# ---- pipe_stage_skid ----
pipe_stage_skid/m1.png
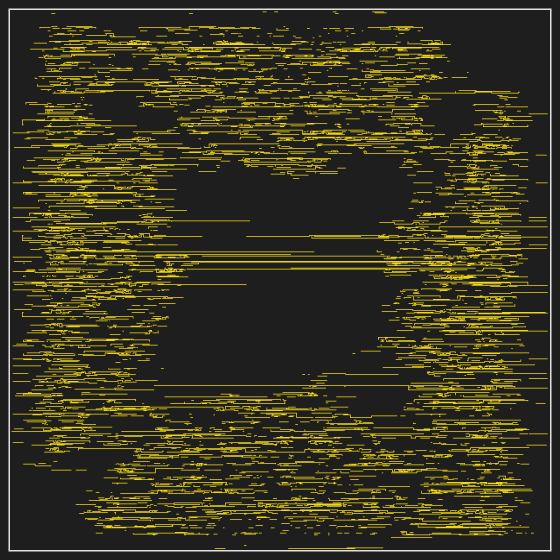

`src/rtl/pipe_stage_skid.sv`:
```
// Pipeline stage with a one-entry skid buffer, flush/stall control and saturating
// stall/bubble performance counters.
module pipe_stage_skid #(
  parameter int unsigned DATA_W     = 128,
  parameter int unsigned CTRL_W     = 16,
  parameter int unsigned CNT_W      = 16,
  parameter bit          FLUSH_DATA = 1'b1
) (
  input  logic              clk,
  input  logic              reset,
  input  logic              i_valid,
  output logic              o_ready,
  input  logic [CTRL_W-1:0] i_ctrl,
  input  logic [DATA_W-1:0] i_data,
  input  logic              i_flush,
  input  logic              i_stall,
  output logic              o_valid,
  input  logic              i_ready,
  output logic [CTRL_W-1:0] o_ctrl,
  output logic [DATA_W-1:0] o_data,
  output logic [CNT_W-1:0]  o_stall_cnt,
  output logic [CNT_W-1:0]  o_bubble_cnt
);

  typedef enum logic [1:0] {StEmpty, StOne, StTwo} state_e;

  state_e              state_q, state_d;
  logic [CTRL_W-1:0]   main_ctrl_q, main_ctrl_d, skid_ctrl_q, skid_ctrl_d;
  logic [DATA_W-1:0]   main_data_q, main_data_d, skid_data_q, skid_data_d;
  logic [CNT_W-1:0]    stall_cnt_q, stall_cnt_d, bubble_cnt_q, bubble_cnt_d;
  logic                accept, xfer;

  assign o_ready = (state_q != StTwo) && !i_stall && !i_flush;
  assign o_valid = (state_q != StEmpty) && !i_stall;
  assign accept  = i_valid && o_ready;
  assign xfer    = o_valid && i_ready;

  assign o_ctrl       = main_ctrl_q;
  assign o_data       = main_data_q;
  assign o_stall_cnt  = stall_cnt_q;
  assign o_bubble_cnt = bubble_cnt_q;

  always_comb begin
    state_d     = state_q;
    main_ctrl_d = main_ctrl_q;
    main_data_d = main_data_q;
    skid_ctrl_d = skid_ctrl_q;
    skid_data_d = skid_data_q;
    if (i_flush) begin
      state_d     = StEmpty;
      main_ctrl_d = '0;
      skid_ctrl_d = '0;
      if (FLUSH_DATA) begin
        main_data_d = '0;
        skid_data_d = '0;
      end
    end else begin
      // Stall forces accept and xfer low, so every case below simply holds.
      case (state_q)
        StEmpty: begin
          if (accept) begin
            state_d     = StOne;
            main_ctrl_d = i_ctrl;
            main_data_d = i_data;
          end
        end
        StOne: begin
          if (accept && xfer) begin
            main_ctrl_d = i_ctrl;
            main_data_d = i_data;
          end else if (accept) begin
            state_d     = StTwo;
            skid_ctrl_d = i_ctrl;
            skid_data_d = i_data;
          end else if (xfer) begin
            state_d     = StEmpty;
            main_ctrl_d = '0;
          end
        end
        StTwo: begin
          if (xfer) begin
            state_d     = StOne;
            main_ctrl_d = skid_ctrl_q;
            main_data_d = skid_data_q;
          end
        end
        default: state_d = StEmpty;
      endcase
    end
  end

  always_comb begin
    stall_cnt_d  = stall_cnt_q;
    bubble_cnt_d = bubble_cnt_q;
    if (i_stall && !i_flush && (stall_cnt_q != '1)) begin
      stall_cnt_d = stall_cnt_q + CNT_W'(1);
    end
    if ((state_q == StEmpty) && !i_stall && (bubble_cnt_q != '1)) begin
      bubble_cnt_d = bubble_cnt_q + CNT_W'(1);
    end
  end

  always_ff @(posedge clk or posedge reset) begin
    if (reset) begin
      state_q      <= StEmpty;
      main_ctrl_q  <= '0;
      main_data_q  <= '0;
      skid_ctrl_q  <= '0;
      skid_data_q  <= '0;
      stall_cnt_q  <= '0;
      bubble_cnt_q <= '0;
    end else begin
      state_q      <= state_d;
      main_ctrl_q  <= main_ctrl_d;
      main_data_q  <= main_data_d;
      skid_ctrl_q  <= skid_ctrl_d;
      skid_data_q  <= skid_data_d;
      stall_cnt_q  <= stall_cnt_d;
      bubble_cnt_q <= bubble_cnt_d;
    end
  end

endmodule

```
`config.mk`:
```
export PLATFORM = sky130hd
export DESIGN_NAME = pipe_stage_skid
export DESIGN_NICKNAME = d
export VERILOG_FILES = /design/src/rtl/pipe_stage_skid.sv
export SDC_FILE = /design/constraint.sdc
export NUM_CORES = 1
export LEC_CHECK = 0
export CAP_MARGIN = 20
export CELL_PAD_IN_SITES_DETAIL_PLACEMENT = 0
export CELL_PAD_IN_SITES_GLOBAL_PLACEMENT = 1
export CORE_MARGIN = 5
export CORE_UTILIZATION = 36
export DETAILED_ROUTE_END_ITERATION = 7
export GPL_ROUTABILITY_DRIVEN = 1
export PLACE_DENSITY = 0.8
export SYNTH_ARGS = -nofsm -noshare
export SYNTH_HDL_FRONTEND = slang
export SYNTH_SLANG_ARGS = --single-unit
```
`constraint.sdc`:
```
create_clock -name clk -period 11.08 [get_ports clk]
set_input_delay 1.662 -clock clk [delete_from_list [all_inputs] [get_ports clk]]
set_output_delay 1.662 -clock clk [all_outputs]
set_load 0.05 [all_outputs]
```
# ---- clk_div_cond_flat ----
## src/rtl/clk_div_cond_if.sv

```systemverilog
`default_nettype none
// ============================================================================
// Module      : clk_div_cond_if
// Description : Bundle of the derived clocks produced by clk_div_cond.
//               master modport: driven by the divider.
//               slave  modport: consumed by the serializer/deserializer logic.
//               Signals: CLK_2, CLK_4, CLK_8 (and CLK_16 when
//               FREQ_DIV_COND_CLK16_EN is defined).
// Revision    : 1.0 - initial release
// ============================================================================
interface clk_div_cond_if;
    logic CLK_2;
    logic CLK_4;
    logic CLK_8;
`ifdef FREQ_DIV_COND_CLK16_EN
    logic CLK_16;

    modport master (output CLK_2, output CLK_4, output CLK_8, output CLK_16);
    modport slave  (input  CLK_2, input  CLK_4, input  CLK_8, input  CLK_16);
`else
    modport master (output CLK_2, output CLK_4, output CLK_8);
    modport slave  (input  CLK_2, input  CLK_4, input  CLK_8);
`endif
endinterface : clk_div_cond_if
`default_nettype wire

```

## src/rtl/clk_div_cond.sv

```systemverilog
`default_nettype none
// ============================================================================
// Module      : clk_div_cond
// Description : Synchronous power-of-two clock divider. A free-running
//               binary up-counter whose bits are the /2, /4 and /8 clocks.
//               Every output comes straight from a flop, so the derived
//               clocks are glitch-free and phase-aligned to rising CLK.
// Ports       : CLK    - master clock, all updates on its rising edge
//               reset  - asynchronous active-high reset, loads INIT
//               div_if - master modport carrying CLK_2 / CLK_4 / CLK_8
//                        (plus CLK_16 with the optional build)
// Parameters  : INIT   - counter reset value, bit0=CLK_2, bit1=CLK_4,
//                        bit2=CLK_8
// Options     : FREQ_DIV_COND_CLK16_EN - widens the counter to 4 bits and
//               adds CLK_16 (reset value 0)
// Revision    : 1.0 - initial release
// ============================================================================
module clk_div_cond #(
    parameter logic [2:0] INIT = 3'b000
) (
    input  wire logic      CLK,
    input  wire logic      reset,
    clk_div_cond_if.master div_if
);

`ifdef FREQ_DIV_COND_CLK16_EN
    localparam int unsigned          c_CNT_W     = 4;
    // The /16 stage always starts low regardless of INIT.
    localparam logic [c_CNT_W-1:0]   c_RESET_VAL = {1'b0, INIT};
`else
    localparam int unsigned          c_CNT_W     = 3;
    localparam logic [c_CNT_W-1:0]   c_RESET_VAL = INIT;
`endif

    logic [c_CNT_W-1:0] cnt_q;
    logic [c_CNT_W-1:0] cnt_d;

    // Natural binary rollover gives the modulo wrap for free.
    always_comb begin
        cnt_d = cnt_q + {{(c_CNT_W-1){1'b0}}, 1'b1};
    end

    always_ff @(posedge CLK or posedge reset) begin
        if (reset) begin
            cnt_q <= c_RESET_VAL;
        end else begin
            cnt_q <= cnt_d;
        end
    end

    // Pure wiring from the counter flops: no gates on the clock outputs.
    assign div_if.CLK_2  = cnt_q[0];
    assign div_if.CLK_4  = cnt_q[1];
    assign div_if.CLK_8  = cnt_q[2];
`ifdef FREQ_DIV_COND_CLK16_EN
    assign div_if.CLK_16 = cnt_q[3];
`endif

endmodule : clk_div_cond
`default_nettype wire

```

## src/flat_wrapper.sv

```systemverilog
// flat-port wrapper written by rule: the top's interface ports become plain ports
module clk_div_cond_flat 
#(
    parameter logic [2:0] INIT = 3'b000
)
  (CLK, reset, div_if_CLK_2, div_if_CLK_4, div_if_CLK_8);
  clk_div_cond_if div_if_i ();
  input  wire logic CLK;
  input  wire logic reset;
  output wire logic [$bits(div_if_i.CLK_2)-1:0] div_if_CLK_2;
  output wire logic [$bits(div_if_i.CLK_4)-1:0] div_if_CLK_4;
  output wire logic [$bits(div_if_i.CLK_8)-1:0] div_if_CLK_8;
  assign div_if_CLK_2 = div_if_i.CLK_2;
  assign div_if_CLK_4 = div_if_i.CLK_4;
  assign div_if_CLK_8 = div_if_i.CLK_8;
  clk_div_cond #(.INIT(INIT)) u_core (.CLK(CLK), .reset(reset), .div_if(div_if_i));
endmodule
```

## config.mk

```make
export PLATFORM = sky130hd
export DESIGN_NAME = clk_div_cond_flat
export DESIGN_NICKNAME = d
export VERILOG_FILES = /design/src/rtl/clk_div_cond_if.sv /design/src/rtl/clk_div_cond.sv /design/src/flat_wrapper.sv
export SDC_FILE = /design/constraint.sdc
export NUM_CORES = 1
export LEC_CHECK = 0
export ABC_AREA = 1
export CELL_PAD_IN_SITES_DETAIL_PLACEMENT = 0
export CELL_PAD_IN_SITES_GLOBAL_PLACEMENT = 1
export CORE_AREA = 2 2 39 41
export CTS_BUF_LIST = sky130_fd_sc_hd__clkbuf_2
export CTS_CLUSTER_SIZE = 14
export DETAILED_ROUTE_END_ITERATION = 6
export DIE_AREA = 0 0 41 43
export PLACE_DENSITY = 0.34
export SLEW_MARGIN = 20
export SYNTH_ARGS = -nofsm -noshare
export SYNTH_HDL_FRONTEND = slang
export SYNTH_SLANG_ARGS = --single-unit
```

## constraint.sdc

```tcl
create_clock -name CLK -period 0.8 [get_ports CLK]
set_input_delay 0.16 -clock CLK [delete_from_list [all_inputs] [get_ports CLK]]
set_output_delay 0.16 -clock CLK [all_outputs]
set_load 0.1 [all_outputs]
```

# ---- matrix_ascii_serializer ----
**config.mk**
```make
export PLATFORM = sky130hd
export DESIGN_NAME = matrix_ascii_serializer
export DESIGN_NICKNAME = d
export VERILOG_FILES = /design/src/rtl/matrix_io_pkg.sv /design/src/rtl/matrix_ascii_serializer_bin2bcd8.sv /design/src/rtl/matrix_ascii_serializer.sv
export SDC_FILE = /design/constraint.sdc
export NUM_CORES = 1
export LEC_CHECK = 0
export ABC_AREA = 1
export CORE_MARGIN = 2
export CORE_UTILIZATION = 55
export DETAILED_ROUTE_END_ITERATION = 16
export PLACE_DENSITY = 0.86
export SLEW_MARGIN = 20
export SYNTH_ARGS = -nofsm -noshare
export SYNTH_HDL_FRONTEND = slang
export SYNTH_HIERARCHICAL = 1
export SYNTH_SLANG_ARGS = --single-unit
```
**constraint.sdc**
```tcl
create_clock -name clk -period 6.45 [get_ports clk]
set_clock_uncertainty 0.2 [all_clocks]
set_input_delay 1.29 -clock clk [delete_from_list [all_inputs] [get_ports clk]]
set_output_delay 1.29 -clock clk [all_outputs]
set_load 0.005 [all_outputs]
```
**src/rtl/matrix_io_pkg.sv**
```systemverilog
// Shared definitions for the matrix ASCII serializer: ASCII constants,
// the serializer state encoding and the default matrix dimension limit.
package matrix_io_pkg;

    localparam int MAX_DIM_DEFAULT = 5;

    localparam logic [7:0] ASCII_SPACE = 8'h20;
    localparam logic [7:0] ASCII_LF    = 8'h0A;
    localparam logic [7:0] ASCII_ZERO  = 8'h30;

    typedef enum logic [3:0] {
        ST_IDLE,
        ST_FETCH,
        ST_WAIT,
        ST_CONV,
        ST_EMIT_H,
        ST_EMIT_T,
        ST_EMIT_O,
        ST_EMIT_SEP,
        ST_EMIT_LF,
        ST_DONE
    } state_e;

endpackage

```
**src/rtl/matrix_ascii_serializer_bin2bcd8.sv**
```systemverilog
// Combinational 8-bit binary to three BCD digits (double-dabble).
module bin2bcd8 (
    input  logic [7:0] bin_i,
    output logic [3:0] hun_o,
    output logic [3:0] ten_o,
    output logic [3:0] one_o
);

    logic [19:0] sh;

    // Shift-and-add-3 over all eight input bits.
    always_comb begin
        sh = {12'd0, bin_i};
        for (int unsigned i = 0; i < 8; i++) begin
            if (sh[11:8]  >= 4'd5) sh[11:8]  = sh[11:8]  + 4'd3;
            if (sh[15:12] >= 4'd5) sh[15:12] = sh[15:12] + 4'd3;
            if (sh[19:16] >= 4'd5) sh[19:16] = sh[19:16] + 4'd3;
            sh = sh << 1;
        end
        hun_o = sh[19:16];
        ten_o = sh[15:12];
        one_o = sh[11:8];
    end

endmodule

```
**src/rtl/matrix_ascii_serializer.sv**
```systemverilog
// Walks a stored matrix row-major, converts each element to decimal ASCII
// and streams it over a valid/ready byte interface (space between elements,
// LF after each row). Optional macro MATRIX_SERIALIZER_PAD_EN replaces
// leading-zero suppression with right-aligned space padding (3 chars/element).
module matrix_ascii_serializer
    import matrix_io_pkg::*;
#(
    parameter int MAX_DIM = MAX_DIM_DEFAULT,
    parameter int DIM_W   = 3,
    parameter int ADDR_W  = 5
) (
    input  logic              clk,
    input  logic              rst,
    input  logic              start,
    input  logic [DIM_W-1:0]  rows,
    input  logic [DIM_W-1:0]  cols,
    output logic [ADDR_W-1:0] rd_addr,
    output logic              rd_en,
    input  logic [7:0]        rd_data,
    output logic [7:0]        out_data,
    output logic              out_valid,
    input  logic              out_ready,
    output logic              busy,
    output logic              done
);

    state_e            state_q, state_d;
    logic [DIM_W-1:0]  rows_q, cols_q, r_q, c_q;
    logic [ADDR_W-1:0] addr_q;
    logic [7:0]        elem_q;
    logic [3:0]        hun_q, ten_q, one_q;
    logic [3:0]        bcd_h, bcd_t, bcd_o;
    logic              hs, dims_ok, last_col, last_row;

    bin2bcd8 u_bcd (
        .bin_i (elem_q),
        .hun_o (bcd_h),
        .ten_o (bcd_t),
        .one_o (bcd_o)
    );

    assign hs       = out_valid && out_ready;
    assign dims_ok  = (rows != '0) && (cols != '0) &&
                      (rows <= DIM_W'(MAX_DIM)) && (cols <= DIM_W'(MAX_DIM));
    assign last_col = ({1'b0, c_q} + 1'b1) == {1'b0, cols_q};
    assign last_row = ({1'b0, r_q} + 1'b1) == {1'b0, rows_q};
    assign rd_addr  = addr_q;

    // State register.
    always_ff @(posedge clk or posedge rst) begin
        if (rst) state_q <= ST_IDLE;
        else     state_q <= state_d;
    end

    // Next-state logic; EMIT states only advance on a handshake.
    always_comb begin
        state_d = state_q;
        case (state_q)
            ST_IDLE:  if (start) state_d = dims_ok ? ST_FETCH : ST_DONE;
            ST_FETCH: state_d = ST_WAIT;
            ST_WAIT:  state_d = ST_CONV;
            ST_CONV: begin
`ifdef MATRIX_SERIALIZER_PAD_EN
                state_d = ST_EMIT_H;
`else
                if (bcd_h != 4'd0)      state_d = ST_EMIT_H;
                else if (bcd_t != 4'd0) state_d = ST_EMIT_T;
                else                    state_d = ST_EMIT_O;
`endif
            end
            ST_EMIT_H:   if (hs) state_d = ST_EMIT_T;
            ST_EMIT_T:   if (hs) state_d = ST_EMIT_O;
            ST_EMIT_O:   if (hs) state_d = last_col ? ST_EMIT_LF : ST_EMIT_SEP;
            ST_EMIT_SEP: if (hs) state_d = ST_FETCH;
            ST_EMIT_LF:  if (hs) state_d = last_row ? ST_DONE : ST_FETCH;
            ST_DONE:     state_d = ST_IDLE;
            default:     state_d = ST_IDLE;
        endcase
    end

    // Datapath: dimension latch, row/column/address counters, element and digits.
    always_ff @(posedge clk or posedge rst) begin
        if (rst) begin
            rows_q <= '0;
            cols_q <= '0;
            r_q    <= '0;
            c_q    <= '0;
            addr_q <= '0;
            elem_q <= '0;
            hun_q  <= '0;
            ten_q  <= '0;
            one_q  <= '0;
        end else begin
            case (state_q)
                ST_IDLE: if (start) begin
                    rows_q <= rows;
                    cols_q <= cols;
                    r_q    <= '0;
                    c_q    <= '0;
                    addr_q <= '0;
                end
                ST_WAIT: elem_q <= rd_data;
                ST_CONV: begin
                    hun_q <= bcd_h;
                    ten_q <= bcd_t;
                    one_q <= bcd_o;
                end
                ST_EMIT_SEP: if (hs) begin
                    c_q    <= c_q + 1'b1;
                    addr_q <= addr_q + 1'b1;
                end
                ST_EMIT_LF: if (hs && !last_row) begin
                    r_q    <= r_q + 1'b1;
                    c_q    <= '0;
                    addr_q <= addr_q + 1'b1;
                end
                default: ;
            endcase
        end
    end

    // Output decode from the current state.
    always_comb begin
        rd_en     = 1'b0;
        out_valid = 1'b0;
        out_data  = '0;
        busy      = (state_q != ST_IDLE);
        done      = (state_q == ST_DONE);
        case (state_q)
            ST_FETCH: rd_en = 1'b1;
            ST_EMIT_H: begin
                out_valid = 1'b1;
                out_data  = (hun_q == 4'd0) ? ASCII_SPACE : (ASCII_ZERO | {4'd0, hun_q});
            end
            ST_EMIT_T: begin
                out_valid = 1'b1;
                out_data  = (hun_q == 4'd0 && ten_q == 4'd0) ? ASCII_SPACE
                                                              : (ASCII_ZERO | {4'd0, ten_q});
            end
            ST_EMIT_O: begin
                out_valid = 1'b1;
                out_data  = ASCII_ZERO | {4'd0, one_q};
            end
            ST_EMIT_SEP: begin
                out_valid = 1'b1;
                out_data  = ASCII_SPACE;
            end
            ST_EMIT_LF: begin
                out_valid = 1'b1;
                out_data  = ASCII_LF;
            end
            default: ;
        endcase
    end

endmodule

```
pipe_stage_skid/clock_nets.png
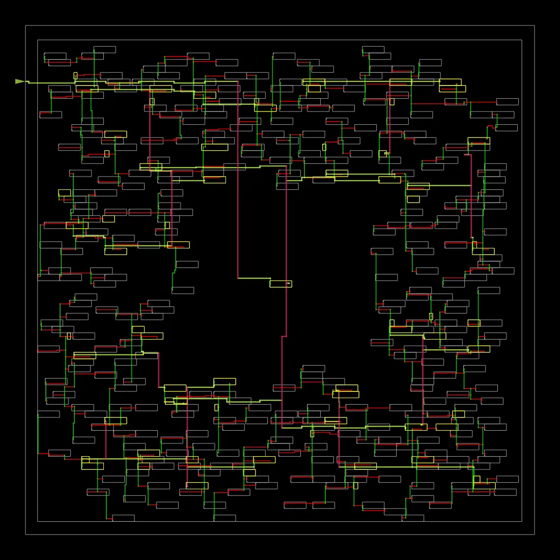
clock skew: 0.0112 ns

About pipe_stage_skid/m1.png:
- longest straight run: 106 um
- share of all routed wire: 46%
- main direction: horizontal

==> results.toml, pipe_stage_skid <==
# synthesis and place-and-route metrics
[status]
outcome = "finished, final reports clean"

[global_routing]
grt_busiest_layer = "met2"
grt_pass1_wl_mm = 66.5

[floorplan]
die_x_um = 213
fp-utilization = 0.363

[cells_and_area]
comb_share = 0.316
largest_cell_class = "sequential cells"
area_growth_pct = 32.9
antenna_cells = 1
layout-drive-gt1-share = 0.141
seq-cell-share = 0.410

[clock_tree]
cts_tree = "built"
cts_sinks = 322
post_cts_resized = 0
clock_path_buffers = 3

[timing]
finalCriticalPeriod_ns = 5.24
final-setup-viol-count = 0
hold_violations = 0

[hold_path]
hold_depth = 1

[route]
drc_errors = 0
top_layer_used = "met5"

[synth]
syn_nets = 1428

[placement]
post-place-cells = 2048
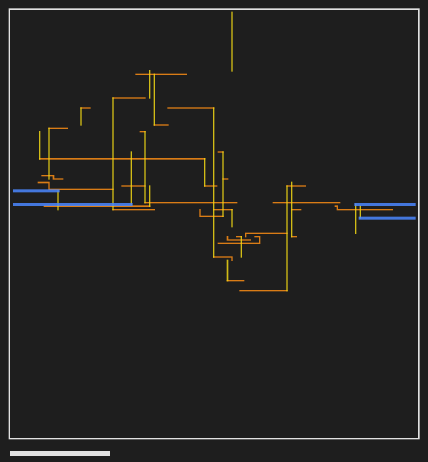
clk_div_cond_flat/layers.png
The bar under the picture is 10 um long.
- blue: M3 (wire length 27.4 um)
- orange: M1 (wire length 115 um)
- yellow: M2 (wire length 101 um)

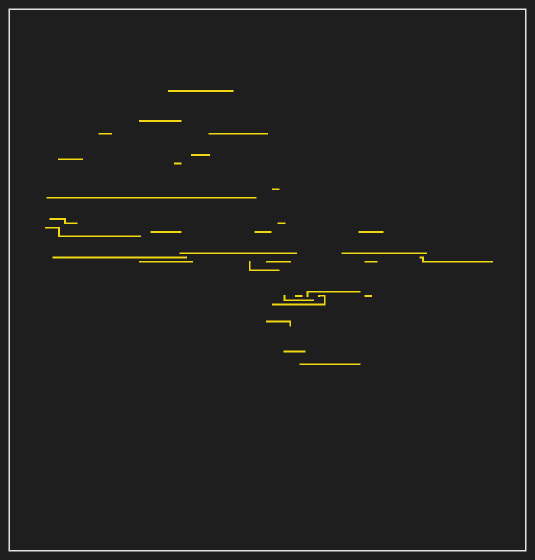
clk_div_cond_flat/m1.png
- wire length on this layer: 115 um
- main direction: horizontal
- share of all routed wire: 47%
- nets with wire on the layer: 18

==> results.toml, clk_div_cond_flat <==
# synthesis and place-and-route metrics
[status]
outcome = "finished with violations"
failed_checks = "negative setup slack"

[critical_path]
r2r_start = "u_core.cnt_q[0]$_DFF_PP0_"
cp.arrival_ns = 0.85
critPathMaxStageDelay_ns = 0.48
cp_num_buf_inv = 1

[cells_and_area]
logic_area_sq_um = 38.8
fillerInstances = 151
clock_area_frac = 0.0714

[placement]
place.gp.congestion = 0.621

[timing]
final-setup-viol-count = 5
setup_slack_ns = -0.213
setup_tns_ns = -0.928
hold_violations = 0
max-slew-margin-rel = 0.918
whs_ns = 0.135

[synth]
area_leaders = "dfrtp_1 66%, inv_1 13%, ha_1 11%"
async_reset_ff_frac = 1.00
ys_seq_frac = 0.659

[clock_tree]
post_cts_resized = 0

[global_routing]
grt_pass1_vias = 103
gr-usage-met1 = 0.0422
grt_max_degree = 4

[run]
cap_viol_max_count = 0

[route]
wirelength_met1_um = 115
drtIter0Drc = 4
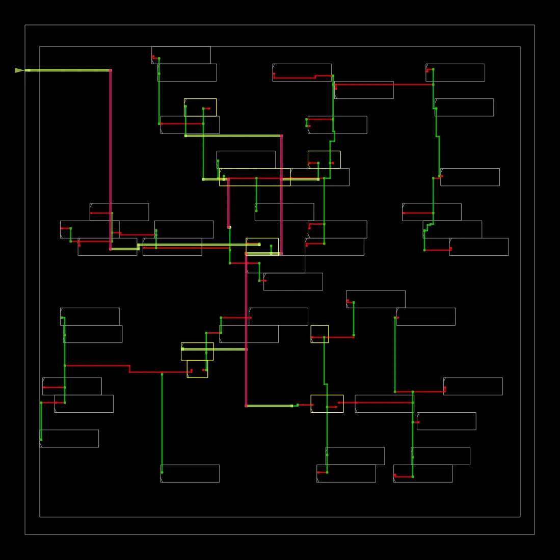
matrix_ascii_serializer/clock_nets.png
Flop Count: 41
clk ins delay skew pair: 0.31 ns

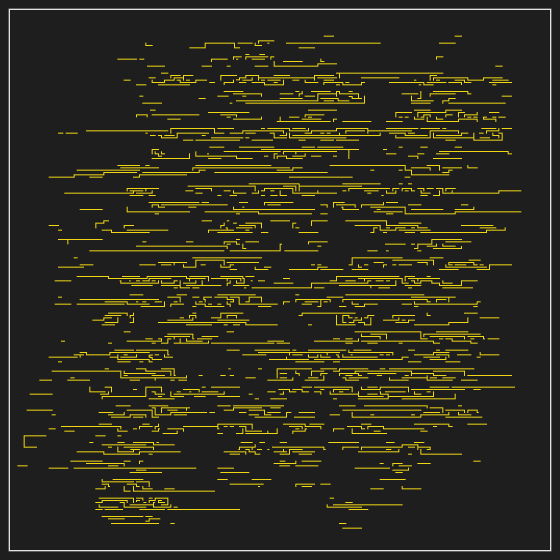
matrix_ascii_serializer/m1.png
- main direction: horizontal
- wire length on this layer: 2,930 um

==> results.toml, matrix_ascii_serializer <==
# synthesis and place-and-route metrics
[synth]
yosys.area_share.simple = 0.394
ys_sh_xor = 0.0108
ys_ff = 41
synth_cells = 445
ys_cells = 445

[critical_path]
worstPathRequired_ns = 6.49
r2r_cells = 33
crit_type = "reg -> reg"

[status]
outcome = "finished, final reports clean"

[cells_and_area]
layout-drive-gt1-share = 0.125
logic_area_sq_um = 1790

[floorplan]
rows = 27

[global_routing]
gr-usage-met1 = 0.284

[run]
warnings = 30

[route]
viasPerCell = 5.30
wirelength_mm = 6.63

==> notes/layouts.md <==
Pictures saved along the way, in no particular order.

Placed cells, one colour a class.
Fill, decap, tap and diode cells in grey.
picture 1
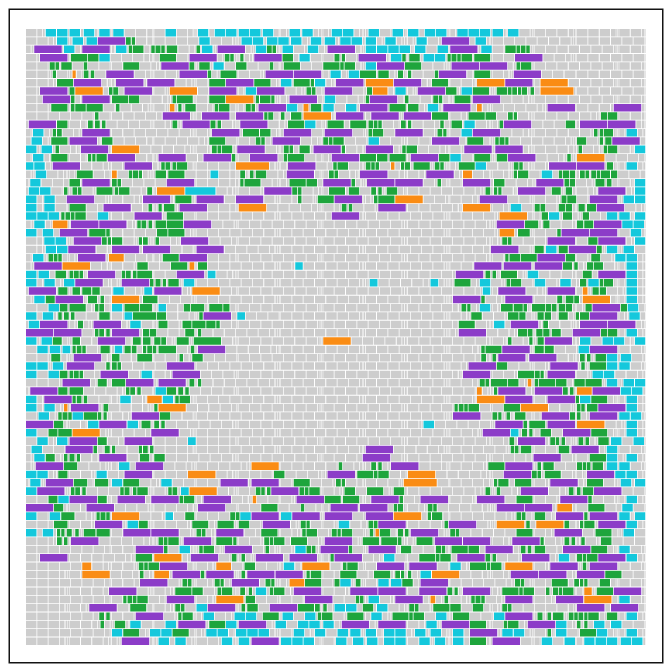
picture 2
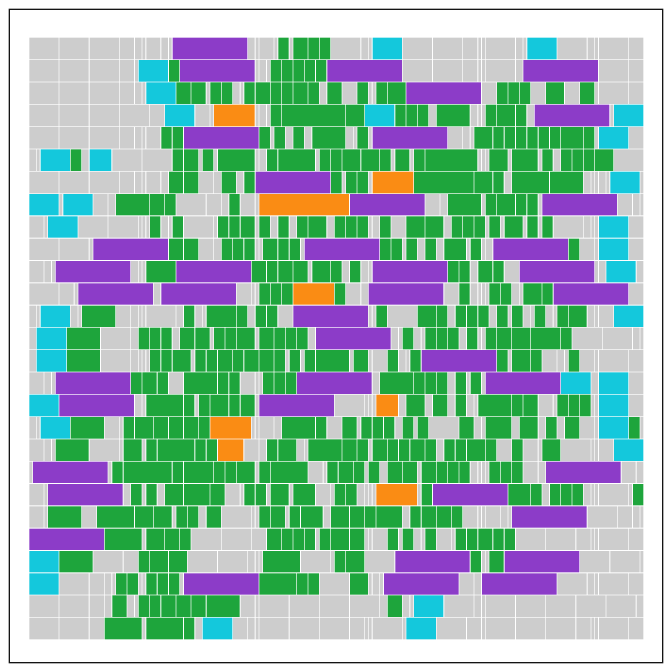
picture 3
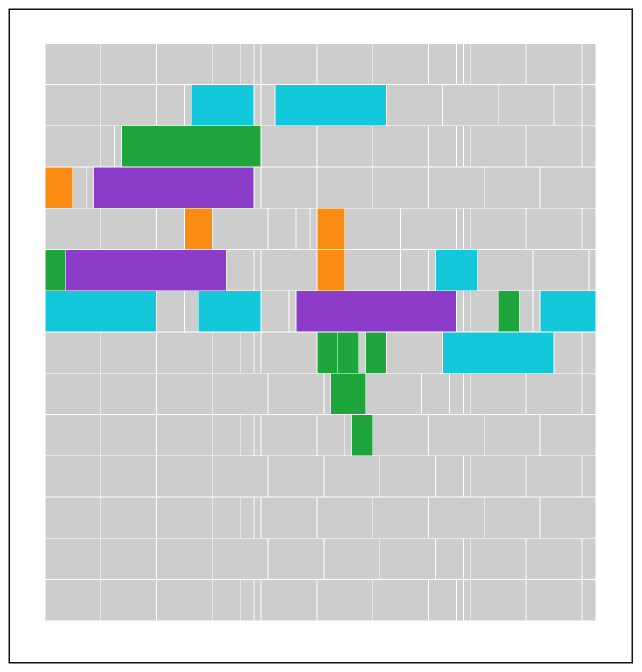
- fewest sequential cells: picture 3
- fewest cells: picture 3
- picture 3 = clk_div_cond_flat
- picture 2 = matrix_ascii_serializer
- picture 1 = pipe_stage_skid


# ---- keypad_scanner ----
`config.mk`:
```
export PLATFORM = sky130hd
export DESIGN_NAME = keypad_scanner
export DESIGN_NICKNAME = d
export VERILOG_FILES = /design/src/rtl/keypad_scanner.sv
export SDC_FILE = /design/constraint.sdc
export NUM_CORES = 1
export LEC_CHECK = 0
export ABC_AREA = 1
export CORE_ASPECT_RATIO = 0.7
export CORE_MARGIN = 2
export CORE_UTILIZATION = 63
export DETAILED_ROUTE_END_ITERATION = 8
export GPL_ROUTABILITY_DRIVEN = 0
export PLACE_DENSITY_LB_ADDON = 0.25
export SYNTH_ARGS = -nofsm -noshare
export SYNTH_HDL_FRONTEND = slang
export SYNTH_SLANG_ARGS = --single-unit
```
`constraint.sdc`:
```
create_clock -name clk -period 4.9 [get_ports clk]
set_input_delay 0.98 -clock clk [delete_from_list [all_inputs] [get_ports clk]]
set_output_delay 0.98 -clock clk [all_outputs]
set_load 0.02 [all_outputs]
```
`src/rtl/keypad_scanner.sv`:
```
// 4x4 keypad front end: active-low row scan, two-flop column synchronizer,
// first-hit-per-frame capture and frame-level press/release debounce.
module keypad_scanner #(
  parameter int SCAN_DIV        = 1000,
  parameter int DEBOUNCE_FRAMES = 4
) (
  input  logic       clk,
  input  logic       rst_n,
  input  logic [3:0] col,
  output logic [3:0] row,
  output logic [3:0] key,
  output logic       key_valid,
  output logic       key_held
);

  localparam int DW = $clog2(SCAN_DIV);
  localparam int CW = $clog2(DEBOUNCE_FRAMES + 1);
  localparam logic [DW-1:0] DIV_LAST = DW'(SCAN_DIV - 1);
  localparam logic [CW-1:0] CNT_LAST = CW'(DEBOUNCE_FRAMES - 1);
  localparam logic [CW-1:0] CNT_ONE  = CW'(1);

  typedef enum logic [1:0] {
    S_IDLE,
    S_DEBOUNCE,
    S_PRESSED,
    S_RELEASE
  } state_t;

  function automatic logic [3:0] key_code(input logic [1:0] r, input logic [1:0] c);
    logic [3:0] code;
    case ({r, c})
      4'h0: code = 4'h1;
      4'h1: code = 4'h2;
      4'h2: code = 4'h3;
      4'h3: code = 4'hA;
      4'h4: code = 4'h4;
      4'h5: code = 4'h5;
      4'h6: code = 4'h6;
      4'h7: code = 4'hB;
      4'h8: code = 4'h7;
      4'h9: code = 4'h8;
      4'hA: code = 4'h9;
      4'hB: code = 4'hC;
      4'hC: code = 4'hE;
      4'hD: code = 4'h0;
      4'hE: code = 4'hF;
      default: code = 4'hD;
    endcase
    return code;
  endfunction

  // Stage p0/p1: column synchronizer
  logic [3:0] col_p0, col_p1;

  always_ff @(posedge clk or negedge rst_n) begin
    if (!rst_n) begin
      col_p0 <= 4'b1111;
      col_p1 <= 4'b1111;
    end else begin
      col_p0 <= col;
      col_p1 <= col_p0;
    end
  end

  // Row scan: dwell counter and row index
  logic [DW-1:0] div;
  logic [1:0]    idx;
  logic          samp, frame_end;

  assign samp      = (div == DIV_LAST);
  assign frame_end = samp && (idx == 2'd3);

  always_ff @(posedge clk or negedge rst_n) begin
    if (!rst_n) begin
      div <= '0;
      idx <= 2'd0;
      row <= 4'b1110;
    end else if (samp) begin
      div <= '0;
      idx <= idx + 2'd1;
      row <= ~(4'b0001 << (idx + 2'd1));
    end else begin
      div <= div + DW'(1);
    end
  end

  // Lowest active column of the row currently driven
  logic       row_hit;
  logic [3:0] row_code;

  always_comb begin
    row_hit  = 1'b0;
    row_code = 4'h0;
    for (int c = 3; c >= 0; c--) begin
      if (!col_p1[c]) begin
        row_hit  = 1'b1;
        row_code = key_code(idx, 2'(c));
      end
    end
  end

  // Frame capture: earliest hit in scan order is kept until frame end
  logic       acc_hit;
  logic [3:0] acc_code;
  logic       frame_hit;
  logic [3:0] frame_code;

  assign frame_hit  = acc_hit | row_hit;
  assign frame_code = acc_hit ? acc_code : row_code;

  always_ff @(posedge clk or negedge rst_n) begin
    if (!rst_n) begin
      acc_hit <= 1'b0;
    end else if (frame_end) begin
      acc_hit <= 1'b0;
    end else if (samp && row_hit) begin
      acc_hit <= 1'b1;
    end
  end

  always_ff @(posedge clk) begin
    if (samp && !acc_hit && row_hit) begin
      acc_code <= row_code;
    end
  end

  // Debounce FSM, advanced once per frame
  state_t        state, state_d;
  logic [CW-1:0] cnt, cnt_d;
  logic [3:0]    cand, cand_d, key_d;
  logic          valid_d, held_d;

  always_comb begin
    state_d = state;
    cnt_d   = cnt;
    cand_d  = cand;
    key_d   = key;
    valid_d = 1'b0;
    if (frame_end) begin
      case (state)
        S_IDLE: begin
          if (frame_hit) begin
            cand_d  = frame_code;
            cnt_d   = CNT_ONE;
            state_d = S_DEBOUNCE;
          end
        end
        S_DEBOUNCE: begin
          if (!frame_hit) begin
            state_d = S_IDLE;
          end else if (frame_code == cand) begin
            cnt_d = cnt + CNT_ONE;
            if (cnt == CNT_LAST) begin
              state_d = S_PRESSED;
              key_d   = cand;
              valid_d = 1'b1;
            end
          end else begin
            cand_d = frame_code;
            cnt_d  = CNT_ONE;
          end
        end
        S_PRESSED: begin
          if (!frame_hit) begin
            state_d = S_RELEASE;
            cnt_d   = CNT_ONE;
          end
        end
        S_RELEASE: begin
          if (frame_hit) begin
            state_d = S_PRESSED;
          end else begin
            cnt_d = cnt + CNT_ONE;
            if (cnt == CNT_LAST) begin
              state_d = S_IDLE;
            end
          end
        end
        default: state_d = S_IDLE;
      endcase
    end
    held_d = (state_d == S_PRESSED) || (state_d == S_RELEASE);
  end

  always_ff @(posedge clk or negedge rst_n) begin
    if (!rst_n) begin
      state     <= S_IDLE;
      cnt       <= '0;
      cand      <= 4'h0;
      key       <= 4'h0;
      key_valid <= 1'b0;
      key_held  <= 1'b0;
    end else begin
      state     <= state_d;
      cnt       <= cnt_d;
      cand      <= cand_d;
      key       <= key_d;
      key_valid <= valid_d;
      key_held  <= held_d;
    end
  end

endmodule

```
# ---- pcu_trap_ctrl ----
`config.mk`:
```
export PLATFORM = sky130hd
export DESIGN_NAME = pcu_trap_ctrl
export DESIGN_NICKNAME = d
export VERILOG_FILES = /design/src/rtl/pcu_pkg.sv /design/src/rtl/pcu_clk_gen.sv /design/src/rtl/pcu_trap_ctrl.sv
export SDC_FILE = /design/constraint.sdc
export NUM_CORES = 1
export LEC_CHECK = 0
export CAP_MARGIN = 20
export CORE_MARGIN = 2
export CORE_UTILIZATION = 30
export CTS_BUF_LIST = sky130_fd_sc_hd__clkbuf_4
export DETAILED_ROUTE_END_ITERATION = 10
export PLACE_DENSITY_LB_ADDON = 0.1
export SYNTH_ARGS = -nofsm -noshare
export SYNTH_HDL_FRONTEND = slang
export SYNTH_HIERARCHICAL = 1
export SYNTH_SLANG_ARGS = --single-unit
```
`constraint.sdc`:
```
create_clock -name clk -period 3.2 [get_ports clk]
set_input_delay 0.64 -clock clk [delete_from_list [all_inputs] [get_ports clk]]
set_output_delay 0.64 -clock clk [all_outputs]
set_load 0.01 [all_outputs]
```
`src/rtl/pcu_pkg.sv`:
```
`default_nettype none
// ============================================================================
// Module      : pcu_pkg
// Description : Shared constants for the trap / clock-control unit: CSR
//               addresses, FSM state encoding and trap cause codes.
// Revision    : 1.0 - initial release
// ============================================================================
package pcu_pkg;

  // CSR address map
  localparam logic [11:0] c_csr_mtvec  = 12'h305;
  localparam logic [11:0] c_csr_mepc   = 12'h341;
  localparam logic [11:0] c_csr_mcause = 12'h342;
  localparam logic [11:0] c_csr_mtval  = 12'h343;
  localparam logic [11:0] c_csr_mipd   = 12'h100;

  // FSM state encoding
  localparam int          c_st_w       = 2;
  localparam logic [1:0]  c_st_idle    = 2'd0;
  localparam logic [1:0]  c_st_halt    = 2'd1;
  localparam logic [1:0]  c_st_handler = 2'd2;

  // Cause codes reported in mcause (source i reports cause i+1)
  localparam logic [3:0]  c_cause_prog_brk   = 4'd1;
  localparam logic [3:0]  c_cause_user_brk   = 4'd2;
  localparam logic [3:0]  c_cause_div_zero   = 4'd3;
  localparam logic [3:0]  c_cause_mem_err    = 4'd4;
  localparam logic [3:0]  c_cause_decode_err = 4'd5;

endpackage
`default_nettype wire

```
`src/rtl/pcu_clk_gen.sv`:
```
`default_nettype none
// ============================================================================
// Module      : pcu_clk_gen
// Description : Divides the fast clock into the CPU clock, produces the
//               tick strobe (last fast cycle before a cpu_clk rising edge)
//               and gates the CPU clock with a run enable that is only
//               allowed to change on tick.
// Ports       : clk        - fast system clock
//               rstn       - asynchronous active-low reset
//               i_run_req  - desired run state, loaded on tick
//               o_tick     - last fast cycle of a CPU cycle
//               o_cpu_clk  - divided, gated CPU clock (registered)
//               o_cpu_stop - high while the CPU clock is held
// Revision    : 1.0 - initial release
// ============================================================================
module pcu_clk_gen #(
  parameter int CLK_DIV = 5
) (
  input  logic clk,
  input  logic rstn,
  input  logic i_run_req,
  output logic o_tick,
  output logic o_cpu_clk,
  output logic o_cpu_stop
);

  localparam int               CNT_W      = $clog2(2 * CLK_DIV);
  localparam logic [CNT_W-1:0] c_cnt_last = CNT_W'(2 * CLK_DIV - 1);
  localparam logic [CNT_W-1:0] c_cnt_half = CNT_W'(CLK_DIV);

  logic [CNT_W-1:0] r_cnt;
  logic [CNT_W-1:0] w_cnt_nxt;
  logic             r_run_en;
  logic             w_run_nxt;
  logic             r_cpu_clk;

  assign o_tick    = (r_cnt == c_cnt_last);
  assign w_cnt_nxt = o_tick ? '0 : r_cnt + CNT_W'(1);
  // Run enable changes only where the divided clock is about to rise from
  // its low phase, so a high phase is never cut short.
  assign w_run_nxt = o_tick ? i_run_req : r_run_en;

  always_ff @(posedge clk or negedge rstn) begin
    if (!rstn) begin
      r_cnt     <= '0;
      r_run_en  <= 1'b0;
      r_cpu_clk <= 1'b0;
    end else begin
      r_cnt     <= w_cnt_nxt;
      r_run_en  <= w_run_nxt;
      // Registered AND of the next divider phase and next enable keeps the
      // CPU clock output free of combinational glitches.
      r_cpu_clk <= (w_cnt_nxt < c_cnt_half) & w_run_nxt;
    end
  end

  assign o_cpu_clk  = r_cpu_clk;
  assign o_cpu_stop = ~r_run_en;

endmodule
`default_nettype wire

```
`src/rtl/pcu_trap_ctrl.sv`:
```
`default_nettype none
// ============================================================================
// Module      : pcu_trap_ctrl
// Description : Trap and clock-control unit. Prioritises NUM_SRC trap
//               requests, either vectors to a handler or halts the CPU
//               clock, owns the machine CSRs and drives pipeline
//               flush/redirect.
// Ports       : clk, rstn            - fast clock, async active-low reset
//               i_src_req            - trap request lines (lowest index wins)
//               i_trap_pc/i_trap_val - PC and auxiliary value of the trap
//               i_mret, i_resume     - handler return, debug run pulse
//               i_csr_*              - CSR read/write port
//               o_csr_rdata          - combinational CSR read data
//               o_cpu_clk/o_cpu_stop - gated CPU clock and hold status
//               o_flush/o_redirect_* - one CPU cycle pipeline redirect
//               o_in_handler         - vectored handler active
// Revision    : 1.0 - initial release
// ============================================================================
module pcu_trap_ctrl #(
  parameter int                 NUM_SRC    = 8,
  parameter int                 XLEN       = 32,
  parameter int                 CLK_DIV    = 5,
  parameter logic [XLEN-1:0]    TRAP_BASE  = 32'h0000_F000,
  parameter int                 VEC_STRIDE = 4,
  parameter logic [NUM_SRC-1:0] HALT_MASK  = 8'b0000_0011
) (
  input  logic               clk,
  input  logic               rstn,
  input  logic [NUM_SRC-1:0] i_src_req,
  input  logic [XLEN-1:0]    i_trap_pc,
  input  logic [XLEN-1:0]    i_trap_val,
  input  logic               i_mret,
  input  logic               i_resume,
  input  logic [11:0]        i_csr_raddr,
  output logic [XLEN-1:0]    o_csr_rdata,
  input  logic [11:0]        i_csr_waddr,
  input  logic [XLEN-1:0]    i_csr_wdata,
  input  logic               i_csr_wen,
  output logic               o_cpu_clk,
  output logic               o_cpu_stop,
  output logic               o_flush,
  output logic               o_redirect_valid,
  output logic [XLEN-1:0]    o_redirect_pc,
  output logic               o_in_handler
);

  import pcu_pkg::*;

  localparam int IDX_W = (NUM_SRC > 1) ? $clog2(NUM_SRC) : 1;

  logic              w_tick;
  logic              w_run_req;

  logic [c_st_w-1:0] r_state;
  logic [c_st_w-1:0] w_state_nxt;
  logic              r_ret_handler;   // halt was entered from the handler
  logic              w_ret_handler_nxt;

  logic              w_req_any;
  logic [IDX_W-1:0]  w_req_idx;
  logic              w_req_halt;

  logic              w_capture;       // hardware CSR capture this tick
  logic              w_enter;         // vector into handler
  logic              w_exit;          // return from handler

  logic              r_redir;
  logic [XLEN-1:0]   r_redirect_pc;
  logic [XLEN-1:0]   w_vec_pc;
  logic              w_sw_wr;

  logic [XLEN-1:0]   r_mtvec;
  logic [XLEN-1:0]   r_mepc;
  logic [XLEN-1:0]   r_mcause;
  logic [XLEN-1:0]   r_mtval;
  logic [XLEN-1:0]   r_mipd;

  // --------------------------------------------------------------------------
  // Clock divider / gating
  // --------------------------------------------------------------------------
  pcu_clk_gen #(
    .CLK_DIV (CLK_DIV)
  ) u_clk_gen (
    .clk        (clk),
    .rstn       (rstn),
    .i_run_req  (w_run_req),
    .o_tick     (w_tick),
    .o_cpu_clk  (o_cpu_clk),
    .o_cpu_stop (o_cpu_stop)
  );

  // The CPU clock runs in every state except HALT.
  assign w_run_req = (w_state_nxt != c_st_halt);

  // --------------------------------------------------------------------------
  // Priority encoder: scanning downwards leaves the lowest asserted index.
  // --------------------------------------------------------------------------
  always_comb begin
    w_req_any = 1'b0;
    w_req_idx = '0;
    for (int i = NUM_SRC - 1; i >= 0; i--) begin
      if (i_src_req[i]) begin
        w_req_any = 1'b1;
        w_req_idx = IDX_W'(i);
      end
    end
  end

  assign w_req_halt = w_req_any & HALT_MASK[w_req_idx];
  assign w_vec_pc   = r_mtvec + XLEN'(w_req_idx) * XLEN'(VEC_STRIDE);
  assign w_sw_wr    = w_tick & i_csr_wen;

  // --------------------------------------------------------------------------
  // FSM: state register
  // --------------------------------------------------------------------------
  always_ff @(posedge clk or negedge rstn) begin
    if (!rstn) begin
      r_state       <= c_st_halt;
      r_ret_handler <= 1'b0;
    end else begin
      r_state       <= w_state_nxt;
      r_ret_handler <= w_ret_handler_nxt;
    end
  end

  // --------------------------------------------------------------------------
  // FSM: next-state logic (all transitions on tick only)
  // --------------------------------------------------------------------------
  always_comb begin
    w_state_nxt       = r_state;
    w_ret_handler_nxt = r_ret_handler;
    w_capture         = 1'b0;
    w_enter           = 1'b0;
    w_exit            = 1'b0;
    if (w_tick) begin
      case (r_state)
        c_st_idle: begin
          if (w_req_any) begin
            w_capture = 1'b1;
            if (w_req_halt) begin
              w_state_nxt       = c_st_halt;
              w_ret_handler_nxt = 1'b0;
            end else begin
              w_enter     = 1'b1;
              w_state_nxt = c_st_handler;
            end
          end
        end
        c_st_halt: begin
          if (i_resume) begin
            w_state_nxt = r_ret_handler ? c_st_handler : c_st_idle;
          end
        end
        c_st_handler: begin
          // mepc is left untouched here so the handler can still return.
          if (w_req_halt) begin
            w_state_nxt       = c_st_halt;
            w_ret_handler_nxt = 1'b1;
          end else if (i_mret || (r_mipd == XLEN'(1))) begin
            w_exit      = 1'b1;
            w_state_nxt = c_st_idle;
          end
        end
        default: begin
          w_state_nxt = c_st_halt;
        end
      endcase
    end
  end

  // --------------------------------------------------------------------------
  // FSM: outputs
  // --------------------------------------------------------------------------
  always_comb begin
    o_in_handler = (r_state == c_st_handler) ||
                   ((r_state == c_st_halt) && r_ret_handler);
  end

  // Redirect pulse is loaded on tick, so it spans exactly one CPU cycle.
  always_ff @(posedge clk or negedge rstn) begin
    if (!rstn) begin
      r_redir       <= 1'b0;
      r_redirect_pc <= '0;
    end else if (w_tick) begin
      r_redir <= w_enter | w_exit;
      if (w_enter) begin
        r_redirect_pc <= w_vec_pc;
      end else if (w_exit) begin
        r_redirect_pc <= r_mepc;
      end
    end
  end

  assign o_flush          = r_redir;
  assign o_redirect_valid = r_redir;
  assign o_redirect_pc    = r_redirect_pc;

  // --------------------------------------------------------------------------
  // CSR file: hardware capture takes precedence over a same-tick write.
  // --------------------------------------------------------------------------
  always_ff @(posedge clk or negedge rstn) begin
    if (!rstn) begin
      r_mtvec  <= {TRAP_BASE[XLEN-1:2], 2'b00};
      r_mepc   <= '0;
      r_mcause <= '0;
      r_mtval  <= '0;
      r_mipd   <= '0;
    end else begin
      if (w_sw_wr && (i_csr_waddr == c_csr_mtvec)) begin
        r_mtvec <= {i_csr_wdata[XLEN-1:2], 2'b00};
      end

      if (w_capture) begin
        r_mepc <= i_trap_pc;
      end else if (w_sw_wr && (i_csr_waddr == c_csr_mepc)) begin
        r_mepc <= i_csr_wdata;
      end

      if (w_capture) begin
        r_mcause <= XLEN'(w_req_idx) + XLEN'(1);
      end else if (w_sw_wr && (i_csr_waddr == c_csr_mcause)) begin
        r_mcause <= i_csr_wdata;
      end

      if (w_capture) begin
        r_mtval <= i_trap_val;
      end else if (w_sw_wr && (i_csr_waddr == c_csr_mtval)) begin
        r_mtval <= i_csr_wdata;
      end

      if (w_capture || w_exit) begin
        r_mipd <= '0;
      end else if (w_sw_wr && (i_csr_waddr == c_csr_mipd)) begin
        r_mipd <= i_csr_wdata;
      end
    end
  end

  always_comb begin
    case (i_csr_raddr)
      c_csr_mtvec:  o_csr_rdata = r_mtvec;
      c_csr_mepc:   o_csr_rdata = r_mepc;
      c_csr_mcause: o_csr_rdata = r_mcause;
      c_csr_mtval:  o_csr_rdata = r_mtval;
      c_csr_mipd:   o_csr_rdata = r_mipd;
      default:      o_csr_rdata = '0;
    endcase
  end

endmodule
`default_nettype wire
```
# ---- id_ex_stage ----
--- src/rtl/id_ex_stage.sv ---
// rtl/id_ex_stage.sv - ID/EX pipeline register with operand forwarding, load-use stall and bubble insertion.
// Define ID_EX_FWD_EN for EX/MEM and MEM/WB forwarding; otherwise RAW hazards on EX and MEM stall instead.
module id_ex_stage #(
  parameter int DATA_W = 32,
  parameter int REG_AW = 5
) (
  input  logic              clk,
  input  logic              reset,
  input  logic              id_valid,
  input  logic [DATA_W-1:0] id_rs_data,
  input  logic [DATA_W-1:0] id_rt_data,
  input  logic [DATA_W-1:0] id_imm,
  input  logic [REG_AW-1:0] id_rs,
  input  logic [REG_AW-1:0] id_rt,
  input  logic [REG_AW-1:0] id_rd,
  input  logic [3:0]        id_alu_control,
  input  logic              id_alu_src,
  input  logic              id_reg_dst,
  input  logic              id_reg_write,
  input  logic              id_mem_read,
  input  logic              id_mem_write,
  input  logic              id_mem_to_reg,
  input  logic              exmem_reg_write,
  input  logic [REG_AW-1:0] exmem_dest,
  input  logic [DATA_W-1:0] exmem_result,
  input  logic              memwb_reg_write,
  input  logic [REG_AW-1:0] memwb_dest,
  input  logic [DATA_W-1:0] memwb_result,
  input  logic              ext_stall,
  input  logic              flush,
  output logic [DATA_W-1:0] alu_in1,
  output logic [DATA_W-1:0] alu_in2,
  output logic [3:0]        alu_control,
  output logic              ex_valid,
  output logic [REG_AW-1:0] ex_dest,
  output logic [DATA_W-1:0] ex_store_data,
  output logic              ex_reg_write,
  output logic              ex_mem_read,
  output logic              ex_mem_write,
  output logic              ex_mem_to_reg,
  output logic              hazard_stall
);

  typedef struct packed {
    logic              valid;
    logic [DATA_W-1:0] rs_data;
    logic [DATA_W-1:0] rt_data;
    logic [DATA_W-1:0] imm;
    logic [REG_AW-1:0] rs;
    logic [REG_AW-1:0] rt;
    logic [REG_AW-1:0] dest;
    logic [3:0]        alu_control;
    logic              alu_src;
    logic              reg_write;
    logic              mem_read;
    logic              mem_write;
    logic              mem_to_reg;
  } ex_state_t;

  ex_state_t         state_q, state_d;
  logic [DATA_W-1:0] opnd_a, opnd_b;
  logic              load_use;
  logic              raw_stall;

  assign ex_valid      = state_q.valid;
  assign ex_dest       = state_q.dest;
  assign alu_control   = state_q.alu_control;
  assign ex_reg_write  = state_q.valid & state_q.reg_write;
  assign ex_mem_read   = state_q.valid & state_q.mem_read;
  assign ex_mem_write  = state_q.valid & state_q.mem_write;
  assign ex_mem_to_reg = state_q.valid & state_q.mem_to_reg;

  assign alu_in1       = opnd_a;
  assign alu_in2       = state_q.alu_src ? state_q.imm : opnd_b;
  assign ex_store_data = opnd_b;

  // A load in EX cannot feed ID's rs, ALU rt, or store data until it reaches WB.
  assign load_use = ex_valid && ex_mem_read && (ex_dest != '0) && id_valid &&
                    ((id_rs == ex_dest) || ((id_rt == ex_dest) && (!id_alu_src || id_mem_write)));

`ifdef ID_EX_FWD_EN
  always_comb begin
    opnd_a = state_q.rs_data;
    if (exmem_reg_write && (exmem_dest == state_q.rs) && (state_q.rs != '0))
      opnd_a = exmem_result;
    else if (memwb_reg_write && (memwb_dest == state_q.rs) && (state_q.rs != '0))
      opnd_a = memwb_result;
  end

  always_comb begin
    opnd_b = state_q.rt_data;
    if (exmem_reg_write && (exmem_dest == state_q.rt) && (state_q.rt != '0))
      opnd_b = exmem_result;
    else if (memwb_reg_write && (memwb_dest == state_q.rt) && (state_q.rt != '0))
      opnd_b = memwb_result;
  end

  assign raw_stall = 1'b0;
`else
  logic unused_fwd;

  assign opnd_a = state_q.rs_data;
  assign opnd_b = state_q.rt_data;

  // MEM/WB needs no stall: the register file writes before it is read.
  assign raw_stall = id_valid && (
      ((id_rs != '0) && ((ex_reg_write && (id_rs == ex_dest)) || (exmem_reg_write && (id_rs == exmem_dest)))) ||
      ((id_rt != '0) && ((ex_reg_write && (id_rt == ex_dest)) || (exmem_reg_write && (id_rt == exmem_dest)))));

  assign unused_fwd = ^{exmem_result, memwb_reg_write, memwb_dest, memwb_result, state_q.rs, state_q.rt};
`endif

  assign hazard_stall = load_use || raw_stall;

  always_comb begin
    state_d = state_q;
    if (flush) begin
      state_d = '0;
    end else if (!ext_stall) begin
      if (hazard_stall) begin
        state_d = '0;
      end else begin
        state_d.valid       = id_valid;
        state_d.rs_data     = id_rs_data;
        state_d.rt_data     = id_rt_data;
        state_d.imm         = id_imm;
        state_d.rs          = id_rs;
        state_d.rt          = id_rt;
        state_d.dest        = id_reg_dst ? id_rd : id_rt;
        state_d.alu_control = id_alu_control;
        state_d.alu_src     = id_alu_src;
        state_d.reg_write   = id_reg_write;
        state_d.mem_read    = id_mem_read;
        state_d.mem_write   = id_mem_write;
        state_d.mem_to_reg  = id_mem_to_reg;
      end
    end
  end

  always_ff @(posedge clk) begin
    if (reset) state_q <= '0;
    else       state_q <= state_d;
  end

endmodule
--- config.mk ---
export PLATFORM = sky130hd
export DESIGN_NAME = id_ex_stage
export DESIGN_NICKNAME = d
export VERILOG_FILES = /design/src/rtl/id_ex_stage.sv
export SDC_FILE = /design/constraint.sdc
export NUM_CORES = 1
export LEC_CHECK = 0
export CELL_PAD_IN_SITES_DETAIL_PLACEMENT = 1
export CELL_PAD_IN_SITES_GLOBAL_PLACEMENT = 2
export CORE_MARGIN = 2
export CORE_UTILIZATION = 22
export CTS_BUF_LIST = sky130_fd_sc_hd__clkbuf_2 sky130_fd_sc_hd__clkbuf_4 sky130_fd_sc_hd__clkbuf_8
export CTS_CLUSTER_DIAMETER = 30
export DETAILED_ROUTE_END_ITERATION = 6
export PLACE_DENSITY_LB_ADDON = 0.05
export SYNTH_ARGS = -nofsm -noshare
export SYNTH_HDL_FRONTEND = slang
export SYNTH_SLANG_ARGS = --single-unit
--- constraint.sdc ---
create_clock -name clk -period 2.7 [get_ports clk]
set_input_delay 0.27 -clock clk [delete_from_list [all_inputs] [get_ports clk]]
set_output_delay 0.27 -clock clk [all_outputs]
set_load 0.005 [all_outputs]
# ---- pc_trap_monitor ----
==> config.mk <==
export PLATFORM = sky130hd
export DESIGN_NAME = pc_trap_monitor
export DESIGN_NICKNAME = d
export VERILOG_FILES = /design/src/rtl/pc_trap_monitor.sv
export SDC_FILE = /design/constraint.sdc
export NUM_CORES = 2
export LEC_CHECK = 0
export ABC_AREA = 1
export ABC_CLOCK_PERIOD_IN_PS = 36800
export CORE_MARGIN = 8
export CORE_UTILIZATION = 30
export CTS_BUF_LIST = sky130_fd_sc_hd__clkbuf_4
export DETAILED_ROUTE_END_ITERATION = 10
export MAX_ROUTING_LAYER = met4
export PLACE_DENSITY = 0.5
export SETUP_SLACK_MARGIN = 0.5
export SLEW_MARGIN = 5
export SYNTH_ARGS = -nofsm -noshare
export SYNTH_HDL_FRONTEND = slang
export SYNTH_SLANG_ARGS = --single-unit
export TNS_END_PERCENT = 30
==> constraint.sdc <==
create_clock -name clk -period 36.8 [get_ports clk]
set_input_delay 7.36 -clock clk [delete_from_list [all_inputs] [get_ports clk]]
set_output_delay 7.36 -clock clk [all_outputs]
set_load 0.005 [all_outputs]
==> src/rtl/pc_trap_monitor.sv <==
// Per-hart retirement monitor: good/bad trap detection, retirement watchdog,
// print-window character capture and a sticky PASS/FAIL verdict.
module pc_trap_monitor #(
    parameter int          NUM_HARTS   = 4,
    parameter int          PC_W        = 64,
    parameter int          NUM_GOOD    = 1,
    parameter int          NUM_BAD     = 1,
    parameter int          TMO_W       = 32,
    parameter logic [63:0] PRINT_BASE  = 64'h0000_0000_8000_0400,
    parameter int          PRINT_SHIFT = 9,
    parameter int          CHAR_DEPTH  = 16,
    parameter int          PASS_ANY    = 0,
    localparam int         HID_W       = (NUM_HARTS > 1) ? $clog2(NUM_HARTS) : 1
) (
    input  logic                      clk,
    input  logic                      rst_l,
    input  logic [NUM_HARTS-1:0]      pc_vld,
    input  logic [NUM_HARTS*PC_W-1:0] pc,
    input  logic [NUM_HARTS-1:0]      hart_mask,
    input  logic [NUM_GOOD*PC_W-1:0]  good_addr,
    input  logic [NUM_GOOD-1:0]       good_en,
    input  logic [NUM_BAD*PC_W-1:0]   bad_addr,
    input  logic [NUM_BAD-1:0]        bad_en,
    input  logic [TMO_W-1:0]          tmo_limit,
    output logic [NUM_HARTS-1:0]      good_hit,
    output logic [NUM_HARTS-1:0]      bad_hit,
    output logic [NUM_HARTS-1:0]      tmo_hit,
    output logic                      pass,
    output logic                      fail,
    output logic [1:0]                fail_code,
    output logic                      char_vld,
    input  logic                      char_rdy,
    output logic [HID_W-1:0]          char_hart,
    output logic [7:0]                char_data,
    output logic                      char_ovf
);

    localparam int              PTR_W = $clog2(CHAR_DEPTH);
    localparam logic [PC_W-1:0] PBASE = PC_W'(PRINT_BASE);
    localparam logic [PC_W-1:0] PWIN  = PBASE >> PRINT_SHIFT;

    typedef enum logic [1:0] {
        ST_RUN  = 2'd0,
        ST_PASS = 2'd1,
        ST_FAIL = 2'd2
    } state_t;

    logic [NUM_HARTS-1:0]      s_vld;
    logic [NUM_HARTS*PC_W-1:0] s_pc;

    logic [NUM_HARTS-1:0] good_m_s, bad_m_s, prt_m_s;
    logic [NUM_HARTS-1:0] good_hit_r, bad_hit_r, tmo_hit_r;
    logic [NUM_HARTS-1:0] good_hit_nxt_s, bad_hit_nxt_s, tmo_hit_nxt_s;
    logic [TMO_W-1:0]     cnt_r     [NUM_HARTS];
    logic [TMO_W-1:0]     cnt_nxt_s [NUM_HARTS];
    logic [TMO_W-1:0]     cnt_inc_s [NUM_HARTS];

    state_t     state_r, state_nxt_s;
    logic       run_s, pass_cond_s, fail_cond_s;
    logic       pass_r, fail_r;
    logic [1:0] fail_code_r, fail_code_nxt_s;
    logic [NUM_HARTS-1:0] masked_good_s;

    logic             push_s, extra_s, wr_s, pop_s, full_s;
    logic [HID_W-1:0] sel_s;
    logic [7:0]       dat_s;
    logic [HID_W+7:0] mem_r [CHAR_DEPTH];
    logic [PTR_W-1:0] wr_ptr_r, rd_ptr_r;
    logic [PTR_W:0]   count_r, count_nxt_s;
    logic             char_vld_r, ovf_r;

    // Stage-1 capture of the retirement bus
    always_ff @(posedge clk or posedge rst_l) begin
        if (rst_l) begin
            s_vld <= '0;
            s_pc  <= '0;
        end else begin
            s_vld <= pc_vld;
            s_pc  <= pc;
        end
    end

    // Address compares against trap slots and the print window
    always_comb begin
        good_m_s = '0;
        bad_m_s  = '0;
        prt_m_s  = '0;
        for (int h = 0; h < NUM_HARTS; h++) begin
            for (int k = 0; k < NUM_GOOD; k++) begin
                good_m_s[h] = good_m_s[h] | (s_vld[h] & good_en[k] &
                              (good_addr[k*PC_W +: PC_W] == s_pc[h*PC_W +: PC_W]));
            end
            for (int k = 0; k < NUM_BAD; k++) begin
                bad_m_s[h] = bad_m_s[h] | (s_vld[h] & bad_en[k] &
                             (bad_addr[k*PC_W +: PC_W] == s_pc[h*PC_W +: PC_W]));
            end
            prt_m_s[h] = s_vld[h] & ((s_pc[h*PC_W +: PC_W] >> PRINT_SHIFT) == PWIN);
        end
    end

    assign run_s = (state_r == ST_RUN);

    // Sticky hit vectors and per-hart watchdogs; all frozen outside RUN
    always_comb begin
        good_hit_nxt_s = good_hit_r | (good_m_s & ~bad_m_s & hart_mask & {NUM_HARTS{run_s}});
        bad_hit_nxt_s  = bad_hit_r  | (bad_m_s & hart_mask & {NUM_HARTS{run_s}});
        tmo_hit_nxt_s  = tmo_hit_r;
        for (int h = 0; h < NUM_HARTS; h++) begin
            cnt_inc_s[h] = cnt_r[h] + TMO_W'(1);
            cnt_nxt_s[h] = cnt_r[h];
            if (run_s && hart_mask[h] && !good_hit_r[h] && (tmo_limit != '0)) begin
                if (s_vld[h]) begin
                    cnt_nxt_s[h] = '0;
                end else if (cnt_r[h] != tmo_limit) begin
                    cnt_nxt_s[h]     = cnt_inc_s[h];
                    tmo_hit_nxt_s[h] = tmo_hit_r[h] | (cnt_inc_s[h] == tmo_limit);
                end else begin
                    // Holding at the limit: no wrap, the hit stays asserted
                    tmo_hit_nxt_s[h] = 1'b1;
                end
            end else begin
                cnt_nxt_s[h] = cnt_r[h];
            end
        end
    end

    // Hit and watchdog state registers
    always_ff @(posedge clk or posedge rst_l) begin
        if (rst_l) begin
            good_hit_r <= '0;
            bad_hit_r  <= '0;
            tmo_hit_r  <= '0;
            for (int h = 0; h < NUM_HARTS; h++) cnt_r[h] <= '0;
        end else begin
            good_hit_r <= good_hit_nxt_s;
            bad_hit_r  <= bad_hit_nxt_s;
            tmo_hit_r  <= tmo_hit_nxt_s;
            for (int h = 0; h < NUM_HARTS; h++) cnt_r[h] <= cnt_nxt_s[h];
        end
    end

    // Verdict next-state; FAIL wins over PASS in the same cycle
    always_comb begin
        masked_good_s   = good_hit_r & hart_mask;
        pass_cond_s     = (PASS_ANY != 0) ? (|masked_good_s)
                        : ((hart_mask != '0) && (masked_good_s == hart_mask));
        fail_cond_s     = (|bad_hit_r) | (|tmo_hit_r);
        state_nxt_s     = state_r;
        fail_code_nxt_s = fail_code_r;
        case (state_r)
            ST_RUN: begin
                if (fail_cond_s) begin
                    state_nxt_s     = ST_FAIL;
                    fail_code_nxt_s = (|bad_hit_r) ? 2'd1 : 2'd2;
                end else if (pass_cond_s) begin
                    state_nxt_s = ST_PASS;
                end else begin
                    state_nxt_s = ST_RUN;
                end
            end
            ST_PASS: state_nxt_s = ST_PASS;
            ST_FAIL: state_nxt_s = ST_FAIL;
            default: state_nxt_s = ST_RUN;
        endcase
    end

    // Verdict state and registered verdict outputs
    always_ff @(posedge clk or posedge rst_l) begin
        if (rst_l) begin
            state_r     <= ST_RUN;
            pass_r      <= 1'b0;
            fail_r      <= 1'b0;
            fail_code_r <= 2'd0;
        end else begin
            state_r     <= state_nxt_s;
            pass_r      <= (state_nxt_s == ST_PASS);
            fail_r      <= (state_nxt_s == ST_FAIL);
            fail_code_r <= fail_code_nxt_s;
        end
    end

    // Print selection: lowest matching hart pushes, the rest count as lost
    always_comb begin
        push_s  = 1'b0;
        extra_s = 1'b0;
        sel_s   = '0;
        dat_s   = 8'd0;
        for (int h = 0; h < NUM_HARTS; h++) begin
            if (prt_m_s[h] && !push_s) begin
                push_s = 1'b1;
                sel_s  = HID_W'(h);
                dat_s  = s_pc[h*PC_W+1 +: 8];
            end else begin
                extra_s = extra_s | prt_m_s[h];
            end
        end
        full_s      = (count_r == (PTR_W+1)'(CHAR_DEPTH));
        pop_s       = char_vld_r & char_rdy;
        wr_s        = push_s & (~full_s | pop_s);
        count_nxt_s = count_r + (PTR_W+1)'(wr_s) - (PTR_W+1)'(pop_s);
    end

    // Character FIFO storage, pointers and overflow flag
    always_ff @(posedge clk or posedge rst_l) begin
        if (rst_l) begin
            for (int i = 0; i < CHAR_DEPTH; i++) mem_r[i] <= '0;
            wr_ptr_r   <= '0;
            rd_ptr_r   <= '0;
            count_r    <= '0;
            char_vld_r <= 1'b0;
            ovf_r      <= 1'b0;
        end else begin
            if (wr_s) begin
                mem_r[wr_ptr_r] <= {sel_s, dat_s};
                wr_ptr_r        <= wr_ptr_r + PTR_W'(1);
            end else begin
                wr_ptr_r <= wr_ptr_r;
            end
            if (pop_s) begin
                rd_ptr_r <= rd_ptr_r + PTR_W'(1);
            end else begin
                rd_ptr_r <= rd_ptr_r;
            end
            count_r    <= count_nxt_s;
            char_vld_r <= (count_nxt_s != '0);
            ovf_r      <= ovf_r | extra_s | (push_s & full_s & ~pop_s);
        end
    end

    assign good_hit  = good_hit_r;
    assign bad_hit   = bad_hit_r;
    assign tmo_hit   = tmo_hit_r;
    assign pass      = pass_r;
    assign fail      = fail_r;
    assign fail_code = fail_code_r;
    assign char_vld  = char_vld_r;
    assign char_data = mem_r[rd_ptr_r][7:0];
    assign char_hart = mem_r[rd_ptr_r][HID_W+7:8];
    assign char_ovf  = ovf_r;

endmodule


==> screenshots <==
Placed cells, one colour a class.
Fill, decap, tap and diode cells in grey.
image #1
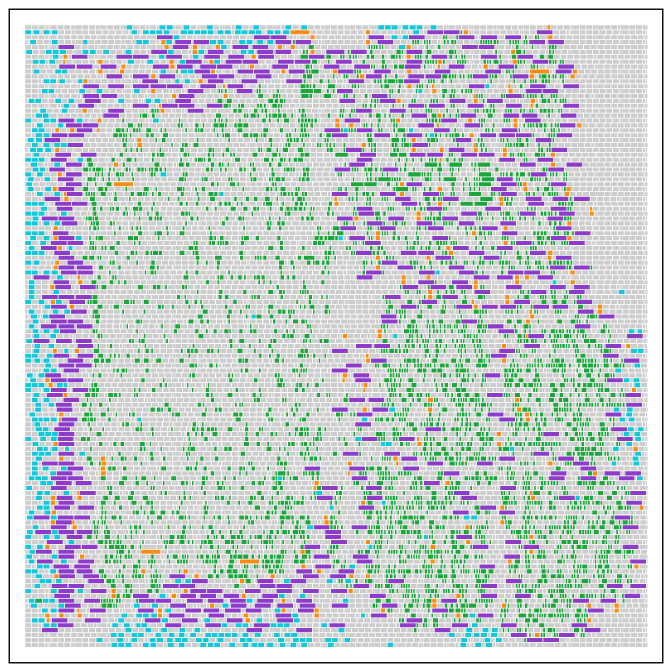
image #2
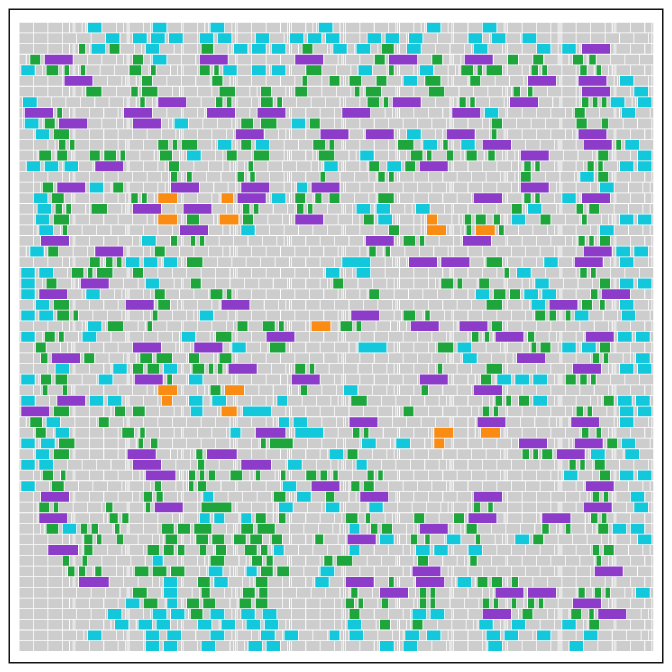
image #3
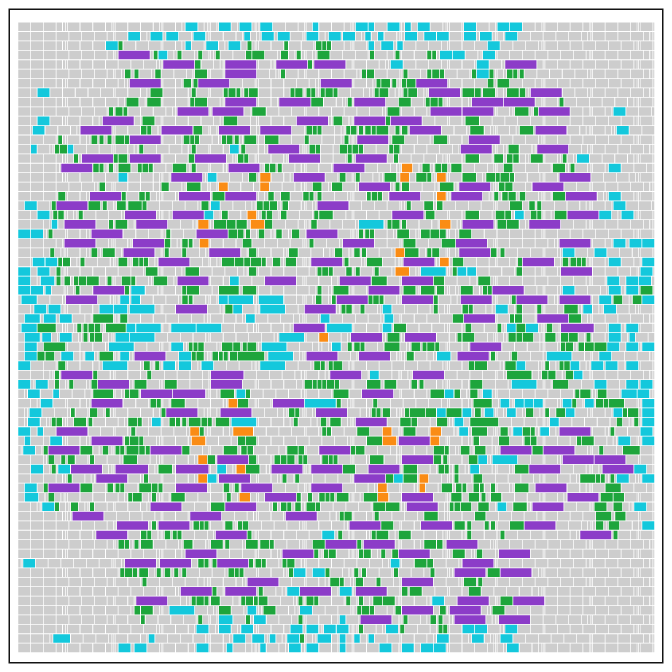
image #4
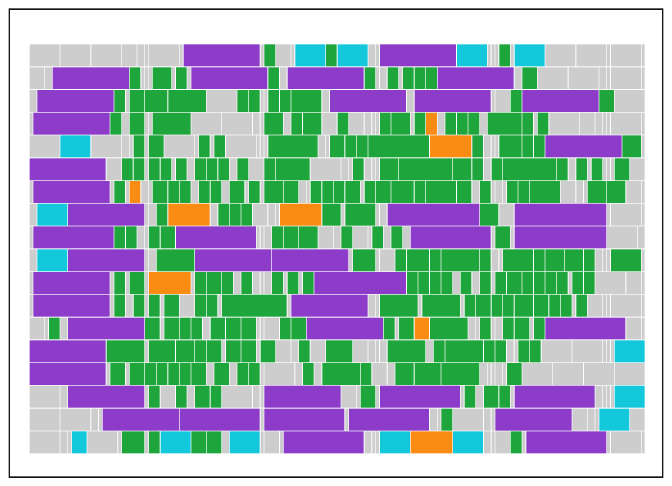
Image #2 is id_ex_stage.
Image #3 is pcu_trap_ctrl.
Image #1 is pc_trap_monitor.
Image #4 is keypad_scanner.

id_ex_stage/route_heat.png
The bar under the picture is 50 um long. 33 x 33 tiles, from dark blue (low) to red (high), scaled to the fullest tile. Values are wire area over tile area, all layers added.
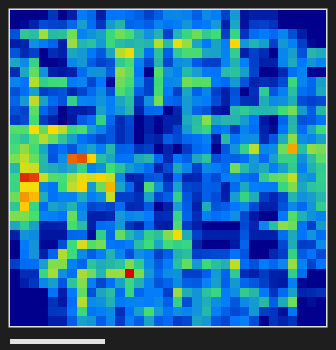
- tiles over half the peak: 12%
- fullest tile: 0.42
- densest ninth of the die: middle left
- mean over tiles: 0.12
- nearly empty tiles: 8.6%

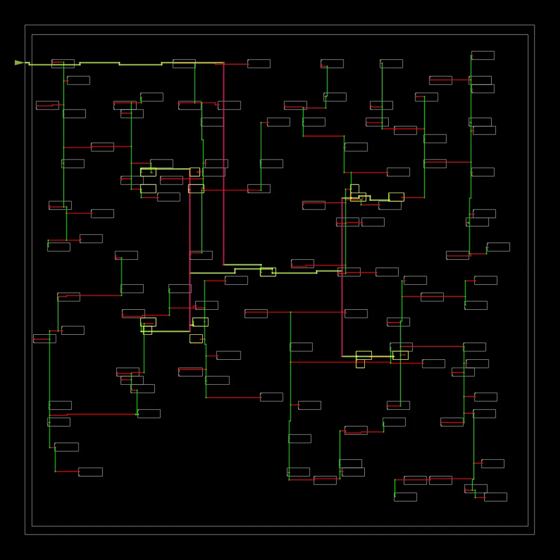
id_ex_stage/clock_nets.png
clock skew: 0.0168 ns
Inserted Clock Buffers: 9
Num Clock Sinks: 111

==> results.toml, id_ex_stage <==
# synthesis and place-and-route metrics
[pwr]
seq-power_mw = 1.73
clockPowerShare = 0.301
power_density_nw_per_um2 = 407
power_combinational_mw = 0.606

[critical_path]
reg2reg_slack_ns = 0.50
r2r_start = "ex_dest[1]$_SDFFE_PP0N_"

[status]
outcome = "finished, final reports clean"

[clock_tree]
cts_tree = "built"
post_cts_resized = 6

[synth]
yosysWarnings = 0
ff_type = "dfxtp_1"
yosysChipArea_sq_um = 5800
top_logic_kind = "simple AND/OR/NAND/NOR gates"
yosysUniqueCellTypes = 31

[cells_and_area]
layout-drive-gt1-share = 0.145
final_cell_count_no_fill = 1147
logic_area_sq_um = 2770
clock_area_frac = 0.0219

[placement]
placed_area_sq_um = 8030
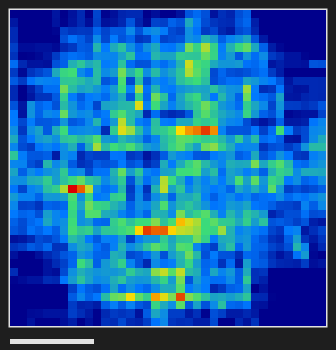
pcu_trap_ctrl/route_heat.png
The bar under the picture is 50 um long. 38 x 38 tiles, from dark blue (low) to red (high), scaled to the fullest tile. Values are wire area over tile area, all layers added.
- tiles over half the peak: 7.1%
- fullest tile: 0.70
- nearly empty tiles: 12%
- mean over tiles: 0.17

==> results.toml, pcu_trap_ctrl <==
# synthesis and place-and-route metrics
[pwr]
p_leak_nw = 6.00
combPwrFrac = 0.259
seq_power_share = 0.519

[cells_and_area]
clock_buffers = 19
final_cell_count_no_fill = 1791
largest_cell_class = "sequential cells"
seq-cell-share = 0.365

[route]
num_vias = 9463
wl_met3_mm = 2.55
dr_wl_met2_mm = 16.9

[synth]
yosysChipArea_sq_um = 10200
ys_cells = 1100
top_cell = "nand2_1"
synth_cells = 1100

[global_routing]
grt-ovfl-total = 0
antenna_found_initial = 5
grt.met2_usage = 0.334

[run]
cap_viol_max_count = 0

[critical_path]
cp_num_buf_inv = 4
path_cells = "clkdlybuf4s50_1 > nor2_2 > nand3b_1 > nor3_4 > buf_6 > clkbuf_16 > a222oi_1 > nand2_1 > buf_2"
path_depth = 9

[status]
outcome = "finished, final reports clean"

[timing]
final-setup-viol-count = 0
setup_tns_ns = 0

[placement]
dpl.hpwl_mm = 27.8

[floorplan]
die_height_um = 188
io_pins = 202

[clock_tree]
cts_tree = "built"
post_cts_resized = 120
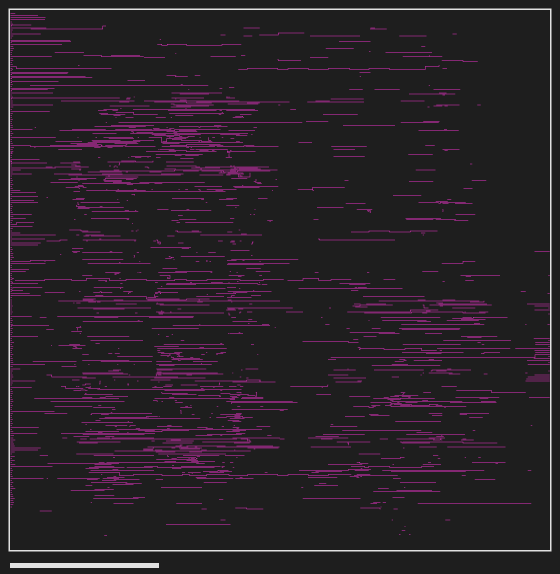
pc_trap_monitor/m3.png
The bar under the picture is 100 um long.
- nets with wire on the layer: 860
- longest straight run: 148 um

==> results.toml, pc_trap_monitor <==
# synthesis and place-and-route metrics
[status]
outcome = "finished, final reports clean"

[pwr]
seq_power_share = 0.410
clockPowerShare = 0.351

[placement]
placed_area_sq_um = 42100

[clock_tree]
clock_latency_ns = 1.25

[critical_path]
cp.arrival_ns = 4.36
crit_fanout = 43

[synth]
top_logic_kind = "simple AND/OR/NAND/NOR gates"
yosysChipArea_sq_um = 35900
ys_seq_frac = 0.405
ys_cells = 4940

[cells_and_area]
logic_area_sq_um = 18600
buf_share = 0.109

[timing]
grt_setup_unrepaired = "false"

[floorplan]
rows = 127
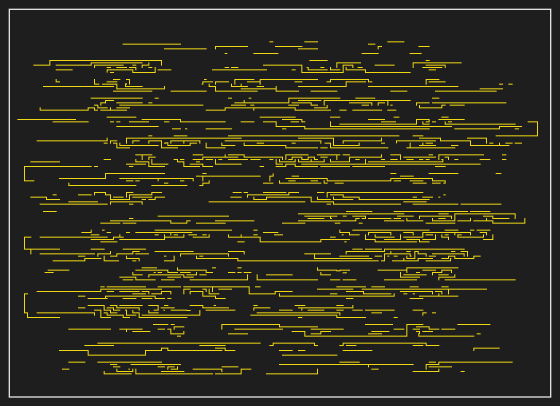
keypad_scanner/m1.png
- share of all routed wire: 52%
- main direction: horizontal
- longest straight run: 25.8 um
- nets with wire on the layer: 292

==> results.toml, keypad_scanner <==
# synthesis and place-and-route metrics
[pwr]
combPwrFrac = 0.057

[timing]
fmaxAchievable_ghz = 0.416
whs_ns = 0.356
setup_tns_ns = 0

[route]
num_vias = 1893
drc_errors = 0
dr_wl_met2_mm = 1.98
viasPerCell = 5.32
wl_per_cell_um = 13.2

[cells_and_area]
num-nonclk-buffers = 15
regArea_sq_um = 1130
lay_top_count = "nand2_1"
clock_area_frac = 0.0302
seq-cell-share = 0.422

[critical_path]
worst_r2r_endpoint = "acc_code[3]$_DFFE_PP_"
path_cells = "clkdlybuf4s50_1"
critPathCaptureType = "output port"
startpoint = "row[2]$_DFFE_PN1N_"
cp_top_family = "buffers and inverters"

[floorplan]
dieArea_sq_um = 4340

[placement]
post-place-cells = 348
dp_slack_ns = 2.62
placed_area_sq_um = 2610

[synth]
adder_share = 0.0571
yosysChipArea_sq_um = 2410

[global_routing]
grt.met2_usage = 0.350

[status]
outcome = "finished, final reports clean"

[clock_tree]
path_clk_slew_ns = 0.08


==> layout pictures side by side <==
M3 wires.
panel A
The bar under the picture is 50 um long.
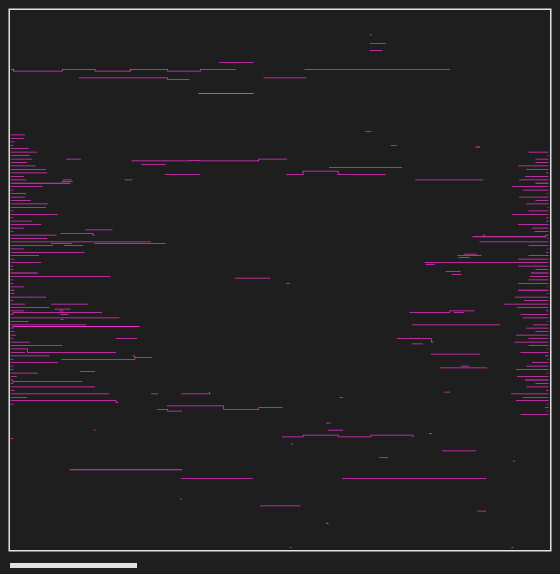
panel B
The bar under the picture is 50 um long.
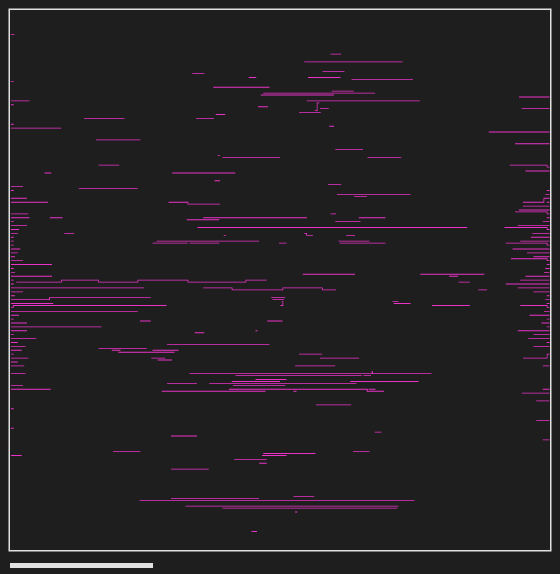
panel C
The bar under the picture is 20 um long.
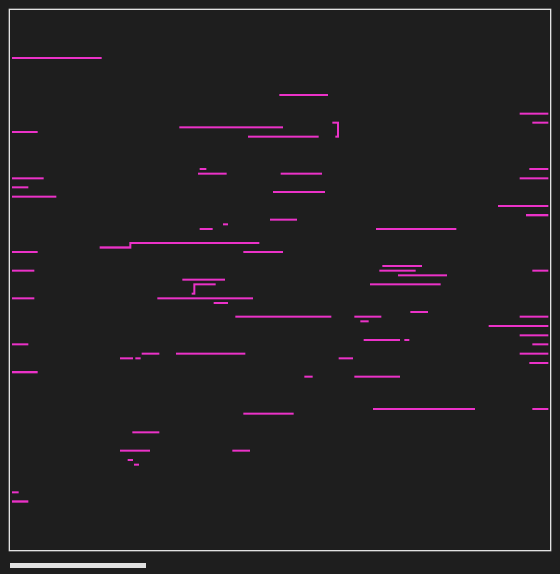
panel D
The bar under the picture is 50 um long.
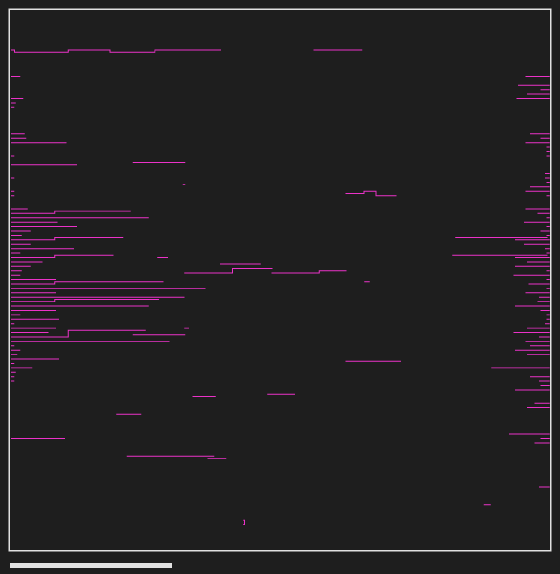
panel E
The bar under the picture is 20 um long.
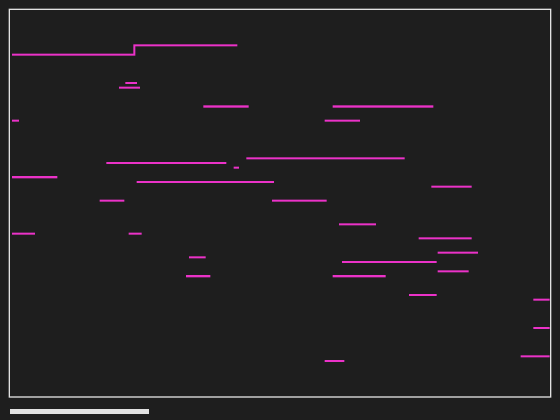
Panel B comes from pcu_trap_ctrl.
Panel D comes from id_ex_stage.
Panel A comes from pipe_stage_skid.
Panel E comes from keypad_scanner.
Panel C comes from matrix_ascii_serializer.
- smallest die: panel E
- largest die: panel A

Key to panel B:
- main direction: horizontal
- share of all routed wire: 6.6%
- wire length on this layer: 2,550 um


==> notes/layouts.md <==
Pictures saved along the way, in no particular order.

Metal 1.
Plate I
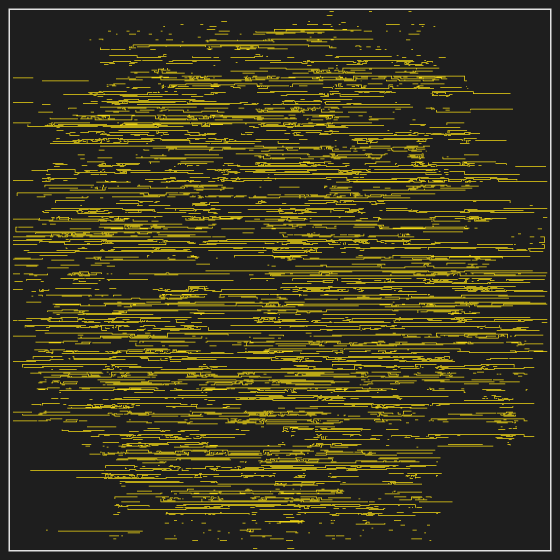
Plate II
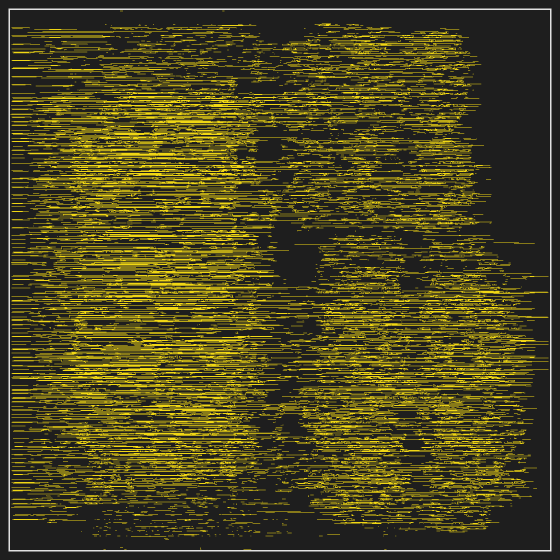
Plate III
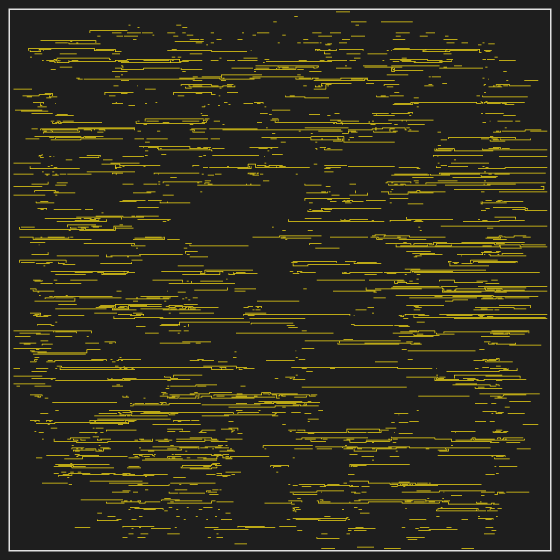
Plate III comes from id_ex_stage.
Plate II comes from pc_trap_monitor.
Plate I comes from pcu_trap_ctrl.

Key to Plate III:
- longest straight run: 46.2 um
- main direction: horizontal
- wire length on this layer: 8,620 um
- nets with wire on the layer: 824
- share of all routed wire: 43%

Power figures rest on the tool's default switching activity, not on a simulated workload.
